######## store_rmw_unit_flat ########
store_rmw_unit_flat, signal wires by layer:
Scale bar: 20 µm. Two of the layers only.
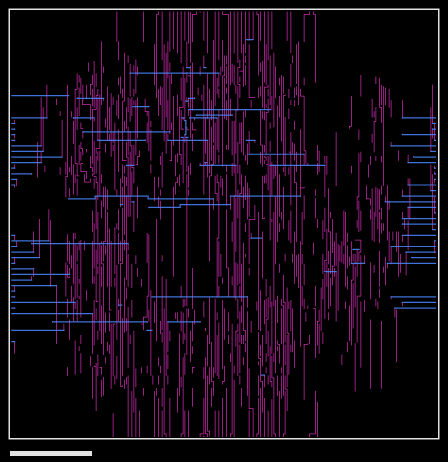

## config.mk

```make
export PLATFORM = sky130hd
export DESIGN_NAME = store_rmw_unit_flat
export DESIGN_NICKNAME = d
export VERILOG_FILES = /design/src/rtl/store_rmw_if.sv /design/src/rtl/store_rmw_unit.sv /design/src/flat_wrapper.sv
export SDC_FILE = /design/constraint.sdc
export NUM_CORES = 1
export LEC_CHECK = 0
export ABC_CLOCK_PERIOD_IN_PS = 1490
export CAP_MARGIN = 20
export CORE_MARGIN = 5
export CORE_UTILIZATION = 38
export DETAILED_ROUTE_END_ITERATION = 16
export PLACE_DENSITY = 0.77
export SLEW_MARGIN = 0
export SYNTH_ARGS = -nofsm -noshare
export SYNTH_HDL_FRONTEND = slang
export SYNTH_SLANG_ARGS = --single-unit
```

## constraint.sdc

```tcl
create_clock -name clk -period 1.49 [get_ports clk]
set_input_delay 0.2235 -clock clk [delete_from_list [all_inputs] [get_ports clk]]
set_output_delay 0.2235 -clock clk [all_outputs]
set_load 0.02 [all_outputs]
```

## src/rtl/store_rmw_if.sv

```systemverilog
// rtl/store_rmw_if.sv - store request and data-memory port bundle for store_rmw_unit
interface store_rmw_if #(
  parameter int ADDR_W = 8
);
  logic              req_valid;
  logic              req_ready;
  logic [31:0]       req_addr;
  logic [31:0]       req_data;
  logic [1:0]        req_size;
  logic [ADDR_W-1:0] mem_addr;
  logic              mem_rd_en;
  logic [31:0]       mem_rdata;
  logic              mem_wr_en;
  logic [31:0]       mem_wdata;
  logic [3:0]        mem_be;
  logic              done;
  logic              err;

  // Environment side: issues store requests and models the data memory.
  modport master (
    output req_valid, req_addr, req_data, req_size, mem_rdata,
    input  req_ready, mem_addr, mem_rd_en, mem_wr_en, mem_wdata, mem_be, done, err
  );

  modport slave (
    input  req_valid, req_addr, req_data, req_size, mem_rdata,
    output req_ready, mem_addr, mem_rd_en, mem_wr_en, mem_wdata, mem_be, done, err
  );
endinterface

```

## src/rtl/store_rmw_unit.sv

```systemverilog
// rtl/store_rmw_unit.sv - byte/halfword/word store unit with read-modify-write for sub-word lanes
module store_rmw_unit #(
  parameter int ADDR_W = 8
) (
  input logic        clk,
  input logic        rst,
  store_rmw_if.slave bus
);

  typedef enum logic [2:0] {
    S_IDLE,
    S_READ,
    S_WAIT,
    S_WRITE,
    S_ERR
  } state_t;

  localparam logic [1:0] SZ_BYTE = 2'b00;
  localparam logic [1:0] SZ_HALF = 2'b01;
  localparam logic [1:0] SZ_WORD = 2'b10;

  state_t      state;
  logic        half_q;
  logic [1:0]  off_q;
  logic [15:0] data_q;
  logic        illegal;

  // Big-endian lanes: offset 0 is bit 3 of the mask (bits 31:24).
  function automatic logic [3:0] lane_mask(input logic half, input logic [1:0] off);
    if (half)
      return off[1] ? 4'b0011 : 4'b1100;
    return 4'b1000 >> off;
  endfunction

  function automatic logic [31:0] merge_word(input logic [31:0] old_word,
                                             input logic [15:0] d,
                                             input logic        half,
                                             input logic [1:0]  off);
    logic [3:0]  m;
    logic [31:0] ins;
    logic [31:0] m32;
    m   = lane_mask(half, off);
    ins = half ? {d, d} : {4{d[7:0]}};
    m32 = {{8{m[3]}}, {8{m[2]}}, {8{m[1]}}, {8{m[0]}}};
    return (old_word & ~m32) | (ins & m32);
  endfunction

  always_comb begin
    illegal = 1'b0;
    case (bus.req_size)
      SZ_HALF: illegal = bus.req_addr[0];
      SZ_WORD: illegal = |bus.req_addr[1:0];
      SZ_BYTE: illegal = 1'b0;
      default: illegal = 1'b1;
    endcase
  end

  always_ff @(posedge clk) begin
    if (rst) begin
      state         <= S_IDLE;
      bus.req_ready <= 1'b1;
      bus.mem_rd_en <= 1'b0;
      bus.mem_wr_en <= 1'b0;
      bus.done      <= 1'b0;
      bus.err       <= 1'b0;
      bus.mem_addr  <= '0;
      bus.mem_wdata <= '0;
      bus.mem_be    <= '0;
      half_q        <= 1'b0;
      off_q         <= '0;
      data_q        <= '0;
    end else begin
      case (state)
        S_IDLE: begin
          if (bus.req_valid && bus.req_ready) begin
            bus.req_ready <= 1'b0;
            if (illegal) begin
              bus.err <= 1'b1;
              state   <= S_ERR;
            end else if (bus.req_size == SZ_WORD) begin
              bus.mem_addr  <= bus.req_addr[ADDR_W+1:2];
              bus.mem_wr_en <= 1'b1;
              bus.mem_wdata <= bus.req_data;
              bus.mem_be    <= 4'b1111;
              bus.done      <= 1'b1;
              state         <= S_WRITE;
            end else begin
              bus.mem_addr  <= bus.req_addr[ADDR_W+1:2];
              bus.mem_rd_en <= 1'b1;
              half_q        <= (bus.req_size == SZ_HALF);
              off_q         <= bus.req_addr[1:0];
              data_q        <= bus.req_data[15:0];
              state         <= S_READ;
            end
          end
        end

        S_READ: begin
          bus.mem_rd_en <= 1'b0;
          state         <= S_WAIT;
        end

        // Read data from the synchronous memory is valid in this cycle.
        S_WAIT: begin
          bus.mem_wdata <= merge_word(bus.mem_rdata, data_q, half_q, off_q);
          bus.mem_be    <= lane_mask(half_q, off_q);
          bus.mem_wr_en <= 1'b1;
          bus.done      <= 1'b1;
          state         <= S_WRITE;
        end

        S_WRITE: begin
          bus.mem_wr_en <= 1'b0;
          bus.done      <= 1'b0;
          bus.req_ready <= 1'b1;
          state         <= S_IDLE;
        end

        S_ERR: begin
          bus.err       <= 1'b0;
          bus.req_ready <= 1'b1;
          state         <= S_IDLE;
        end

        default: begin
          bus.mem_rd_en <= 1'b0;
          bus.mem_wr_en <= 1'b0;
          bus.done      <= 1'b0;
          bus.err       <= 1'b0;
          bus.req_ready <= 1'b1;
          state         <= S_IDLE;
        end
      endcase
    end
  end

endmodule

```

## src/flat_wrapper.sv

```systemverilog
// flat-port wrapper written by rule: the top's interface ports become plain ports
module store_rmw_unit_flat 
#(
  parameter int ADDR_W = 8
)
  (clk, rst, bus_req_valid, bus_req_addr, bus_req_data, bus_req_size, bus_mem_rdata, bus_req_ready, bus_mem_addr, bus_mem_rd_en, bus_mem_wr_en, bus_mem_wdata, bus_mem_be, bus_done, bus_err);
  store_rmw_if #(.ADDR_W(ADDR_W)) bus_i ();
  input logic clk;
  input logic rst;
  input wire logic [$bits(bus_i.req_valid)-1:0] bus_req_valid;
  input wire logic [$bits(bus_i.req_addr)-1:0] bus_req_addr;
  input wire logic [$bits(bus_i.req_data)-1:0] bus_req_data;
  input wire logic [$bits(bus_i.req_size)-1:0] bus_req_size;
  input wire logic [$bits(bus_i.mem_rdata)-1:0] bus_mem_rdata;
  output wire logic [$bits(bus_i.req_ready)-1:0] bus_req_ready;
  output wire logic [$bits(bus_i.mem_addr)-1:0] bus_mem_addr;
  output wire logic [$bits(bus_i.mem_rd_en)-1:0] bus_mem_rd_en;
  output wire logic [$bits(bus_i.mem_wr_en)-1:0] bus_mem_wr_en;
  output wire logic [$bits(bus_i.mem_wdata)-1:0] bus_mem_wdata;
  output wire logic [$bits(bus_i.mem_be)-1:0] bus_mem_be;
  output wire logic [$bits(bus_i.done)-1:0] bus_done;
  output wire logic [$bits(bus_i.err)-1:0] bus_err;
  assign bus_i.req_valid = bus_req_valid;
  assign bus_i.req_addr = bus_req_addr;
  assign bus_i.req_data = bus_req_data;
  assign bus_i.req_size = bus_req_size;
  assign bus_i.mem_rdata = bus_mem_rdata;
  assign bus_req_ready = bus_i.req_ready;
  assign bus_mem_addr = bus_i.mem_addr;
  assign bus_mem_rd_en = bus_i.mem_rd_en;
  assign bus_mem_wr_en = bus_i.mem_wr_en;
  assign bus_mem_wdata = bus_i.mem_wdata;
  assign bus_mem_be = bus_i.mem_be;
  assign bus_done = bus_i.done;
  assign bus_err = bus_i.err;
  store_rmw_unit #(.ADDR_W(ADDR_W)) u_core (.clk(clk), .rst(rst), .bus(bus_i));
endmodule
```

######## hack_mul_seq ########
### config.mk
export PLATFORM = sky130hd
export DESIGN_NAME = hack_mul_seq
export DESIGN_NICKNAME = d
export VERILOG_FILES = /design/src/rtl/hack_pkg.sv /design/src/rtl/hack_alu.sv /design/src/rtl/hack_mul_seq.sv
export SDC_FILE = /design/constraint.sdc
export NUM_CORES = 1
export LEC_CHECK = 0
export CELL_PAD_IN_SITES_DETAIL_PLACEMENT = 1
export CELL_PAD_IN_SITES_GLOBAL_PLACEMENT = 1
export CORE_ASPECT_RATIO = 0.6
export CORE_MARGIN = 2
export CORE_UTILIZATION = 39
export DETAILED_ROUTE_END_ITERATION = 12
export GPL_TIMING_DRIVEN = 0
export PLACE_DENSITY_LB_ADDON = 0.1
export SYNTH_ARGS = -nofsm -noshare
export SYNTH_HDL_FRONTEND = slang
export SYNTH_HIERARCHICAL = 1
export SYNTH_SLANG_ARGS = --single-unit
### constraint.sdc
create_clock -name clk -period 5.4 [get_ports clk]
set_input_delay 0.81 -clock clk [delete_from_list [all_inputs] [get_ports clk]]
set_output_delay 0.81 -clock clk [all_outputs]
set_load 0.02 [all_outputs]
### src/rtl/hack_pkg.sv
// hack_pkg: shared types and constants for the Hack ALU and the
// shift-and-add multiplier sequencer.
//   alu_ctrl_t  : packed ALU control word {zx,nx,zy,ny,f,no}
//   ALU_*       : control words used by the sequencer
//   mul_state_t : sequencer FSM states
package hack_pkg;

  typedef struct packed {
    logic zx;
    logic nx;
    logic zy;
    logic ny;
    logic f;
    logic no;
  } alu_ctrl_t;

  localparam alu_ctrl_t ALU_ADD    = alu_ctrl_t'(6'b000010); // x + y
  localparam alu_ctrl_t ALU_PASS_X = alu_ctrl_t'(6'b001100); // x & 0xFFFF = x
  localparam alu_ctrl_t ALU_ZERO   = alu_ctrl_t'(6'b101010); // constant 0

  typedef enum logic [1:0] {
    IDLE = 2'd0,
    ADD  = 2'd1,
    DBL  = 2'd2,
    DONE = 2'd3
  } mul_state_t;

endpackage

### src/rtl/hack_alu.sv
// hack_alu: combinational Hack ALU.
//   x, y   : 16-bit operands
//   zx..no : control bits (zero/negate x, zero/negate y, add-vs-and, negate out)
//   out    : 16-bit result (carry-out discarded)
//   zr, ng : out == 0, out[15]
module hack_alu (
  input  logic [15:0] x,
  input  logic [15:0] y,
  input  logic        zx,
  input  logic        nx,
  input  logic        zy,
  input  logic        ny,
  input  logic        f,
  input  logic        no,
  output logic [15:0] out,
  output logic        zr,
  output logic        ng
);

  logic [15:0] x1_s;
  logic [15:0] x2_s;
  logic [15:0] y1_s;
  logic [15:0] y2_s;
  logic [15:0] f_s;

  // Operand preconditioning, function select and output negation.
  always_comb begin
    x1_s = zx ? 16'h0000 : x;
    x2_s = nx ? ~x1_s : x1_s;
    y1_s = zy ? 16'h0000 : y;
    y2_s = ny ? ~y1_s : y1_s;
    f_s  = f ? (x2_s + y2_s) : (x2_s & y2_s);
    out  = no ? ~f_s : f_s;
    zr   = (out == 16'h0000);
    ng   = out[15];
  end

endmodule

### src/rtl/hack_mul_seq.sv
// hack_mul_seq: start/done coprocessor computing the low 16 bits of a*b by
// shift-and-add, routing every add and every doubling through one hack_alu.
//   clk, rst      : clock, synchronous active-high reset
//   start, a, b   : request and operands (sampled only while idle)
//   busy          : high from the cycle after an accepted start through DONE
//   done          : one-cycle pulse; result/zr/ng valid from this cycle
//   result, zr, ng: product, product == 0, product[15]; held until next done
module hack_mul_seq
  import hack_pkg::*;
#(
  parameter bit EARLY_EXIT = 1'b0
) (
  input  logic        clk,
  input  logic        rst,
  input  logic        start,
  input  logic [15:0] a,
  input  logic [15:0] b,
  output logic        busy,
  output logic        done,
  output logic [15:0] result,
  output logic        zr,
  output logic        ng
);

  mul_state_t  state_q,  state_d;
  logic [15:0] acc_q,    acc_d;
  logic [15:0] mcand_q,  mcand_d;
  logic [15:0] mplier_q, mplier_d;
  logic [3:0]  cnt_q,    cnt_d;
  logic [15:0] result_q, result_d;
  logic        zr_q,     zr_d;
  logic        ng_q,     ng_d;
  logic        busy_q,   busy_d;
  logic        done_q,   done_d;

  logic [15:0] alu_x;
  logic [15:0] alu_y;
  alu_ctrl_t   alu_ctrl;
  logic [15:0] alu_out;

  hack_alu u_alu (
    .x   (alu_x),
    .y   (alu_y),
    .zx  (alu_ctrl.zx),
    .nx  (alu_ctrl.nx),
    .zy  (alu_ctrl.zy),
    .ny  (alu_ctrl.ny),
    .f   (alu_ctrl.f),
    .no  (alu_ctrl.no),
    .out (alu_out),
    .zr  (),
    .ng  ()
  );

  // Next-state, ALU steering and datapath updates.
  always_comb begin
    state_d  = state_q;
    acc_d    = acc_q;
    mcand_d  = mcand_q;
    mplier_d = mplier_q;
    cnt_d    = cnt_q;
    result_d = result_q;
    zr_d     = zr_q;
    ng_d     = ng_q;
    alu_x    = acc_q;
    alu_y    = mcand_q;
    alu_ctrl = ALU_PASS_X;

    case (state_q)
      IDLE: begin
        if (start) begin
          acc_d    = 16'h0000;
          mcand_d  = a;
          mplier_d = b;
          cnt_d    = 4'd0;
          state_d  = ADD;
        end else begin
          state_d  = IDLE;
        end
      end
      ADD: begin
        alu_ctrl = ALU_ADD;
        if (mplier_q[0]) begin
          acc_d = alu_out;
        end else begin
          acc_d = acc_q;
        end
        state_d = DBL;
      end
      DBL: begin
        alu_x    = mcand_q;
        alu_ctrl = ALU_ADD;
        mcand_d  = alu_out;
        mplier_d = mplier_q >> 1;
        cnt_d    = cnt_q + 4'd1;
        if ((cnt_q == 4'd15) || (EARLY_EXIT && (mplier_d == 16'h0000))) begin
          // acc is final after the last ADD, so capture it on entry to DONE
          // to make result/zr/ng visible in the same cycle as the done pulse.
          result_d = acc_q;
          zr_d     = (acc_q == 16'h0000);
          ng_d     = acc_q[15];
          state_d  = DONE;
        end else begin
          state_d  = ADD;
        end
      end
      DONE: begin
        state_d = IDLE;
      end
      default: begin
        state_d = IDLE;
      end
    endcase

    // Status outputs are registered views of the state being entered.
    busy_d = (state_d != IDLE);
    done_d = (state_d == DONE);
  end

  // State and datapath registers with synchronous reset.
  always_ff @(posedge clk) begin
    if (rst) begin
      state_q  <= IDLE;
      acc_q    <= 16'h0000;
      mcand_q  <= 16'h0000;
      mplier_q <= 16'h0000;
      cnt_q    <= 4'd0;
      result_q <= 16'h0000;
      zr_q     <= 1'b0;
      ng_q     <= 1'b0;
      busy_q   <= 1'b0;
      done_q   <= 1'b0;
    end else begin
      state_q  <= state_d;
      acc_q    <= acc_d;
      mcand_q  <= mcand_d;
      mplier_q <= mplier_d;
      cnt_q    <= cnt_d;
      result_q <= result_d;
      zr_q     <= zr_d;
      ng_q     <= ng_d;
      busy_q   <= busy_d;
      done_q   <= done_d;
    end
  end

  assign busy   = busy_q;
  assign done   = done_q;
  assign result = result_q;
  assign zr     = zr_q;
  assign ng     = ng_q;

endmodule

######## uart_tx_report ########
`src/rtl/uart_tx_report.sv`:
```
// UART 8N1 transmitter that streams a snapshotted packed-BCD word as ASCII digits, MSD first.
// Define TX_CRLF_EN to append a CR/LF trailer to every report.
module uart_tx_report #(
    parameter int BIT_TICKS = 16,
    parameter int N_DIG     = 7
) (
    input  logic               clk,
    input  logic               rst,
    input  logic               start,
    input  logic [4*N_DIG-1:0] bcd,
    output logic               uart_tx,
    output logic               busy,
    output logic               done,
    output logic               err
);

`ifdef TX_CRLF_EN
    localparam int N_CHARS = N_DIG + 2;
`else
    localparam int N_CHARS = N_DIG;
`endif
    localparam int TW = $clog2(BIT_TICKS);
    localparam int DW = $clog2(N_CHARS + 1);
    localparam logic [TW-1:0] TICK_LAST = TW'(BIT_TICKS - 1);
    localparam logic [DW-1:0] DIG_LAST  = DW'(N_CHARS - 1);

    localparam logic [2:0] S_IDLE   = 3'd0;
    localparam logic [2:0] S_START  = 3'd1;
    localparam logic [2:0] S_DATA   = 3'd2;
    localparam logic [2:0] S_STOP   = 3'd3;
    localparam logic [2:0] S_FINISH = 3'd4;

    logic [2:0]         state, state_n;
    logic [TW-1:0]      tick_cnt, tick_n;
    logic [2:0]         bit_cnt, bit_n;
    logic [DW-1:0]      dig_idx, dig_n;
    logic [4*N_DIG-1:0] snap, snap_n;
    logic               busy_n, done_n, err_n, tx_n;
    logic               tick_wrap;
    logic [7:0]         char_n;

    // Character for report slot idx: BCD digits first, then the optional CR/LF trailer.
    function automatic logic [7:0] char_at(input logic [4*N_DIG-1:0] s, input logic [DW-1:0] idx);
        logic [4*N_DIG-1:0] sh;
        logic [3:0]         d;
        sh = s << (4 * int'(idx));
        d  = sh[4*N_DIG-1 -: 4];
        if (int'(idx) < N_DIG)
            char_at = (d > 4'd9) ? 8'h3F : 8'h30 + {4'h0, d};
`ifdef TX_CRLF_EN
        else if (int'(idx) == N_DIG)
            char_at = 8'h0D;
        else
            char_at = 8'h0A;
`else
        else
            char_at = 8'h0A;
`endif
    endfunction

    always_comb begin
        state_n   = state;
        tick_n    = tick_cnt;
        bit_n     = bit_cnt;
        dig_n     = dig_idx;
        snap_n    = snap;
        busy_n    = busy;
        done_n    = 1'b0;
        err_n     = err;
        tick_wrap = (tick_cnt == TICK_LAST);

        case (state)
            // FINISH is the done cycle; it accepts a new start just like IDLE.
            S_IDLE, S_FINISH: begin
                busy_n  = 1'b0;
                state_n = S_IDLE;
                if (start) begin
                    snap_n  = bcd;
                    err_n   = 1'b0;
                    busy_n  = 1'b1;
                    state_n = S_START;
                    tick_n  = '0;
                    bit_n   = '0;
                    dig_n   = '0;
                end
            end
            S_START: begin
                if (tick_wrap) begin
                    tick_n  = '0;
                    bit_n   = '0;
                    state_n = S_DATA;
                end else begin
                    tick_n = tick_cnt + TW'(1);
                end
            end
            S_DATA: begin
                if (tick_wrap) begin
                    tick_n = '0;
                    if (bit_cnt == 3'd7)
                        state_n = S_STOP;
                    else
                        bit_n = bit_cnt + 3'd1;
                end else begin
                    tick_n = tick_cnt + TW'(1);
                end
            end
            S_STOP: begin
                if (tick_wrap) begin
                    tick_n = '0;
                    if (dig_idx == DIG_LAST) begin
                        state_n = S_FINISH;
                        busy_n  = 1'b0;
                        done_n  = 1'b1;
                    end else begin
                        dig_n   = dig_idx + DW'(1);
                        state_n = S_START;
                    end
                end else begin
                    tick_n = tick_cnt + TW'(1);
                end
            end
            default: state_n = S_IDLE;
        endcase

        // err rises as the start bit of an invalid digit goes out.
        char_n = char_at(snap_n, dig_n);
        if (state_n == S_START && state != S_START && char_n == 8'h3F)
            err_n = 1'b1;

        tx_n = 1'b1;
        if (state_n == S_START)
            tx_n = 1'b0;
        else if (state_n == S_DATA)
            tx_n = char_n[bit_n];
    end

    always_ff @(posedge clk) begin
        if (rst) begin
            state    <= S_IDLE;
            tick_cnt <= '0;
            bit_cnt  <= '0;
            dig_idx  <= '0;
            snap     <= '0;
            uart_tx  <= 1'b1;
            busy     <= 1'b0;
            done     <= 1'b0;
            err      <= 1'b0;
        end else begin
            state    <= state_n;
            tick_cnt <= tick_n;
            bit_cnt  <= bit_n;
            dig_idx  <= dig_n;
            snap     <= snap_n;
            uart_tx  <= tx_n;
            busy     <= busy_n;
            done     <= done_n;
            err      <= err_n;
        end
    end

endmodule

```
`config.mk`:
```
export PLATFORM = sky130hd
export DESIGN_NAME = uart_tx_report
export DESIGN_NICKNAME = d
export VERILOG_FILES = /design/src/rtl/uart_tx_report.sv
export SDC_FILE = /design/constraint.sdc
export NUM_CORES = 1
export LEC_CHECK = 0
export CORE_MARGIN = 5
export CORE_UTILIZATION = 35
export DETAILED_ROUTE_END_ITERATION = 10
export PLACE_DENSITY = 0.61
export REMOVE_ABC_BUFFERS = 1
export SLEW_MARGIN = 30
export SYNTH_ARGS = -nofsm -noshare
export SYNTH_HDL_FRONTEND = slang
export SYNTH_SLANG_ARGS = --single-unit
```
`constraint.sdc`:
```
create_clock -name clk -period 3.63 [get_ports clk]
set_input_delay 0.726 -clock clk [delete_from_list [all_inputs] [get_ports clk]]
set_output_delay 0.726 -clock clk [all_outputs]
set_load 0.02 [all_outputs]
```
######## shiftreg_univ ########
$ cat config.mk
export PLATFORM = sky130hd
export DESIGN_NAME = shiftreg_univ
export DESIGN_NICKNAME = d
export VERILOG_FILES = /design/src/rtl/shiftreg_univ.sv
export SDC_FILE = /design/constraint.sdc
export NUM_CORES = 1
export LEC_CHECK = 0
export CELL_PAD_IN_SITES_DETAIL_PLACEMENT = 0
export CELL_PAD_IN_SITES_GLOBAL_PLACEMENT = 1
export CORE_AREA = 2 2 50 52
export DETAILED_ROUTE_END_ITERATION = 16
export DIE_AREA = 0 0 52 54
export GPL_ROUTABILITY_DRIVEN = 1
export PLACE_DENSITY = 0.85
export SLEW_MARGIN = 20
export SYNTH_ARGS = -nofsm -noshare
export SYNTH_HDL_FRONTEND = slang
export SYNTH_SLANG_ARGS = --single-unit
$ cat constraint.sdc
create_clock -name clk -period 1.62 [get_ports clk]
set_clock_uncertainty 0.2 [all_clocks]
set_input_delay 0.486 -clock clk [delete_from_list [all_inputs] [get_ports clk]]
set_output_delay 0.486 -clock clk [all_outputs]
set_load 0.02 [all_outputs]
$ cat src/rtl/shiftreg_univ.sv
// ---------------------------------------------------------------------------
// shiftreg_univ
//   Universal shift register with parallel load and multi-step shift engine.
//   A start request latches a mode and a step count. One single-bit step
//   (SHL, SHR, ROL or ROR) is then applied per clock until the count runs out,
//   followed by a one-cycle done pulse. A load during an operation aborts it.
//
// Ports
//   clk    in   1      rising-edge clock
//   rst    in   1      synchronous active-high reset
//   load   in   1      parallel load request (also aborts a running shift)
//   val    in   WIDTH  parallel load data
//   start  in   1      begin a multi-step shift (ignored while busy)
//   mode   in   2      00 SHL, 01 SHR, 10 ROL, 11 ROR
//   amt    in   CNT_W  number of single-bit steps
//   din    in   1      serial input for SHL/SHR, sampled at each step edge
//   dout   out  WIDTH  register contents
//   sout   out  1      bit expelled by the most recent step
//   busy   out  1      shift operation in progress
//   done   out  1      one-cycle completion pulse
// ---------------------------------------------------------------------------
module shiftreg_univ #(
    parameter int unsigned WIDTH = 4,
    parameter int unsigned CNT_W = 3
) (
    input  logic             clk,
    input  logic             rst,
    input  logic             load,
    input  logic [WIDTH-1:0] val,
    input  logic             start,
    input  logic [1:0]       mode,
    input  logic [CNT_W-1:0] amt,
    input  logic             din,
    output logic [WIDTH-1:0] dout,
    output logic             sout,
    output logic             busy,
    output logic             done
);

    localparam logic [1:0] MODE_SHL = 2'b00;
    localparam logic [1:0] MODE_SHR = 2'b01;
    localparam logic [1:0] MODE_ROL = 2'b10;
    localparam logic [1:0] MODE_ROR = 2'b11;

    typedef enum logic {
        IDLE  = 1'b0,
        SHIFT = 1'b1
    } state_e;

    state_e           state_q, state_d;
    logic [WIDTH-1:0] dout_q,  dout_d;
    logic             sout_q,  sout_d;
    logic             busy_q,  busy_d;
    logic             done_q,  done_d;
    logic [CNT_W-1:0] cnt_q,   cnt_d;
    logic [1:0]       mode_q,  mode_d;

    // Single-bit step result for the latched mode
    logic [WIDTH-1:0] step_dout;
    logic             step_sout;

    always_comb begin
        step_dout = dout_q;
        step_sout = sout_q;
        case (mode_q)
            MODE_SHL: begin
                step_dout = {dout_q[WIDTH-2:0], din};
                step_sout = dout_q[WIDTH-1];
            end
            MODE_SHR: begin
                step_dout = {din, dout_q[WIDTH-1:1]};
                step_sout = dout_q[0];
            end
            MODE_ROL: begin
                step_dout = {dout_q[WIDTH-2:0], dout_q[WIDTH-1]};
                step_sout = dout_q[WIDTH-1];
            end
            MODE_ROR: begin
                step_dout = {dout_q[0], dout_q[WIDTH-1:1]};
                step_sout = dout_q[0];
            end
            default: begin
                step_dout = dout_q;
                step_sout = sout_q;
            end
        endcase
    end

    // Next-state and output logic
    always_comb begin
        state_d = state_q;
        dout_d  = dout_q;
        sout_d  = sout_q;
        busy_d  = busy_q;
        done_d  = 1'b0;
        cnt_d   = cnt_q;
        mode_d  = mode_q;

        case (state_q)
            IDLE: begin
                if (load) begin
                    // Load wins over a simultaneous start; the start is dropped
                    dout_d = val;
                end else if (start) begin
                    if (amt == CNT_W'(0)) begin
                        // Zero-length operation: completes immediately
                        done_d = 1'b1;
                    end else begin
                        mode_d  = mode;
                        cnt_d   = amt;
                        state_d = SHIFT;
                        busy_d  = 1'b1;
                    end
                end
            end

            SHIFT: begin
                if (load) begin
                    // Abort: take the new value, no completion pulse
                    dout_d  = val;
                    cnt_d   = CNT_W'(0);
                    state_d = IDLE;
                    busy_d  = 1'b0;
                end else begin
                    dout_d = step_dout;
                    sout_d = step_sout;
                    cnt_d  = cnt_q - CNT_W'(1);
                    if (cnt_q == CNT_W'(1)) begin
                        state_d = IDLE;
                        busy_d  = 1'b0;
                        done_d  = 1'b1;
                    end
                end
            end

            default: begin
                state_d = IDLE;
                busy_d  = 1'b0;
            end
        endcase
    end

    // State register with synchronous reset
    always_ff @(posedge clk) begin
        if (rst) begin
            state_q <= IDLE;
            dout_q  <= '0;
            sout_q  <= 1'b0;
            busy_q  <= 1'b0;
            done_q  <= 1'b0;
            cnt_q   <= '0;
            mode_q  <= MODE_SHL;
        end else begin
            state_q <= state_d;
            dout_q  <= dout_d;
            sout_q  <= sout_d;
            busy_q  <= busy_d;
            done_q  <= done_d;
            cnt_q   <= cnt_d;
            mode_q  <= mode_d;
        end
    end

    assign dout = dout_q;
    assign sout = sout_q;
    assign busy = busy_q;
    assign done = done_q;

endmodule

######## rr_priority_encoder ########
$ cat config.mk
export PLATFORM = sky130hd
export DESIGN_NAME = rr_priority_encoder
export DESIGN_NICKNAME = d
export VERILOG_FILES = /design/src/rtl/rr_priority_encoder.sv
export SDC_FILE = /design/constraint.sdc
export NUM_CORES = 1
export LEC_CHECK = 0
export CORE_UTILIZATION = 46
export CTS_CLUSTER_DIAMETER = 100
export CTS_CLUSTER_SIZE = 14
export DETAILED_ROUTE_END_ITERATION = 16
export HOLD_SLACK_MARGIN = 0.03
export PLACE_DENSITY = 0.77
export SLEW_MARGIN = 25
export SYNTH_ARGS = -nofsm -noshare
export SYNTH_HDL_FRONTEND = slang
export SYNTH_SLANG_ARGS = --single-unit
$ cat constraint.sdc
create_clock -name clk -period 6.35 [get_ports clk]
set_input_delay 0.635 -clock clk [delete_from_list [all_inputs] [get_ports clk]]
set_output_delay 0.635 -clock clk [all_outputs]
set_load 0.01 [all_outputs]
$ cat src/rtl/rr_priority_encoder.sv
// Registered, handshaked priority encoder: sticky pending requests, one grant
// at a time held until ack, fixed-priority or round-robin selection per cycle.
module rr_priority_encoder #(
   parameter int m = 8,
   parameter int n = 3
) (
   input  logic         clk,
   input  logic         rst,
   input  logic [m-1:0] in,
   input  logic         rr_en,
   input  logic         ack,
   output logic [n-1:0] out,
   output logic         valid,
   output logic [m-1:0] pending
);

   typedef enum logic {IDLE = 1'b0, GRANT = 1'b1} state_t;

   localparam logic [n-1:0] LAST = n'(m - 1);

   state_t         r_state, w_state_n;
   logic [n-1:0]   r_out, w_out_n;
   logic [n-1:0]   r_ptr, w_ptr_n;
   logic [m-1:0]   r_pending, w_pend_n;
   logic [m-1:0]   w_clr;
   logic           w_fire;
   logic [2*m-1:0] w_rot;
   logic [n:0]     w_sum;
   logic [n-1:0]   w_sel;
   logic           w_found;

   assign w_fire   = (r_state == GRANT) && ack;
   assign w_clr    = w_fire ? ({{(m-1){1'b0}}, 1'b1} << r_out) : '0;
   assign w_pend_n = (r_pending & ~w_clr) | in;
   assign w_ptr_n  = w_fire ? ((r_out == LAST) ? '0 : r_out + 1'b1) : r_ptr;
   // Doubling the vector turns the wrapping scan into a plain low-to-high scan.
   assign w_rot    = {w_pend_n, w_pend_n} >> w_ptr_n;

   always_comb begin
      w_sel   = '0;
      w_found = 1'b0;
      w_sum   = '0;
      if (rr_en) begin
         for (int k = 0; k < m; k++) begin
            if (!w_found && w_rot[k]) begin
               w_found = 1'b1;
               w_sum   = {1'b0, w_ptr_n} + (n+1)'(k);
               if (w_sum >= (n+1)'(m)) w_sum = w_sum - (n+1)'(m);
               w_sel   = w_sum[n-1:0];
            end
         end
      end else begin
         for (int i = 0; i < m; i++) begin
            if (w_pend_n[i]) w_sel = n'(i);
         end
      end
   end

   // A held grant is never preempted; a new selection only happens from IDLE or on fire.
   always_comb begin
      w_state_n = r_state;
      w_out_n   = r_out;
      if (r_state == IDLE || w_fire) begin
         if (|w_pend_n) begin
            w_state_n = GRANT;
            w_out_n   = w_sel;
         end else begin
            w_state_n = IDLE;
         end
      end
   end

   always_ff @(posedge clk) begin
      if (rst) begin
         r_state   <= IDLE;
         r_out     <= '0;
         r_ptr     <= '0;
         r_pending <= '0;
      end else begin
         r_state   <= w_state_n;
         r_out     <= w_out_n;
         r_ptr     <= w_ptr_n;
         r_pending <= w_pend_n;
      end
   end

   assign out     = r_out;
   assign valid   = (r_state == GRANT);
   assign pending = r_pending;

endmodule


## Gallery

Sequential cells grouped by signal name.
panel A
Scale bar: 20 µm.
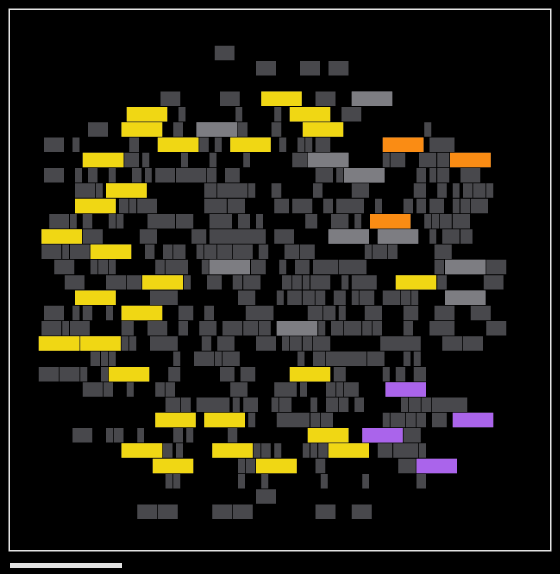
panel B
Scale bar: 20 µm.
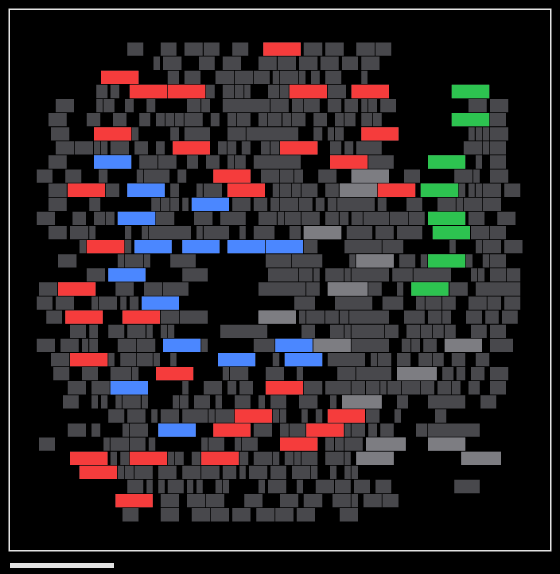
panel C
Scale bar: 50 µm.
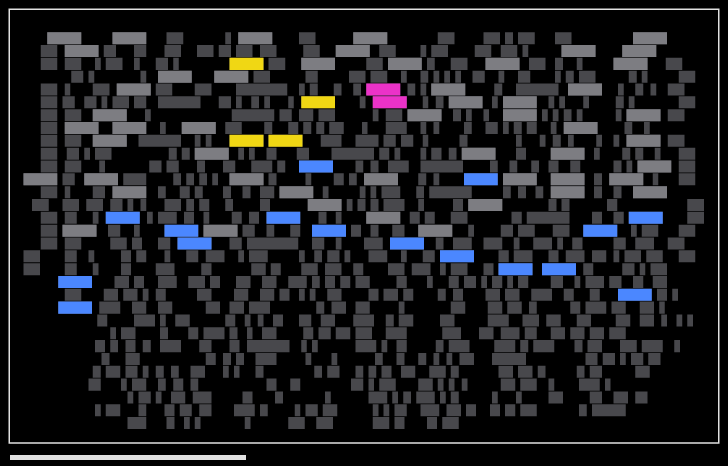
panel D
Scale bar: 20 µm.
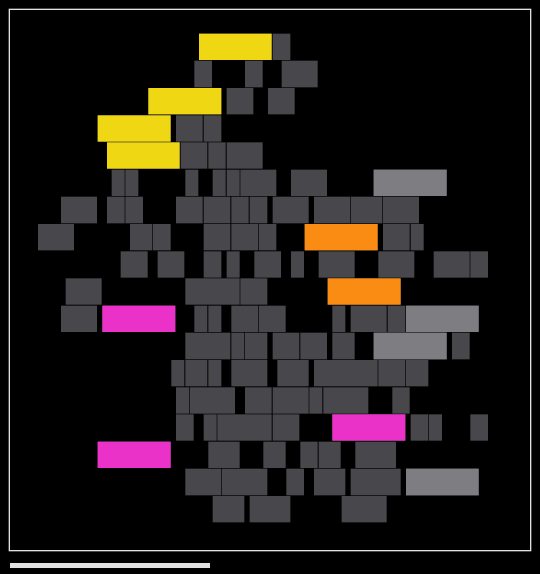
panel E
Scale bar: 20 µm.
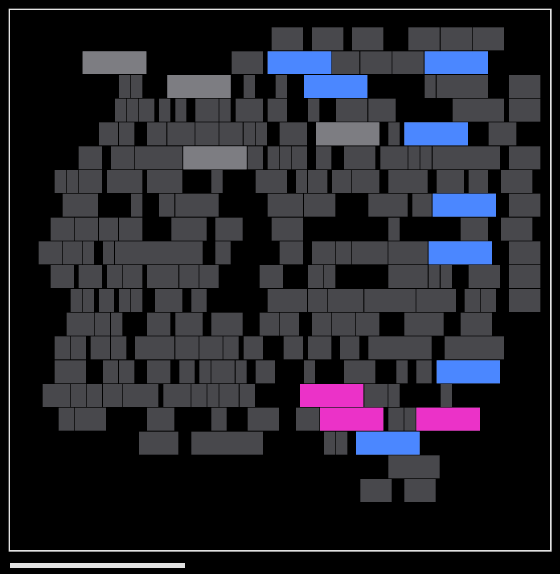
The one with the most cells is panel C.
The one with the largest die is panel C.
| from | picture |
|---|---|
| rr_priority_encoder | panel E |
| shiftreg_univ | panel D |
| store_rmw_unit_flat | panel B |
| hack_mul_seq | panel C |
| uart_tx_report | panel A |

hack_mul_seq, signal wires by layer:
Scale bar: 50 µm. Two of the layers only.
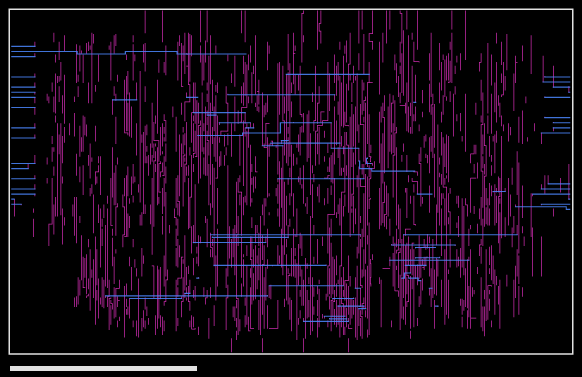
| layer | color | wire length |
|---|---|---|
| metal 2 | magenta | 7260 µm |
| metal 3 | blue | 777 µm |
Total Wirelength: 16730 µm
routed len/inst: 19.78 µm
overall fraction of global-route tracks in use: 25.36%
via count of the routed design: 4840

==> summary.txt, hack_mul_seq <==
Here are the numbers from the latest Yosys + OpenROAD run.

The setup slack after placement came out at -0.01921 ns. The area taken by multi-input logic gates came out at 3311 µm². The proportion of total power due to net switching came out at 32.65%. The layout has 1537 filler cells.

Power spread over the standard cell area amounts to 294.8 nW/µm². met2 is the most crowded layer. The first global-routing pass estimated 27120 µm of wire. The largest voltage drop on the vdd net is 0.0001821 V. The cell area after technology mapping came out at 4995 µm². During placement, the flow inserted port buffers numbering 54.

The layout summary lists the proportion of cells stronger than drive strength 1 as 9.104%. The number of antenna diodes in the final layout is 0. Per the post-CTS timing run, clock transition at the registers of the reported paths is 0.06 ns.

The number of max-slew violations in the final report is 0. The run finished with clean final reports. The combinational logic power came out at 0.576 mW.

met2 track demand over resource after global routing is 38.70%. For this configuration, the core starts out at a cell density of 40.75%. The total power after layout is 1.796 mW.

Across all checked pins, the minimum headroom to the slew limit is 53.15%. Entering global routing, the biggest net connects 12 pins. The cell family with the largest share of critical-path delay is AND-OR/OR-AND gates. Listed in order, past its start point the critical path passes inv_1 > ha_1 > inv_1 > clkbuf_2 > clkbuf_2 > xnor2_1 > ha_1 > fa_1 > a211oi_4 > o21ai_0 > a21oi_1 > o311ai_0 > or3_2 > a31oi_1 > xnor2_1 > mux2i_1 > a211oi_1. Logic depth along the worst register-to-register path is recorded as 17. Measured on the final layout, the clock distribution area share stands at 5.113%.
## hack_mul_seq: worst paths after layout
path / startpoint / endpoint / slack (ns)
max reg2reg: state_q[1] / alu_y[14] / 0.38
min reg2reg: result[0] / result[0] / 0.46
max: state_q[1] / alu_y[14] / 0.38
min: result[0] / result[0] / 0.46
## hack_mul_seq: registers in the layout, indices dropped and copies added, names as in the netlist
| signal | count |
|---|---|
| mplier_q | 16 |
| cnt_q | 4 |
| state_q | 2 |
| busy | 1 |
| result | 16 |
| zr | 1 |
| alu_y | 16 |
| acc_q | 16 |
| done | 1 |
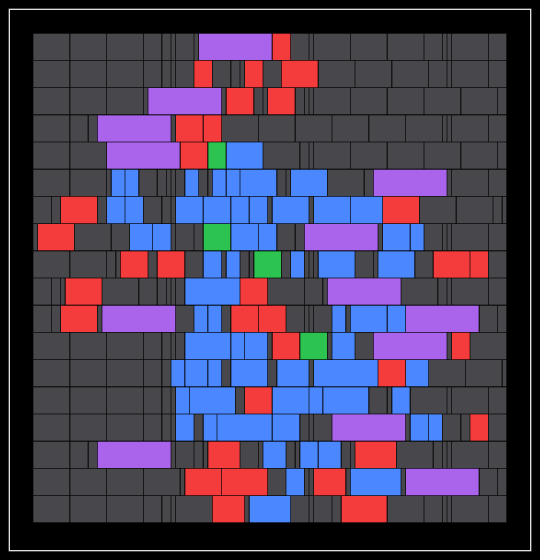
shiftreg_univ: cell classes on the final placement
Fill, decap, tap and diode cells in gray.
| class | color | cells |
|---|---|---|
| other buffers and delay cells | red | 33 |
| combinational and other logic | blue | 63 |
| flops | purple | 13 |
| clock drivers and dummy loads | green | 4 |
Layout Cell Area excl Fill: 1035 µm²
Finished Core Util: 44.61%
area of the placeable core: 2320 µm²
Placement Rows: 18
Seq area share: 25.15%

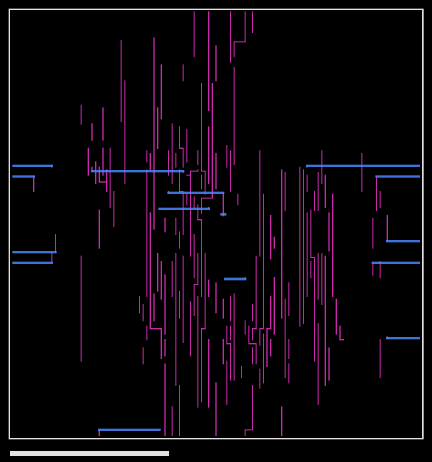
shiftreg_univ: signal wires by layer
Scale bar: 20 µm. Two of the layers only.
| layer | color | wire length |
|---|---|---|
| metal 3 | blue | 85.7 µm |
| metal 2 | magenta | 853 µm |
overall fraction of global-route tracks in use: 13.38%
routed len/inst: 11.66 µm

==> summary.txt, shiftreg_univ <==
Here are the numbers from the latest Yosys + OpenROAD run.

The fraction of synthesized area in multiplexers is 10.09%. Combinational logic is responsible for 25.0% of the overall power. Once detail routing completed, the nets flagged for antenna violations numbered 0. The synthesis run shows the most used standard cells to be dfxtp_1 (13), nor2_1 (10), a21oi_1 (7), mux2i_1 (7).

The number of remaining DRC errors is 0. In this run the number of cells on the critical path is 6. The run finished with clean final reports.

The I/O pin total came out at 21. The antenna diode count came out at 0. The worst hold margin is 0.2600 ns. The total number of clock tree sinks is 13. The horizontal die size is 52 µm. The portion of the layout cell area used by non-clock buffers came out at 25.88%. The tree is rooted in a clkbuf_4. The via count of the first global-routing pass is 635.
-- shiftreg_univ: cells in the final DEF (no fill, tap or decap), drive strengths merged, types with 5 or more instances in the layout --
cell type and n:
clkbuf 10, buf 13, nand2 5, a21oi 7, clkdlybuf4s50 8, nor2 10, mux2i 7, dfxtp 13
-- shiftreg_univ: timing repair --
item / 4_1_cts / 5_1_grt
pin swaps: 2 / 5
endpoints found under the setup margin: 15 / 14
buffers inserted: 0 / 1
hold buffers: 0 / 0
resized: 20 / 12
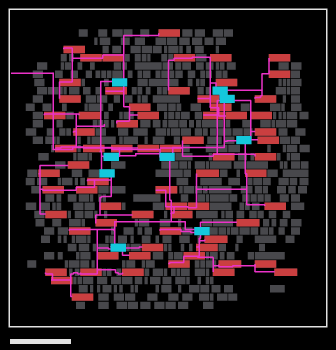
store_rmw_unit_flat: clock wires, drivers and flops
Scale bar: 20 µm.
[clock drivers] cyan | count: 9
[clock wires] magenta | length: 936 µm
[flip-flops] red | count: 70
routed clock nets: 10
Final Skew: 0.006764 ns
clk latency late pin: 0.34 ns

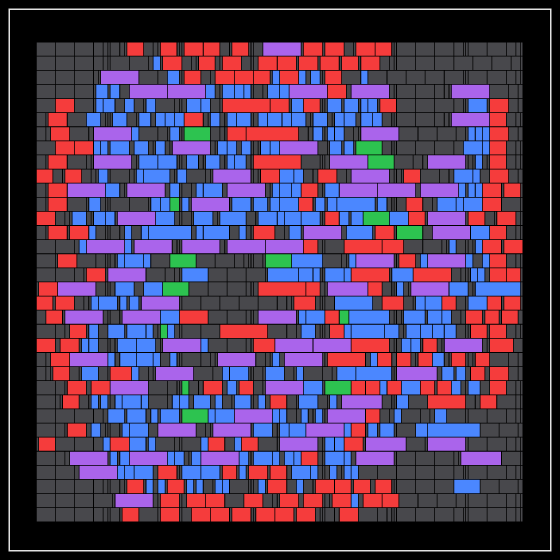
store_rmw_unit_flat: cell classes on the final placement
Fill, decap, tap and diode cells in gray.
| class | color | cells |
|---|---|---|
| flops | purple | 70 |
| combinational and other logic | blue | 292 |
| clock drivers and dummy loads | green | 14 |
| other buffers and delay cells | red | 172 |
Finished Core Util: 61.68%
area of the placeable core: 8678 µm²
Layout Cell Area excl Fill: 5353 µm²
Placement Rows: 34

Notes on 'signal wires by layer' of store_rmw_unit_flat above:
| layer | color | wire length |
|---|---|---|
| metal 3 | blue | 669 µm |
| metal 2 | magenta | 5500 µm |
overall fraction of global-route tracks in use: 18.83%
Total Wirelength: 11150 µm
routed len/inst: 16.99 µm
via count of the routed design: 3535

==> summary.txt, store_rmw_unit_flat <==
Here are the numbers from the latest Yosys + OpenROAD run.

The antenna diode count came out at 0. The checks that failed: negative setup slack. The setup-violating endpoint count in the final report came out at 1. The worst hold margin came out at 0.4165 ns.

The simple logic cell fraction of the synthesized area came out at 18.29%. The run finished, with violations left. Per the OpenROAD timing report, the critical path contains 7 cells. Per the synthesis report, the single largest cell type by area occupies 41.64% of cell area. The startpoint type of the worst setup path is a flop. The count of instances resized after the clock tree is built came out at 61.

The number of buffers inserted by hold repair at cts came out at 0. Setup repair after global routing could not meet its margin everywhere. The number of violations reported at the end of detailed-routing iteration 0 came out at 127. The smallest setup slack after layout came out at -0.003344 ns.

The layout overhead on the synthesized area is 59.03%. For this run, the detailed router reports a per-instance via density of 5.389. The relative contribution of combinational cells to total power came out at 30.1%. Counting pins that exceed their max-slew limit in the final report gives 0. The portion of the layout cell area used by non-clock buffers came out at 32.54%. After layout, the buffer instance count without clock buffers stands at 172.

The adder-cell share of the synthesized area came out at 0%. The startpoint identified for the worst hold timing path is bus_req_size[1]. In the final layout, the registers with the most flip-flops are u_core.bus.mem_wdata (32), u_core.data_q (16), u_core.bus.mem_addr (8). The yosys warning tally is 0. The worst-path maximum fanout is 29.
store_rmw_unit_flat: cells in the mapped netlist (2+ instances only):
cell type and instances:
dfxtp_1 70, nand2_1 67, mux2i_1 42, nor2_1 38
a21oi_1 20, clkbuf_1 18, a31oi_1 17, o21ai_0 13
o21ai_1 13, buf_2 12, nor3_1 10, nand3_1 9
o21a_1 9, a211o_1 8, a311o_1 8, o211ai_1 8
buf_4 5, nor2b_1 3, o221a_2 3, and2_0 2
clkbuf_2 2, nand3b_1 2, nor2_2 2
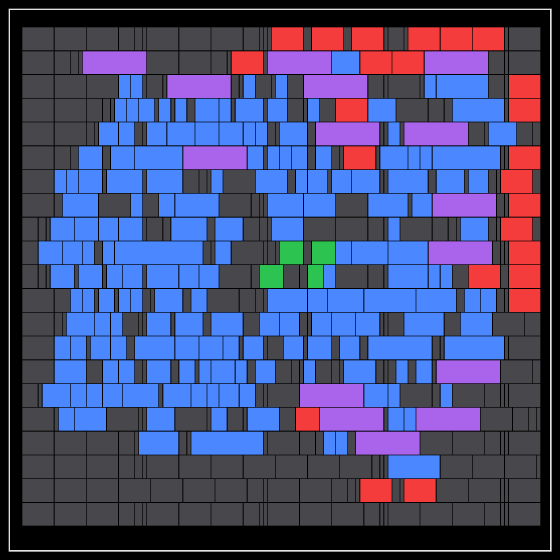
rr_priority_encoder: cell classes on the final placement
Fill, decap, tap and diode cells in gray.
| class | color | cells |
|---|---|---|
| flops | purple | 15 |
| clock drivers and dummy loads | green | 4 |
| other buffers and delay cells | red | 24 |
| combinational and other logic | blue | 172 |
Seq area share: 15.88%
Placement Rows: 21
Finished Core Util: 55.78%
area of the placeable core: 3390 µm²
Layout Cell Area excl Fill: 1891 µm²

==> summary.txt, rr_priority_encoder <==
Here are the numbers from the latest Yosys + OpenROAD run.

The run finished with clean final reports. The logic share of the area came out at 64.59%. In the hold timing report, the worst path depth is 2.

The design received a total of 46 well taps at floorplan. For the worst reg-to-reg path, the startpoint reported by OpenROAD is out[0]. The clock-pin slew on the worst setup and hold paths came out at 0.11 ns.

The slack of the worst reg-to-reg path is 2.63 ns. The post-synthesis sequential element count is 15. The share of final layout cell area taken by clock buffers and inverters came out at 1.456%. STA classifies the critical path startpoint as an input pin. The number of flip-flops in the largest register came out at 8. Setup repair after global routing left no endpoint under its margin.

The relative contribution of combinational cells to total power came out at 53.6%. Global routing put the most usage on met2. The arrival time of data at the worst endpoint is listed as 4.33 ns. Counting tap cells, the placed design contains a total of 257 instances. The critical-path cell with the highest stage delay is clkdlybuf4s50_1. The power density over cell area came out at 193.3 nW/µm². The part of the cycle the worst path needs came out at 65.02%. The horizontal die size is 61.79 µm. The distinct cell type count of the synthesized netlist came out at 60. The slew of the pin with the lowest slew margin came out at 0.7713 ns. Leaving out buffers and inverters, the combinational logic in the layout accounts for 1221 µm². The worst-path maximum fanout is 18.

The power report puts the net switching power at 0.1592 mW. The launch point of the critical path was reported as ack. 24 I/O pins were placed. The HPWL after detailed placement is 3212 µm. The register cell area after layout is 300.3 µm². The total number of clock tree sinks came out at 15. In this run, the synthesized area fraction spent on adder and majority cells is recorded as 6.088%. The layout overhead on the synthesized area came out at 14.99%.

The wire length recorded after detailed routing is 4226 µm. Hold analysis lists the worst path endpoint as pending[1]. The vertical extent of the die is 61.79 µm. For reference, the top cells by area after synthesis are dfxtp_1 (18%), ha_1 (6.1%), nand2_1 (4.8%), mux2i_1 (3.7%), o22ai_1 (3.0%). The fraction of layout cells with a size suffix above 1 is 14.42%.

The critical path data required time is 6.55 ns.
==> rr_priority_encoder: layout by cell type, fill, tap and decap left out, drive strengths merged, types with 7 or more instances in the layout <==
cell / count
a21oi: 17
clkdlybuf4s50: 23
dfxtp: 15
ha: 8
inv: 11
mux2i: 8
nand2: 21
nand3: 9
nor2: 14
nor3: 7
o22ai: 9
==> rr_priority_encoder: worst max-delay path: cells and delay by family <==
family	cells	cell delay, ns
AND/OR/NAND/NOR	2	0.86
buffers and inverters	2	1.22
AND-OR/OR-AND	6	1.60
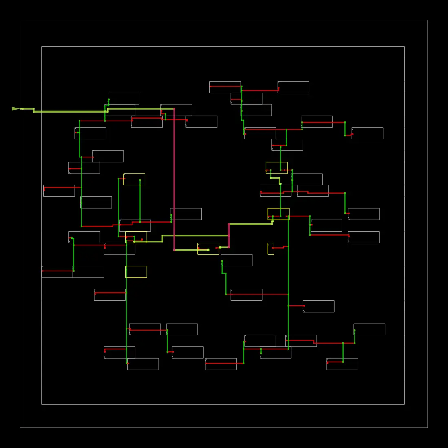
uart_tx_report: the clock network
power drawn by the clock network: 0.320 mW
cts bufs inserted: 5
clk latency late pin: 0.30 ns
Final Skew: 0.006787 ns
flip-flop and latch count: 45

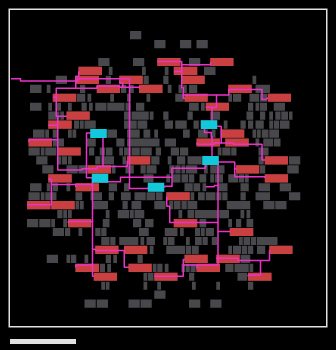
uart_tx_report: clock wires, drivers and flops
Scale bar: 20 µm.
[clock wires] magenta | length: 612 µm
[clock drivers] cyan | count: 5
[flip-flops] red | count: 45
routed clock nets: 6
Clk network pwr share: 31.2%

==> summary.txt, uart_tx_report <==
Here are the numbers from the latest Yosys + OpenROAD run.

The flow ran to the end, and the final reports show no timing, DRC or antenna violations. The static power due to leakage is 1.131 nW. The critical path endpoint has a required time of 3.86 ns. Global route summary, busiest routing layer listed as met2. The routed layout reports a DRC error count of 0. The setup-violating endpoint count in the final report is 0.

The global route stage reports its total congestion overflow as 0. In this run the number of H-tree levels came out at 2. Listed in order, past its start point the critical path passes clkdlybuf4s50_1 > or3b_2 > nand2_1 > o21ai_2 > nor3_1 > a2111oi_4 > o311a_2 > a211oi_1 > a2bb2oi_1.

The number of warnings in the stage logs came out at 26. The routed metal-1 wire length came out at 3163 µm. The count of final hold-check violations came out at 0. The final max-slew violation count recorded for this run is 0.

Per the final report, the share of cell area in non-clock buffers is 14.20%. After detailed routing, no signal wire sits above met4. The cell total after placement is 443. In this design, the largest share of critical-path delay is due to simple AND/OR/NAND/NOR gates. After filler insertion, the fill cell instance count of the layout stands at 751. The routability congestion estimate from global placement came out at 0.8484. Among all stages on the critical path, the largest delay is contributed by or3b_2. The largest voltage drop on the vdd net came out at 0.0001650 V.

The clock-pin slew on the worst setup and hold paths is 0.08 ns. At the worst endpoint, the arrival time is 3.50 ns. The max-capacitance violation count came out at 0. The register cell area after layout came out at 900.9 µm². The total buffers and inverters traversed by the critical path came out at 1. Summed over all routing layers, the global router reports a total usage of 14.99%. The number of standard cells in the layout, taps in and fillers out came out at 450.

The cell area after technology mapping came out at 2591 µm². Sorting the synthesized cells by how often they occur yields nand2_1 (57), dfxtp_1 (45), a21oi_1 (27), nor2_1 (27), nor3_1 (15). CTS placed an instance of clkbuf_8 at the clock tree root. STA classifies the critical path endpoint as a flop. The core utilization at floorplan came out at 35.92%.

The number of violations reported at the end of detailed-routing iteration 0 came out at 179. In the final layout, excluding clock buffers the buffer count is 46. Looking at the reg2reg group, the worst path starts from state[0].

The post-CTS repair timing setup buffer count is 0. The delay contributed by the slowest stage of the critical path is 0.60 ns. The detailed route wirelength on metal3 came out at 396 µm.

The total number of clock tree sinks is 45. The fraction of layout cells with a size suffix above 1 is 10.54%. Ranking logic cells in the layout by count gives the top entries nand2_1 (57), dfxtp_1 (45), clkdlybuf4s50_1 (34).

The setup slack after placement came out at 0.04375 ns. The worst min-delay path category is reg -> reg.
[uart_tx_report: report_power, final]
part / internal (mW) / switching [mW] / leakage, nW / total, mW
sequential: 0.519 / 0.0193 / 0.368 / 0.538
combinational: 0.0840 / 0.0822 / 0.719 / 0.166
clock: 0.151 / 0.168 / 0.0443 / 0.320
[uart_tx_report: flip-flops by register name, indices dropped and copies added (netlist names)]
name,flops
state,3
done,1
snap,28
dig_idx,3
uart_tx,1
tick_cnt,4
busy,1
err,1
bit_cnt,3

######## sevenseg_flat ########
sevenseg_flat, signal wires by layer:
Scale bar: 10 µm. Two of the layers only.
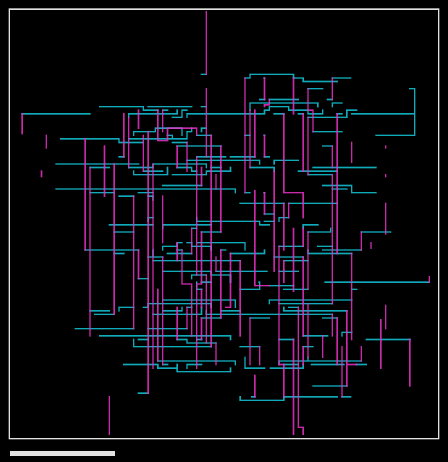

`config.mk`:
```
export PLATFORM = sky130hd
export DESIGN_NAME = sevenseg_flat
export DESIGN_NICKNAME = d
export VERILOG_FILES = /design/src/rtl/sevenseg_pkg.sv /design/src/rtl/sevenseg_if.sv /design/src/rtl/sevenseg_decode.sv /design/src/rtl/sevenseg.sv /design/src/flat_wrapper.sv
export SDC_FILE = /design/constraint.sdc
export NUM_CORES = 1
export LEC_CHECK = 0
export ABC_AREA = 0
export CORE_MARGIN = 2
export CORE_UTILIZATION = 39
export CTS_CLUSTER_DIAMETER = 50
export DETAILED_ROUTE_END_ITERATION = 16
export GPL_TIMING_DRIVEN = 0
export PLACE_DENSITY = 0.7
export RECOVER_POWER = 50
export SYNTH_ARGS = -nofsm -noshare
export SYNTH_HDL_FRONTEND = slang
export SYNTH_SLANG_ARGS = --single-unit
export TNS_END_PERCENT = 10
```
`constraint.sdc`:
```
create_clock -name clk -period 1.2 [get_ports clk]
set_clock_uncertainty 0.2 [all_clocks]
set_input_delay 0.12 -clock clk [delete_from_list [all_inputs] [get_ports clk]]
set_output_delay 0.12 -clock clk [all_outputs]
set_load 0.05 [all_outputs]
```
`src/rtl/sevenseg_pkg.sv`:
```
// Purpose : shared types and constants for the seven-segment display driver.
// Contents: 7-bit segment vector type, 16-entry active-low glyph table,
//           dash / all-off / all-on patterns (all in active-low form).
package sevenseg_pkg;

    // Segment vector, bit6 = a ... bit0 = g.
    typedef logic [6:0] seg_t;

    // Active-low glyphs (1 = segment off) for values 0..F.
    localparam seg_t GLYPH_TABLE [16] = '{
        7'b0000001, // 0
        7'b1001111, // 1
        7'b0010010, // 2
        7'b0000110, // 3
        7'b1001100, // 4
        7'b0100100, // 5
        7'b0100000, // 6
        7'b0001111, // 7
        7'b0000000, // 8
        7'b0000100, // 9
        7'b0001000, // A
        7'b1100000, // b
        7'b0110001, // C
        7'b1000010, // d
        7'b0110000, // E
        7'b0111000  // F
    };

    localparam seg_t SEG_DASH    = 7'b1111110; // only g lit
    localparam seg_t SEG_ALL_OFF = 7'b1111111;
    localparam seg_t SEG_ALL_ON  = 7'b0000000;

    // Convert an active-low pattern into the physical drive polarity.
    function automatic seg_t to_drive(input seg_t pat_low, input bit active_low);
        return active_low ? pat_low : ~pat_low;
    endfunction

endpackage

```
`src/rtl/sevenseg_if.sv`:
```
// Purpose : bundle of display control inputs and the segment drive output.
// Ports   : num/en/blank/lamp_test driven by master, a_to_g driven by slave.
// Modports: master = display controller, slave = sevenseg driver.
interface sevenseg_if;
    import sevenseg_pkg::*;

    logic [3:0] num;
    logic       en;
    logic       blank;
    logic       lamp_test;
    seg_t       a_to_g;

    modport master (
        output num, en, blank, lamp_test,
        input  a_to_g
    );

    modport slave (
        input  num, en, blank, lamp_test,
        output a_to_g
    );

endinterface

```
`src/rtl/sevenseg_decode.sv`:
```
// Purpose : map a 4-bit value to its active-low glyph (hex or decimal+dash).
// Latency : combinational, zero cycles.
// Backpressure: none; pure function of num.
module sevenseg_decode
    import sevenseg_pkg::*;
#(
    parameter bit HEX_MODE = 1'b1
) (
    input  logic [3:0] num,
    output seg_t       glyph
);

    always_comb begin
        glyph = GLYPH_TABLE[num];
        // Decimal mode: anything above 9 is not a valid digit, show a dash.
        if (!HEX_MODE && (num >= 4'd10)) begin
            glyph = SEG_DASH;
        end
    end

endmodule

```
`src/rtl/sevenseg.sv`:
```
// Purpose : registered seven-segment driver with blank / lamp-test overrides.
// Latency : one cycle; a_to_g reflects inputs sampled at the previous edge.
// Backpressure: none; en qualifies loads, otherwise the output register holds.
// Ports   : clk, reset (sync, active-high), bus (slave modport of sevenseg_if).
module sevenseg
    import sevenseg_pkg::*;
#(
    parameter bit ACTIVE_LOW = 1'b1,
    parameter bit HEX_MODE   = 1'b1
) (
    input  logic        clk,
    input  logic        reset,
    sevenseg_if.slave   bus
);

    localparam seg_t SEG_RESET = to_drive(SEG_ALL_OFF, ACTIVE_LOW);

    seg_t glyph;
    seg_t pat_low;
    seg_t seg_d;
    seg_t seg_q;

    sevenseg_decode #(
        .HEX_MODE (HEX_MODE)
    ) u_decode (
        .num   (bus.num),
        .glyph (glyph)
    );

    // Priority: lamp test beats blank beats the decoded digit. All work is
    // done in active-low form and converted to drive polarity at the end,
    // so overrides and dash follow the polarity parameter uniformly.
    always_comb begin
        pat_low = glyph;
        if (bus.lamp_test) begin
            pat_low = SEG_ALL_ON;
        end else if (bus.blank) begin
            pat_low = SEG_ALL_OFF;
        end

        seg_d = seg_q;
        if (bus.en) begin
            seg_d = to_drive(pat_low, ACTIVE_LOW);
        end
    end

    always_ff @(posedge clk) begin
        if (reset) begin
            seg_q <= SEG_RESET;
        end else begin
            seg_q <= seg_d;
        end
    end

    assign bus.a_to_g = seg_q;

endmodule

```
`src/flat_wrapper.sv`:
```
// flat-port wrapper written by rule: the top's interface ports become plain ports
module sevenseg_flat import sevenseg_pkg::*;
#(
    parameter bit ACTIVE_LOW = 1'b1,
    parameter bit HEX_MODE   = 1'b1
)
  (clk, reset, bus_num, bus_en, bus_blank, bus_lamp_test, bus_a_to_g);
  sevenseg_if bus_i ();
  input  logic clk;
  input  logic reset;
  input wire logic [$bits(bus_i.num)-1:0] bus_num;
  input wire logic [$bits(bus_i.en)-1:0] bus_en;
  input wire logic [$bits(bus_i.blank)-1:0] bus_blank;
  input wire logic [$bits(bus_i.lamp_test)-1:0] bus_lamp_test;
  output wire logic [$bits(bus_i.a_to_g)-1:0] bus_a_to_g;
  assign bus_i.num = bus_num;
  assign bus_i.en = bus_en;
  assign bus_i.blank = bus_blank;
  assign bus_i.lamp_test = bus_lamp_test;
  assign bus_a_to_g = bus_i.a_to_g;
  sevenseg #(.ACTIVE_LOW(ACTIVE_LOW), .HEX_MODE(HEX_MODE)) u_core (.clk(clk), .reset(reset), .bus(bus_i));
endmodule
```
######## token_animator ########
File: config.mk
export PLATFORM = sky130hd
export DESIGN_NAME = token_animator
export DESIGN_NICKNAME = d
export VERILOG_FILES = /design/src/rtl/dice_race_pkg.sv /design/src/rtl/step_timer.sv /design/src/rtl/token_animator.sv
export SDC_FILE = /design/constraint.sdc
export NUM_CORES = 1
export LEC_CHECK = 0
export ABC_AREA = 1
export CAP_MARGIN = 20
export CELL_PAD_IN_SITES_DETAIL_PLACEMENT = 0
export CELL_PAD_IN_SITES_GLOBAL_PLACEMENT = 1
export CORE_MARGIN = 2
export CORE_UTILIZATION = 46
export DETAILED_ROUTE_END_ITERATION = 12
export HOLD_SLACK_MARGIN = 0.02
export PLACE_DENSITY = 0.82
export RECOVER_POWER = 100
export SETUP_SLACK_MARGIN = 0.2
export SLEW_MARGIN = 10
export SYNTH_ARGS = -nofsm -noshare
export SYNTH_HDL_FRONTEND = slang
export SYNTH_HIERARCHICAL = 1
export SYNTH_SLANG_ARGS = --single-unit
File: constraint.sdc
create_clock -name clk -period 4.1 [get_ports clk]
set_input_delay 0.41 -clock clk [delete_from_list [all_inputs] [get_ports clk]]
set_output_delay 0.41 -clock clk [all_outputs]
set_load 0.005 [all_outputs]
File: src/rtl/dice_race_pkg.sv
// Shared types and constants for the dice-race board game datapath.
// Player IDs: 0 = P1, 1 = P2. Positions are 4-bit unsigned tiles.
package dice_race_pkg;

  localparam int POS_W           = 4;
  localparam int MAX_POS_DEFAULT = 10;

  typedef logic [POS_W-1:0] pos_t;

  localparam logic PLAYER_P1 = 1'b0;
  localparam logic PLAYER_P2 = 1'b1;

  typedef enum logic [1:0] {
    S_IDLE,
    S_MOVE,
    S_DONE
  } anim_state_t;

  function automatic pos_t clamp_pos(input pos_t pos, input pos_t max_pos);
    return (pos > max_pos) ? max_pos : pos;
  endfunction

endpackage

File: src/rtl/step_timer.sv
// Free-running terminal-count counter: tick is high while the count sits at
// CYCLES-1; clear holds it at zero.
module step_timer #(
  parameter int CYCLES = 4
) (
  input  logic clk,
  input  logic reset,
  input  logic clear,
  output logic tick
);

  localparam int CNT_W = (CYCLES > 1) ? $clog2(CYCLES) : 1;
  localparam logic [CNT_W-1:0] TERM = CNT_W'(CYCLES - 1);

  logic [CNT_W-1:0] cnt_q;
  logic [CNT_W-1:0] cnt_d;

  assign tick = (cnt_q == TERM);

  always_comb begin
    cnt_d = cnt_q + 1'b1;
    if (clear || tick) begin
      cnt_d = '0;
    end
  end

  always_ff @(posedge clk or posedge reset) begin
    if (reset) begin
      cnt_q <= '0;
    end else begin
      cnt_q <= cnt_d;
    end
  end

endmodule

File: src/rtl/token_animator.sv
// Walks the displayed board tokens one tile per STEP_CYCLES toward the committed
// positions. Define TOKEN_ANIM_INSTANT_EN to jump straight to the target instead.
module token_animator
  import dice_race_pkg::*;
#(
  parameter int STEP_CYCLES = 25_000_000,
  parameter int MAX_POS     = MAX_POS_DEFAULT
) (
  input  logic             clk,
  input  logic             reset,
  input  logic             pos_valid,
  input  logic [POS_W-1:0] p1_pos,
  input  logic [POS_W-1:0] p2_pos,
  input  logic             turn,
  output logic [POS_W-1:0] disp_p1_pos,
  output logic [POS_W-1:0] disp_p2_pos,
  output logic             moving,
  output logic             active_player,
  output logic             step_tick,
  output logic             turn_done
);

  localparam pos_t MAX_P = pos_t'(MAX_POS);

  anim_state_t state_q, state_d;
  logic        pv_q;
  pos_t        target_q, target_d;
  pos_t        disp_p1_q, disp_p1_d;
  pos_t        disp_p2_q, disp_p2_d;
  logic        mover_q, mover_d;
  logic        moving_q, moving_d;
  logic        step_tick_q, step_tick_d;
  logic        turn_done_q, turn_done_d;

  logic pv_rise;
  pos_t p1_clamp, p2_clamp;
  logic p1_mis, p2_mis;
  logic trigger;
  logic trig_mover;
  pos_t trig_target, trig_disp;
  pos_t mover_disp;
  pos_t step_pos;
  logic step_now;

  assign pv_rise     = pos_valid & ~pv_q;
  assign p1_clamp    = clamp_pos(p1_pos, MAX_P);
  assign p2_clamp    = clamp_pos(p2_pos, MAX_P);
  assign p1_mis      = (p1_clamp != disp_p1_q);
  assign p2_mis      = (p2_clamp != disp_p2_q);
  assign trigger     = pv_rise | p1_mis | p2_mis;
  // An explicit move request outranks a relocation-induced mismatch
  assign trig_mover  = pv_rise ? turn : (p1_mis ? PLAYER_P1 : PLAYER_P2);
  assign trig_target = (trig_mover == PLAYER_P1) ? p1_clamp : p2_clamp;
  assign trig_disp   = (trig_mover == PLAYER_P1) ? disp_p1_q : disp_p2_q;
  assign mover_disp  = (mover_q == PLAYER_P1) ? disp_p1_q : disp_p2_q;

`ifdef TOKEN_ANIM_INSTANT_EN
  assign step_now = 1'b1;
  assign step_pos = target_q;
`else
  step_timer #(
    .CYCLES(STEP_CYCLES)
  ) u_step_timer (
    .clk  (clk),
    .reset(reset),
    .clear(state_q != S_MOVE),
    .tick (step_now)
  );

  assign step_pos = (target_q > mover_disp) ? mover_disp + 1'b1 : mover_disp - 1'b1;
`endif

  always_ff @(posedge clk or posedge reset) begin
    if (reset) begin
      state_q     <= S_IDLE;
      pv_q        <= 1'b0;
      target_q    <= '0;
      disp_p1_q   <= '0;
      disp_p2_q   <= '0;
      mover_q     <= PLAYER_P1;
      moving_q    <= 1'b0;
      step_tick_q <= 1'b0;
      turn_done_q <= 1'b0;
    end else begin
      state_q     <= state_d;
      pv_q        <= pos_valid;
      target_q    <= target_d;
      disp_p1_q   <= disp_p1_d;
      disp_p2_q   <= disp_p2_d;
      mover_q     <= mover_d;
      moving_q    <= moving_d;
      step_tick_q <= step_tick_d;
      turn_done_q <= turn_done_d;
    end
  end

  always_comb begin
    state_d = state_q;
    case (state_q)
      S_IDLE: begin
        if (trigger) begin
          state_d = (trig_target == trig_disp) ? S_DONE : S_MOVE;
        end
      end
      S_MOVE: begin
        if (step_now && (step_pos == target_q)) begin
          state_d = S_DONE;
        end
      end
      S_DONE:  state_d = S_IDLE;
      default: state_d = S_IDLE;
    endcase
  end

  always_comb begin
    target_d    = target_q;
    mover_d     = mover_q;
    disp_p1_d   = disp_p1_q;
    disp_p2_d   = disp_p2_q;
    step_tick_d = 1'b0;
    turn_done_d = (state_q == S_DONE);
    // Stays high through the landing step so it falls together with turn_done
    moving_d    = (state_q == S_MOVE) || (state_d == S_MOVE);

    if ((state_q == S_IDLE) && trigger) begin
      target_d = trig_target;
      mover_d  = trig_mover;
    end

    if ((state_q == S_MOVE) && step_now) begin
      step_tick_d = 1'b1;
      if (mover_q == PLAYER_P1) begin
        disp_p1_d = step_pos;
      end else begin
        disp_p2_d = step_pos;
      end
    end
  end

  assign disp_p1_pos   = disp_p1_q;
  assign disp_p2_pos   = disp_p2_q;
  assign moving        = moving_q;
  assign active_player = mover_q;
  assign step_tick     = step_tick_q;
  assign turn_done     = turn_done_q;

endmodule
######## ex_stage_flat ########
$ cat src/rtl/mips_pkg.sv
// +------------------------------------------------------------------+
// | mips_pkg : shared encodings for the MIPS execute stage.  Rev 1.0 |
// +------------------------------------------------------------------+
`default_nettype none

package mips_pkg;

  typedef enum logic [3:0] {
    ALU_ADD   = 4'd0,
    ALU_SUB   = 4'd1,
    ALU_AND   = 4'd2,
    ALU_OR    = 4'd3,
    ALU_XOR   = 4'd4,
    ALU_NOR   = 4'd5,
    ALU_SLT   = 4'd6,
    ALU_SLL   = 4'd7,
    ALU_SRL   = 4'd8,
    ALU_SRA   = 4'd9,
    ALU_LUI   = 4'd10,
    ALU_MFHI  = 4'd11,
    ALU_MFLO  = 4'd12,
    ALU_MULT  = 4'd13,
    ALU_MULTU = 4'd14,
    ALU_NOP   = 4'd15
  } alu_op_e;

  localparam logic [1:0] FWD_RF  = 2'd0;
  localparam logic [1:0] FWD_WB  = 2'd1;
  localparam logic [1:0] FWD_MEM = 2'd2;

  typedef enum logic [0:0] {
    IDLE = 1'b0,
    BUSY = 1'b1
  } mul_state_e;

  // Instructions that must wait for an in-flight multiply to finish.
  function automatic logic uses_hilo(input alu_op_e op);
    return (op == ALU_MFHI) || (op == ALU_MFLO) || (op == ALU_MULT) || (op == ALU_MULTU);
  endfunction

endpackage

`default_nettype wire

$ cat src/rtl/ex_stage_if.sv
// +------------------------------------------------------------------+
// | ex_stage_if : ID/EX, forwarding and EX/MEM signal bundle.         |
// | Rev 1.0                                                           |
// +------------------------------------------------------------------+
`default_nettype none

interface ex_stage_if #(
  parameter int XLEN = 32
);
  import mips_pkg::*;

  logic            id_valid;
  alu_op_e         id_aluOp;
  logic [XLEN-1:0] id_rs_data;
  logic [XLEN-1:0] id_rt_data;
  logic [XLEN-1:0] id_imm;
  logic            id_aluSrc;
  logic [4:0]      id_shamt;
  logic [4:0]      id_Rd;
  logic            id_regWrite;
  logic            id_memRead;
  logic            id_memWrite;
  logic            id_memToReg;
  logic [1:0]      frwrdA;
  logic [1:0]      frwrdB;
  logic [XLEN-1:0] wb_data;
  logic            ex_flush;
  logic            ex_stall;
  logic [XLEN-1:0] mem_aluRes;
  logic [XLEN-1:0] mem_storeData;
  logic [4:0]      mem_Rd;
  logic            mem_regWrite;
  logic            mem_memRead;
  logic            mem_memWrite;
  logic            mem_memToReg;
  logic            mem_zero;

  modport master (
    output id_valid, id_aluOp, id_rs_data, id_rt_data, id_imm, id_aluSrc,
           id_shamt, id_Rd, id_regWrite, id_memRead, id_memWrite, id_memToReg,
           frwrdA, frwrdB, wb_data, ex_flush,
    input  ex_stall, mem_aluRes, mem_storeData, mem_Rd, mem_regWrite,
           mem_memRead, mem_memWrite, mem_memToReg, mem_zero
  );

  modport slave (
    input  id_valid, id_aluOp, id_rs_data, id_rt_data, id_imm, id_aluSrc,
           id_shamt, id_Rd, id_regWrite, id_memRead, id_memWrite, id_memToReg,
           frwrdA, frwrdB, wb_data, ex_flush,
    output ex_stall, mem_aluRes, mem_storeData, mem_Rd, mem_regWrite,
           mem_memRead, mem_memWrite, mem_memToReg, mem_zero
  );

endinterface

`default_nettype wire

$ cat src/rtl/ex_stage_mult_unit.sv
// +------------------------------------------------------------------+
// | mult_unit : iterative shift-add multiplier owning HI/LO.  Rev 1.0 |
// +------------------------------------------------------------------+
`default_nettype none

module mult_unit
  import mips_pkg::*;
#(
  parameter int XLEN       = 32,
  parameter int MUL_CYCLES = 32
) (
  input  logic            clk,
  input  logic            rst_n,
  input  logic            start_i,
  input  logic            signed_i,
  input  logic [XLEN-1:0] a_i,
  input  logic [XLEN-1:0] b_i,
  output logic            busy_o,
  output logic [XLEN-1:0] hi_o,
  output logic [XLEN-1:0] lo_o
);

  localparam int CNT_W = (MUL_CYCLES > 1) ? $clog2(MUL_CYCLES) : 1;

  mul_state_e        state_q, state_d;
  logic [CNT_W-1:0]  cnt_q, cnt_d;
  logic [2*XLEN-1:0] mcand_q, mcand_d;
  logic [2*XLEN-1:0] acc_q, acc_d;
  logic [2*XLEN-1:0] acc_step;
  logic [XLEN-1:0]   mplier_q, mplier_d;
  logic [XLEN-1:0]   hi_q, hi_d, lo_q, lo_d;
  logic [XLEN-1:0]   mag_a, mag_b;
  logic              neg_q, neg_d;

  // Work on magnitudes; the sign is reapplied to the full product at write-back.
  assign mag_a    = (signed_i && a_i[XLEN-1]) ? -a_i : a_i;
  assign mag_b    = (signed_i && b_i[XLEN-1]) ? -b_i : b_i;
  assign acc_step = mplier_q[0] ? (acc_q + mcand_q) : acc_q;

  always_comb begin
    state_d  = state_q;
    cnt_d    = cnt_q;
    mcand_d  = mcand_q;
    mplier_d = mplier_q;
    acc_d    = acc_q;
    neg_d    = neg_q;
    hi_d     = hi_q;
    lo_d     = lo_q;
    case (state_q)
      IDLE: begin
        if (start_i) begin
          state_d  = BUSY;
          cnt_d    = CNT_W'(MUL_CYCLES - 1);
          mcand_d  = {{XLEN{1'b0}}, mag_a};
          mplier_d = mag_b;
          acc_d    = '0;
          neg_d    = signed_i && (a_i[XLEN-1] ^ b_i[XLEN-1]);
        end
      end
      BUSY: begin
        acc_d    = acc_step;
        mcand_d  = mcand_q << 1;
        mplier_d = mplier_q >> 1;
        cnt_d    = cnt_q - CNT_W'(1);
        if (cnt_q == '0) begin
          state_d      = IDLE;
          {hi_d, lo_d} = neg_q ? -acc_step : acc_step;
        end
      end
      default: state_d = IDLE;
    endcase
  end

  always_ff @(posedge clk or negedge rst_n) begin
    if (!rst_n) begin
      state_q  <= IDLE;
      cnt_q    <= '0;
      mcand_q  <= '0;
      mplier_q <= '0;
      acc_q    <= '0;
      neg_q    <= 1'b0;
      hi_q     <= '0;
      lo_q     <= '0;
    end else begin
      state_q  <= state_d;
      cnt_q    <= cnt_d;
      mcand_q  <= mcand_d;
      mplier_q <= mplier_d;
      acc_q    <= acc_d;
      neg_q    <= neg_d;
      hi_q     <= hi_d;
      lo_q     <= lo_d;
    end
  end

  assign busy_o = (state_q == BUSY);
  assign hi_o   = hi_q;
  assign lo_o   = lo_q;

endmodule

`default_nettype wire

$ cat src/rtl/ex_stage.sv
// +------------------------------------------------------------------+
// | ex_stage : MIPS EX stage - forwarding muxes, ALU, HI/LO interlock |
// | and EX/MEM pipeline register.  Rev 1.0                            |
// +------------------------------------------------------------------+
`default_nettype none

module ex_stage
  import mips_pkg::*;
#(
  parameter int XLEN       = 32,
  parameter int MUL_CYCLES = 32
) (
  input  logic       clk,
  input  logic       rst_n,
  ex_stage_if.slave  ex_if
);

  logic [XLEN-1:0] fwd_a_raw, fwd_b_raw;
  logic [XLEN-1:0] op_a, fwd_b, op_b, alu_res;
  logic [XLEN-1:0] hi, lo;
  logic            mul_busy, is_mult, stall, issue, mul_start;

  logic            hold_valid_q, hold_valid_d;
  logic [XLEN-1:0] hold_a_q, hold_a_d, hold_b_q, hold_b_d;

  logic [XLEN-1:0] mem_aluRes_q, mem_aluRes_d;
  logic [XLEN-1:0] mem_storeData_q, mem_storeData_d;
  logic [4:0]      mem_Rd_q, mem_Rd_d;
  logic            mem_regWrite_q, mem_regWrite_d;
  logic            mem_memRead_q, mem_memRead_d;
  logic            mem_memWrite_q, mem_memWrite_d;
  logic            mem_memToReg_q, mem_memToReg_d;
  logic            mem_zero_q, mem_zero_d;

  function automatic logic [XLEN-1:0] fwd_sel(input logic [1:0] sel, input logic [XLEN-1:0] rf,
                                              input logic [XLEN-1:0] wb, input logic [XLEN-1:0] mem);
    case (sel)
      FWD_WB:  fwd_sel = wb;
      FWD_MEM: fwd_sel = mem;
      default: fwd_sel = rf;
    endcase
  endfunction

  assign fwd_a_raw = fwd_sel(ex_if.frwrdA, ex_if.id_rs_data, ex_if.wb_data, mem_aluRes_q);
  assign fwd_b_raw = fwd_sel(ex_if.frwrdB, ex_if.id_rt_data, ex_if.wb_data, mem_aluRes_q);

  // Once stalled, the forwarding sources may drain; the held copies stay authoritative.
  assign op_a  = hold_valid_q ? hold_a_q : fwd_a_raw;
  assign fwd_b = hold_valid_q ? hold_b_q : fwd_b_raw;
  assign op_b  = ex_if.id_aluSrc ? ex_if.id_imm : fwd_b;

  assign is_mult   = (ex_if.id_aluOp == ALU_MULT) || (ex_if.id_aluOp == ALU_MULTU);
  assign stall     = mul_busy && ex_if.id_valid && uses_hilo(ex_if.id_aluOp);
  assign issue     = ex_if.id_valid && !stall && !ex_if.ex_flush;
  assign mul_start = issue && is_mult;

  assign hold_valid_d = stall && !ex_if.ex_flush;
  assign hold_a_d     = (stall && !hold_valid_q) ? fwd_a_raw : hold_a_q;
  assign hold_b_d     = (stall && !hold_valid_q) ? fwd_b_raw : hold_b_q;

  mult_unit #(
    .XLEN       (XLEN),
    .MUL_CYCLES (MUL_CYCLES)
  ) u_mult (
    .clk      (clk),
    .rst_n    (rst_n),
    .start_i  (mul_start),
    .signed_i (ex_if.id_aluOp == ALU_MULT),
    .a_i      (op_a),
    .b_i      (fwd_b),
    .busy_o   (mul_busy),
    .hi_o     (hi),
    .lo_o     (lo)
  );

  always_comb begin
    alu_res = '0;
    case (ex_if.id_aluOp)
      ALU_ADD:  alu_res = op_a + op_b;
      ALU_SUB:  alu_res = op_a - op_b;
      ALU_AND:  alu_res = op_a & op_b;
      ALU_OR:   alu_res = op_a | op_b;
      ALU_XOR:  alu_res = op_a ^ op_b;
      ALU_NOR:  alu_res = ~(op_a | op_b);
      ALU_SLT:  alu_res = {{(XLEN-1){1'b0}}, ($signed(op_a) < $signed(op_b))};
      ALU_SLL:  alu_res = op_b << ex_if.id_shamt;
      ALU_SRL:  alu_res = op_b >> ex_if.id_shamt;
      ALU_SRA:  alu_res = $signed(op_b) >>> ex_if.id_shamt;
      ALU_LUI:  alu_res = op_b << 16;
      ALU_MFHI: alu_res = hi;
      ALU_MFLO: alu_res = lo;
      default:  alu_res = '0;
    endcase
  end

  // Stalls, flushes and invalid slots all leave a bubble in EX/MEM.
  always_comb begin
    mem_aluRes_d    = '0;
    mem_storeData_d = '0;
    mem_Rd_d        = '0;
    mem_regWrite_d  = 1'b0;
    mem_memRead_d   = 1'b0;
    mem_memWrite_d  = 1'b0;
    mem_memToReg_d  = 1'b0;
    mem_zero_d      = 1'b0;
    if (issue) begin
      mem_aluRes_d    = alu_res;
      mem_storeData_d = fwd_b;
      mem_Rd_d        = ex_if.id_Rd;
      mem_regWrite_d  = ex_if.id_regWrite && !is_mult;
      mem_memRead_d   = ex_if.id_memRead;
      mem_memWrite_d  = ex_if.id_memWrite;
      mem_memToReg_d  = ex_if.id_memToReg;
      mem_zero_d      = (alu_res == '0);
    end
  end

  always_ff @(posedge clk or negedge rst_n) begin
    if (!rst_n) begin
      hold_valid_q    <= 1'b0;
      hold_a_q        <= '0;
      hold_b_q        <= '0;
      mem_aluRes_q    <= '0;
      mem_storeData_q <= '0;
      mem_Rd_q        <= '0;
      mem_regWrite_q  <= 1'b0;
      mem_memRead_q   <= 1'b0;
      mem_memWrite_q  <= 1'b0;
      mem_memToReg_q  <= 1'b0;
      mem_zero_q      <= 1'b0;
    end else begin
      hold_valid_q    <= hold_valid_d;
      hold_a_q        <= hold_a_d;
      hold_b_q        <= hold_b_d;
      mem_aluRes_q    <= mem_aluRes_d;
      mem_storeData_q <= mem_storeData_d;
      mem_Rd_q        <= mem_Rd_d;
      mem_regWrite_q  <= mem_regWrite_d;
      mem_memRead_q   <= mem_memRead_d;
      mem_memWrite_q  <= mem_memWrite_d;
      mem_memToReg_q  <= mem_memToReg_d;
      mem_zero_q      <= mem_zero_d;
    end
  end

  assign ex_if.ex_stall      = stall;
  assign ex_if.mem_aluRes    = mem_aluRes_q;
  assign ex_if.mem_storeData = mem_storeData_q;
  assign ex_if.mem_Rd        = mem_Rd_q;
  assign ex_if.mem_regWrite  = mem_regWrite_q;
  assign ex_if.mem_memRead   = mem_memRead_q;
  assign ex_if.mem_memWrite  = mem_memWrite_q;
  assign ex_if.mem_memToReg  = mem_memToReg_q;
  assign ex_if.mem_zero      = mem_zero_q;

endmodule

`default_nettype wire

$ cat src/flat_wrapper.sv
// flat-port wrapper written by rule: the top's interface ports become plain ports
module ex_stage_flat import mips_pkg::*;
#(
  parameter int XLEN       = 32,
  parameter int MUL_CYCLES = 32
)
  (clk, rst_n, ex_if_id_valid, ex_if_id_aluOp, ex_if_id_rs_data, ex_if_id_rt_data, ex_if_id_imm, ex_if_id_aluSrc, ex_if_id_shamt, ex_if_id_Rd, ex_if_id_regWrite, ex_if_id_memRead, ex_if_id_memWrite, ex_if_id_memToReg, ex_if_frwrdA, ex_if_frwrdB, ex_if_wb_data, ex_if_ex_flush, ex_if_ex_stall, ex_if_mem_aluRes, ex_if_mem_storeData, ex_if_mem_Rd, ex_if_mem_regWrite, ex_if_mem_memRead, ex_if_mem_memWrite, ex_if_mem_memToReg, ex_if_mem_zero);
  ex_stage_if #(.XLEN(XLEN)) ex_if_i ();
  input  logic clk;
  input  logic rst_n;
  input wire logic [$bits(ex_if_i.id_valid)-1:0] ex_if_id_valid;
  input wire logic [$bits(ex_if_i.id_aluOp)-1:0] ex_if_id_aluOp;
  input wire logic [$bits(ex_if_i.id_rs_data)-1:0] ex_if_id_rs_data;
  input wire logic [$bits(ex_if_i.id_rt_data)-1:0] ex_if_id_rt_data;
  input wire logic [$bits(ex_if_i.id_imm)-1:0] ex_if_id_imm;
  input wire logic [$bits(ex_if_i.id_aluSrc)-1:0] ex_if_id_aluSrc;
  input wire logic [$bits(ex_if_i.id_shamt)-1:0] ex_if_id_shamt;
  input wire logic [$bits(ex_if_i.id_Rd)-1:0] ex_if_id_Rd;
  input wire logic [$bits(ex_if_i.id_regWrite)-1:0] ex_if_id_regWrite;
  input wire logic [$bits(ex_if_i.id_memRead)-1:0] ex_if_id_memRead;
  input wire logic [$bits(ex_if_i.id_memWrite)-1:0] ex_if_id_memWrite;
  input wire logic [$bits(ex_if_i.id_memToReg)-1:0] ex_if_id_memToReg;
  input wire logic [$bits(ex_if_i.frwrdA)-1:0] ex_if_frwrdA;
  input wire logic [$bits(ex_if_i.frwrdB)-1:0] ex_if_frwrdB;
  input wire logic [$bits(ex_if_i.wb_data)-1:0] ex_if_wb_data;
  input wire logic [$bits(ex_if_i.ex_flush)-1:0] ex_if_ex_flush;
  output wire logic [$bits(ex_if_i.ex_stall)-1:0] ex_if_ex_stall;
  output wire logic [$bits(ex_if_i.mem_aluRes)-1:0] ex_if_mem_aluRes;
  output wire logic [$bits(ex_if_i.mem_storeData)-1:0] ex_if_mem_storeData;
  output wire logic [$bits(ex_if_i.mem_Rd)-1:0] ex_if_mem_Rd;
  output wire logic [$bits(ex_if_i.mem_regWrite)-1:0] ex_if_mem_regWrite;
  output wire logic [$bits(ex_if_i.mem_memRead)-1:0] ex_if_mem_memRead;
  output wire logic [$bits(ex_if_i.mem_memWrite)-1:0] ex_if_mem_memWrite;
  output wire logic [$bits(ex_if_i.mem_memToReg)-1:0] ex_if_mem_memToReg;
  output wire logic [$bits(ex_if_i.mem_zero)-1:0] ex_if_mem_zero;
  assign ex_if_i.id_valid = ex_if_id_valid;
  assign ex_if_i.id_aluOp = ex_if_id_aluOp;
  assign ex_if_i.id_rs_data = ex_if_id_rs_data;
  assign ex_if_i.id_rt_data = ex_if_id_rt_data;
  assign ex_if_i.id_imm = ex_if_id_imm;
  assign ex_if_i.id_aluSrc = ex_if_id_aluSrc;
  assign ex_if_i.id_shamt = ex_if_id_shamt;
  assign ex_if_i.id_Rd = ex_if_id_Rd;
  assign ex_if_i.id_regWrite = ex_if_id_regWrite;
  assign ex_if_i.id_memRead = ex_if_id_memRead;
  assign ex_if_i.id_memWrite = ex_if_id_memWrite;
  assign ex_if_i.id_memToReg = ex_if_id_memToReg;
  assign ex_if_i.frwrdA = ex_if_frwrdA;
  assign ex_if_i.frwrdB = ex_if_frwrdB;
  assign ex_if_i.wb_data = ex_if_wb_data;
  assign ex_if_i.ex_flush = ex_if_ex_flush;
  assign ex_if_ex_stall = ex_if_i.ex_stall;
  assign ex_if_mem_aluRes = ex_if_i.mem_aluRes;
  assign ex_if_mem_storeData = ex_if_i.mem_storeData;
  assign ex_if_mem_Rd = ex_if_i.mem_Rd;
  assign ex_if_mem_regWrite = ex_if_i.mem_regWrite;
  assign ex_if_mem_memRead = ex_if_i.mem_memRead;
  assign ex_if_mem_memWrite = ex_if_i.mem_memWrite;
  assign ex_if_mem_memToReg = ex_if_i.mem_memToReg;
  assign ex_if_mem_zero = ex_if_i.mem_zero;
  ex_stage #(.XLEN(XLEN), .MUL_CYCLES(MUL_CYCLES)) u_core (.clk(clk), .rst_n(rst_n), .ex_if(ex_if_i));
endmodule
$ cat config.mk
export PLATFORM = sky130hd
export DESIGN_NAME = ex_stage_flat
export DESIGN_NICKNAME = d
export VERILOG_FILES = /design/src/rtl/mips_pkg.sv /design/src/rtl/ex_stage_if.sv /design/src/rtl/ex_stage_mult_unit.sv /design/src/rtl/ex_stage.sv /design/src/flat_wrapper.sv
export SDC_FILE = /design/constraint.sdc
export NUM_CORES = 2
export LEC_CHECK = 0
export CAP_MARGIN = 25
export CORE_MARGIN = 1
export CORE_UTILIZATION = 50
export CTS_CLUSTER_DIAMETER = 200
export DETAILED_ROUTE_END_ITERATION = 6
export MAX_ROUTING_LAYER = met4
export PLACE_DENSITY_LB_ADDON = 0.15
export SLEW_MARGIN = 0
export SYNTH_ARGS = -nofsm -noshare
export SYNTH_HDL_FRONTEND = slang
export SYNTH_SLANG_ARGS = --single-unit
export TNS_END_PERCENT = 30
$ cat constraint.sdc
create_clock -name clk -period 9.36 [get_ports clk]
set_input_delay 1.872 -clock clk [delete_from_list [all_inputs] [get_ports clk]]
set_output_delay 1.872 -clock clk [all_outputs]
set_load 0.05 [all_outputs]
sevenseg_flat, the clock network:
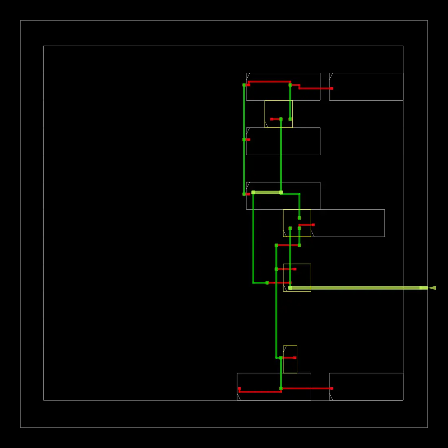
Clock buffer cells: 4
clk latency late pin: 0.24 ns

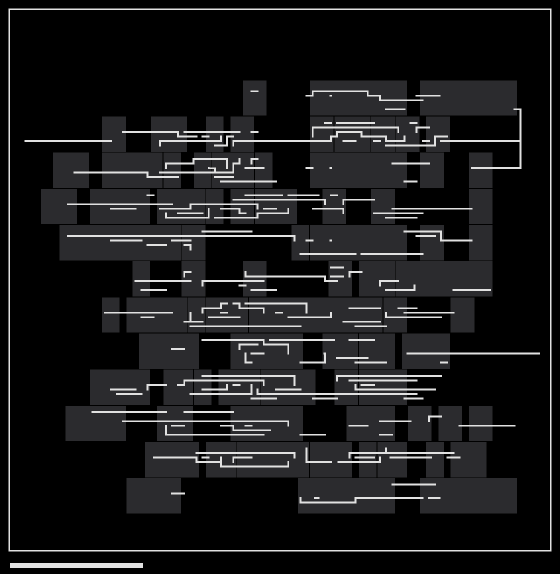
sevenseg_flat: metal 1
Scale bar: 10 µm.
main direction: horizontal
wire length on this layer: 518 µm
share of all routed wire: 47%
longest straight run: 17.0 µm
met1 track demand over resource in global routing: 16.94%
Total Wirelength: 1095 µm
via count of the routed design: 489

About 'signal wires by layer' of sevenseg_flat:
| layer | color | wire length |
|---|---|---|
| metal 2 | magenta | 520 µm |
| metal 1 | cyan | 518 µm |
routed len/inst: 11.65 µm
overall fraction of global-route tracks in use: 14.88%

==> summary.txt, sevenseg_flat <==
Here are the numbers from the latest Yosys + OpenROAD run.

The post-layout net count came out at 96. In the routed layout, each cell is associated on average with a via count of 5.202. The layout report lists the multi-input gate area as 382.9 µm². Per the CTS log, the buffer count on the longest clock path is 2. After layout the clock buffers and inverters come to 3.723% of cell area. The maximum clock rate came out at 860.3 MHz.

The final timing report derives a shortest allowable period of 1.162 ns. The depth of the CTS H-tree is 1. After layout, the buffer instance count without clock buffers stands at 16. The flow ran to the end, and the final reports show no timing, DRC or antenna violations. The average instance in the mapped netlist occupies 8.436 µm². The relative contribution of sequential cells to total power came out at 36.6%. The core region area came out at 1269 µm². The critical path in this run is classified as reg -> out.

Note, the detailed placer reported a final HPWL of 840.4 µm. The switching portion of total power comes to 34.95%. Prior to clock tree synthesis, the placed netlist has a worst setup slack of -0.7528 ns. Among cell families on the critical path, the largest total delay comes from flip-flops. At the end of the flow the core is filled with cells to 55.62%. For this run, the number of standard cells in the final layout without fillers is 94.
-- sevenseg_flat: worst paths after layout --
| check | to | slack (ns) | cells past startpoint |
|---|---|---|---|
| max | bus_a_to_g[5] | 0.04 | 1 |
| min | u_core.bus.a_to_g[5] | 0.12 | 3 |
| max reg2reg | u_core.bus.a_to_g[6] | 0.35 | 2 |
| min reg2reg | u_core.bus.a_to_g[1] | 0.27 | 2 |
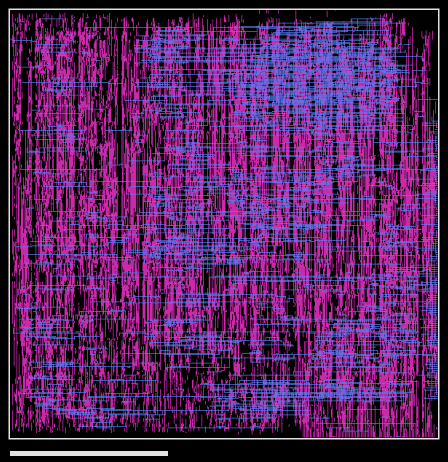
ex_stage_flat: signal wires by layer
Scale bar: 100 µm. Two of the layers only.
| layer | color | wire length |
|---|---|---|
| metal 2 | magenta | 76.7 mm |
| metal 3 | blue | 23.2 mm |
routed len/inst: 31.58 µm
Total Wirelength: 182400 µm
overall fraction of global-route tracks in use: 49.85%

==> summary.txt, ex_stage_flat <==
Here are the numbers from the latest Yosys + OpenROAD run.

The checks that failed: design-rule violations. In this run, CTS created clock tree buffers numbering 45. The detail-routed via count per cell came out at 7.062. The flow ran to the end, but the final reports show violations. The switching power is 5.207 mW.

The highest layer touched by signal routing is met4. The minimum clock period came out at 8.737 ns. Of the synthesized area, sequential elements account for 25.71%.

The remaining number of nets flagged by the antenna check after routing came out at 0. The core region is 71360 µm². Of the cells placed in the final design, the portion with a size suffix greater than 1 is 8.702%. The number of remaining DRC errors came out at 15. The maximum count of clock buffers along a single path came out at 3. For this run, global-route usage on met1 was measured as 59.27%. The met3 capacity usage during global routing is 15.17%.
-- ex_stage_flat: critical path, cell delays in order --
cell             delay (ns)
clkdlybuf4s50_1        0.55
inv_1                  0.08
ha_1                   0.31
buf_4                  0.22
buf_4                  0.23
nor3b_1                0.16
o31ai_1                0.81
and2_1                 0.58
inv_1                  0.29
ha_1                   0.55
a22o_1                 0.30
a222oi_1               0.54
o211ai_1               0.30
a31oi_1                0.22
o311ai_0               0.30
a211oi_1               0.28
o211ai_1               0.18
nor4b_1                0.39
nand4_1                0.27
nor4_1                 0.47
and3_1                 0.22
and3_1                 0.14
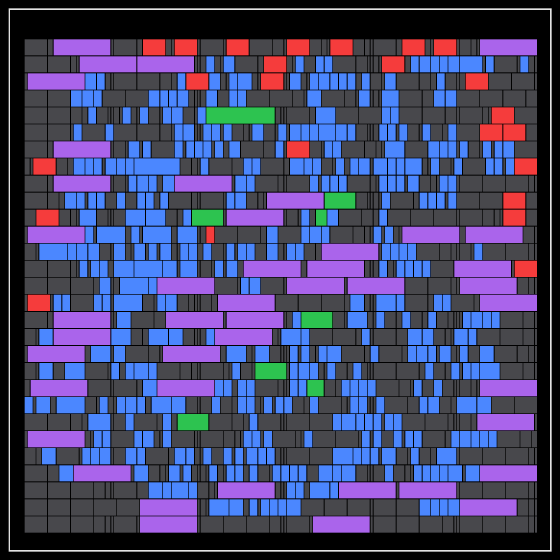
token_animator: cell classes on the final placement
Fill, decap, tap and diode cells in gray.
| class | color | cells |
|---|---|---|
| clock drivers and dummy loads | green | 8 |
| combinational and other logic | blue | 400 |
| other buffers and delay cells | red | 24 |
| flops | purple | 44 |
Placement Rows: 29
Layout Cell Area excl Fill: 3422 µm²
area of the placeable core: 6459 µm²
Finished Core Util: 52.98%

==> summary.txt, token_animator <==
Here are the numbers from the latest Yosys + OpenROAD run.

The cell area after technology mapping came out at 3108 µm². Global routing consumed, over all layers together, 22.43% of the routing resources. The design has 44 sequential cells. The filler cell count in the final layout came out at 661. The maximum clock rate is 314.0 MHz.

The adder-cell share of the synthesized area is 3.462%. The wire length per cell is 13.83 µm. The slack of the worst reg-to-reg path is 1.12 ns. The number of buffers inserted by hold repair at cts is 0. Yosys mapped the design onto 32 distinct sky130hd cell types. The global-route wire length before repair came out at 13040 µm. The report gives the cell count of the worst hold path as 1. The pin count of the biggest net entering global routing came out at 26. The layout contains a multi-input combinational cell count of 347.

The fraction of synthesized cell area taken by the top area cell type is 35.43%. The power dissipated in sequential cells is 0.550 mW. The HPWL after detailed placement came out at 5947 µm. The most critical setup path has its startpoint at p1_pos[3]. Setup repair after global routing left no endpoint under its margin. The worst register-to-register path ends at state_q[0].

The share of final layout cell area taken by clock buffers and inverters is 3.254%. The setup slack after placement came out at 1.138 ns. The data arrival time of the critical path is 3.38 ns.

The area of the die came out at 7430 µm². The number of max-slew violations in the final report is 0. The synthesized area per cell is 6.891 µm².

The total power after layout is 1.605 mW. The number of detailed-routing iterations run before antenna repair came out at 5. CTS added clock buffers totalling 5. Compared with the post-synthesis result, the final layout area differs by 10.10%. The switching power came out at 0.6708 mW. Counting only logic cells after layout, the most numerous master is nand2_1.

The run finished with clean final reports. Note that the worst hold path type here is reg -> reg.
==> token_animator: worst max-delay path: stages <==
cell and delay [ns]:
dlygate4sd3_1 0.64, a21oi_1 0.28, nand2_1 0.10, nand2_1 0.08, nor2_2 0.03, nand3_1 0.46
nand2_1 0.53, nand2_1 0.24, nand2_1 0.07, nand2_1 0.07, nand2_1 0.05, nor2_1 0.14
nand2_1 0.08, nand2_1 0.10, nand2_1 0.07


==> gallery <==
Cell classes on the final placement.
Fill, decap, tap and diode cells in gray.
Plate I
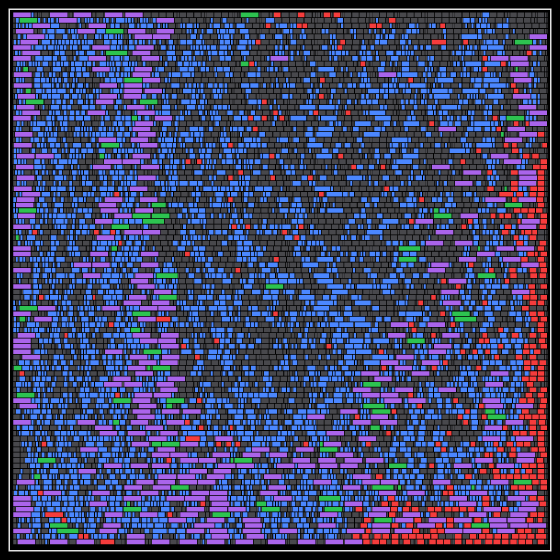
Plate II
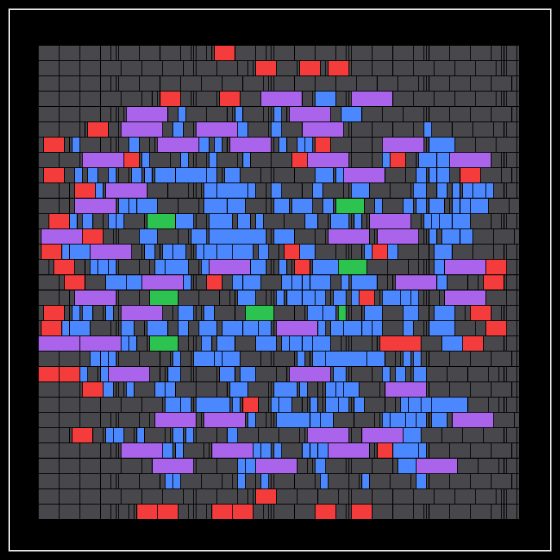
Plate III
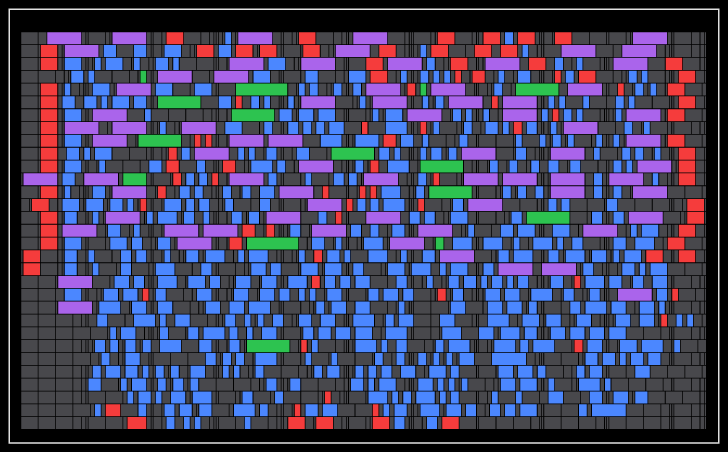
Plate IV
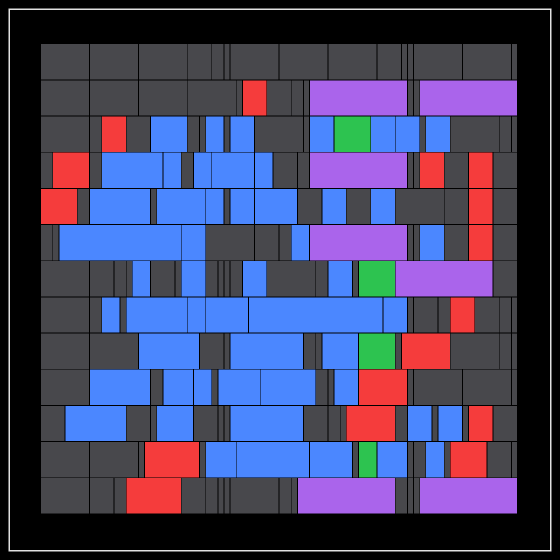
Plate II comes from uart_tx_report.
Plate IV comes from sevenseg_flat.
Plate I comes from ex_stage_flat.
Plate III comes from hack_mul_seq.
Of these, most cells: Plate I
Of these, most sequential cells: Plate I

Key to Plate IV:
| class | color | cells |
|---|---|---|
| combinational and other logic | blue | 52 |
| flops | purple | 7 |
| clock drivers and dummy loads | green | 4 |
| other buffers and delay cells | red | 16 |


## Gallery

Signal wires by layer.
Scale bar: 20 µm. Two of the layers only.
image #1
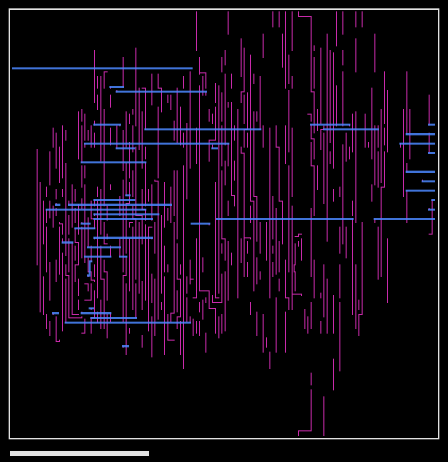
image #2
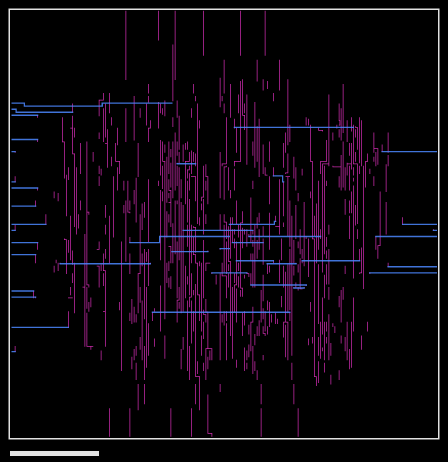
image #3
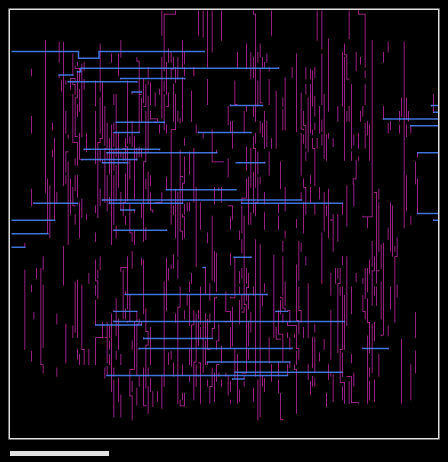
token_animator is image #3.
rr_priority_encoder is image #1.
uart_tx_report is image #2.
- largest die: image #2
- least wire: image #1

Key to image #1:
| layer | color | wire length |
|---|---|---|
| metal 2 | magenta | 2000 µm |
| metal 3 | blue | 266 µm |

Power and IR drop assume default switching activity.
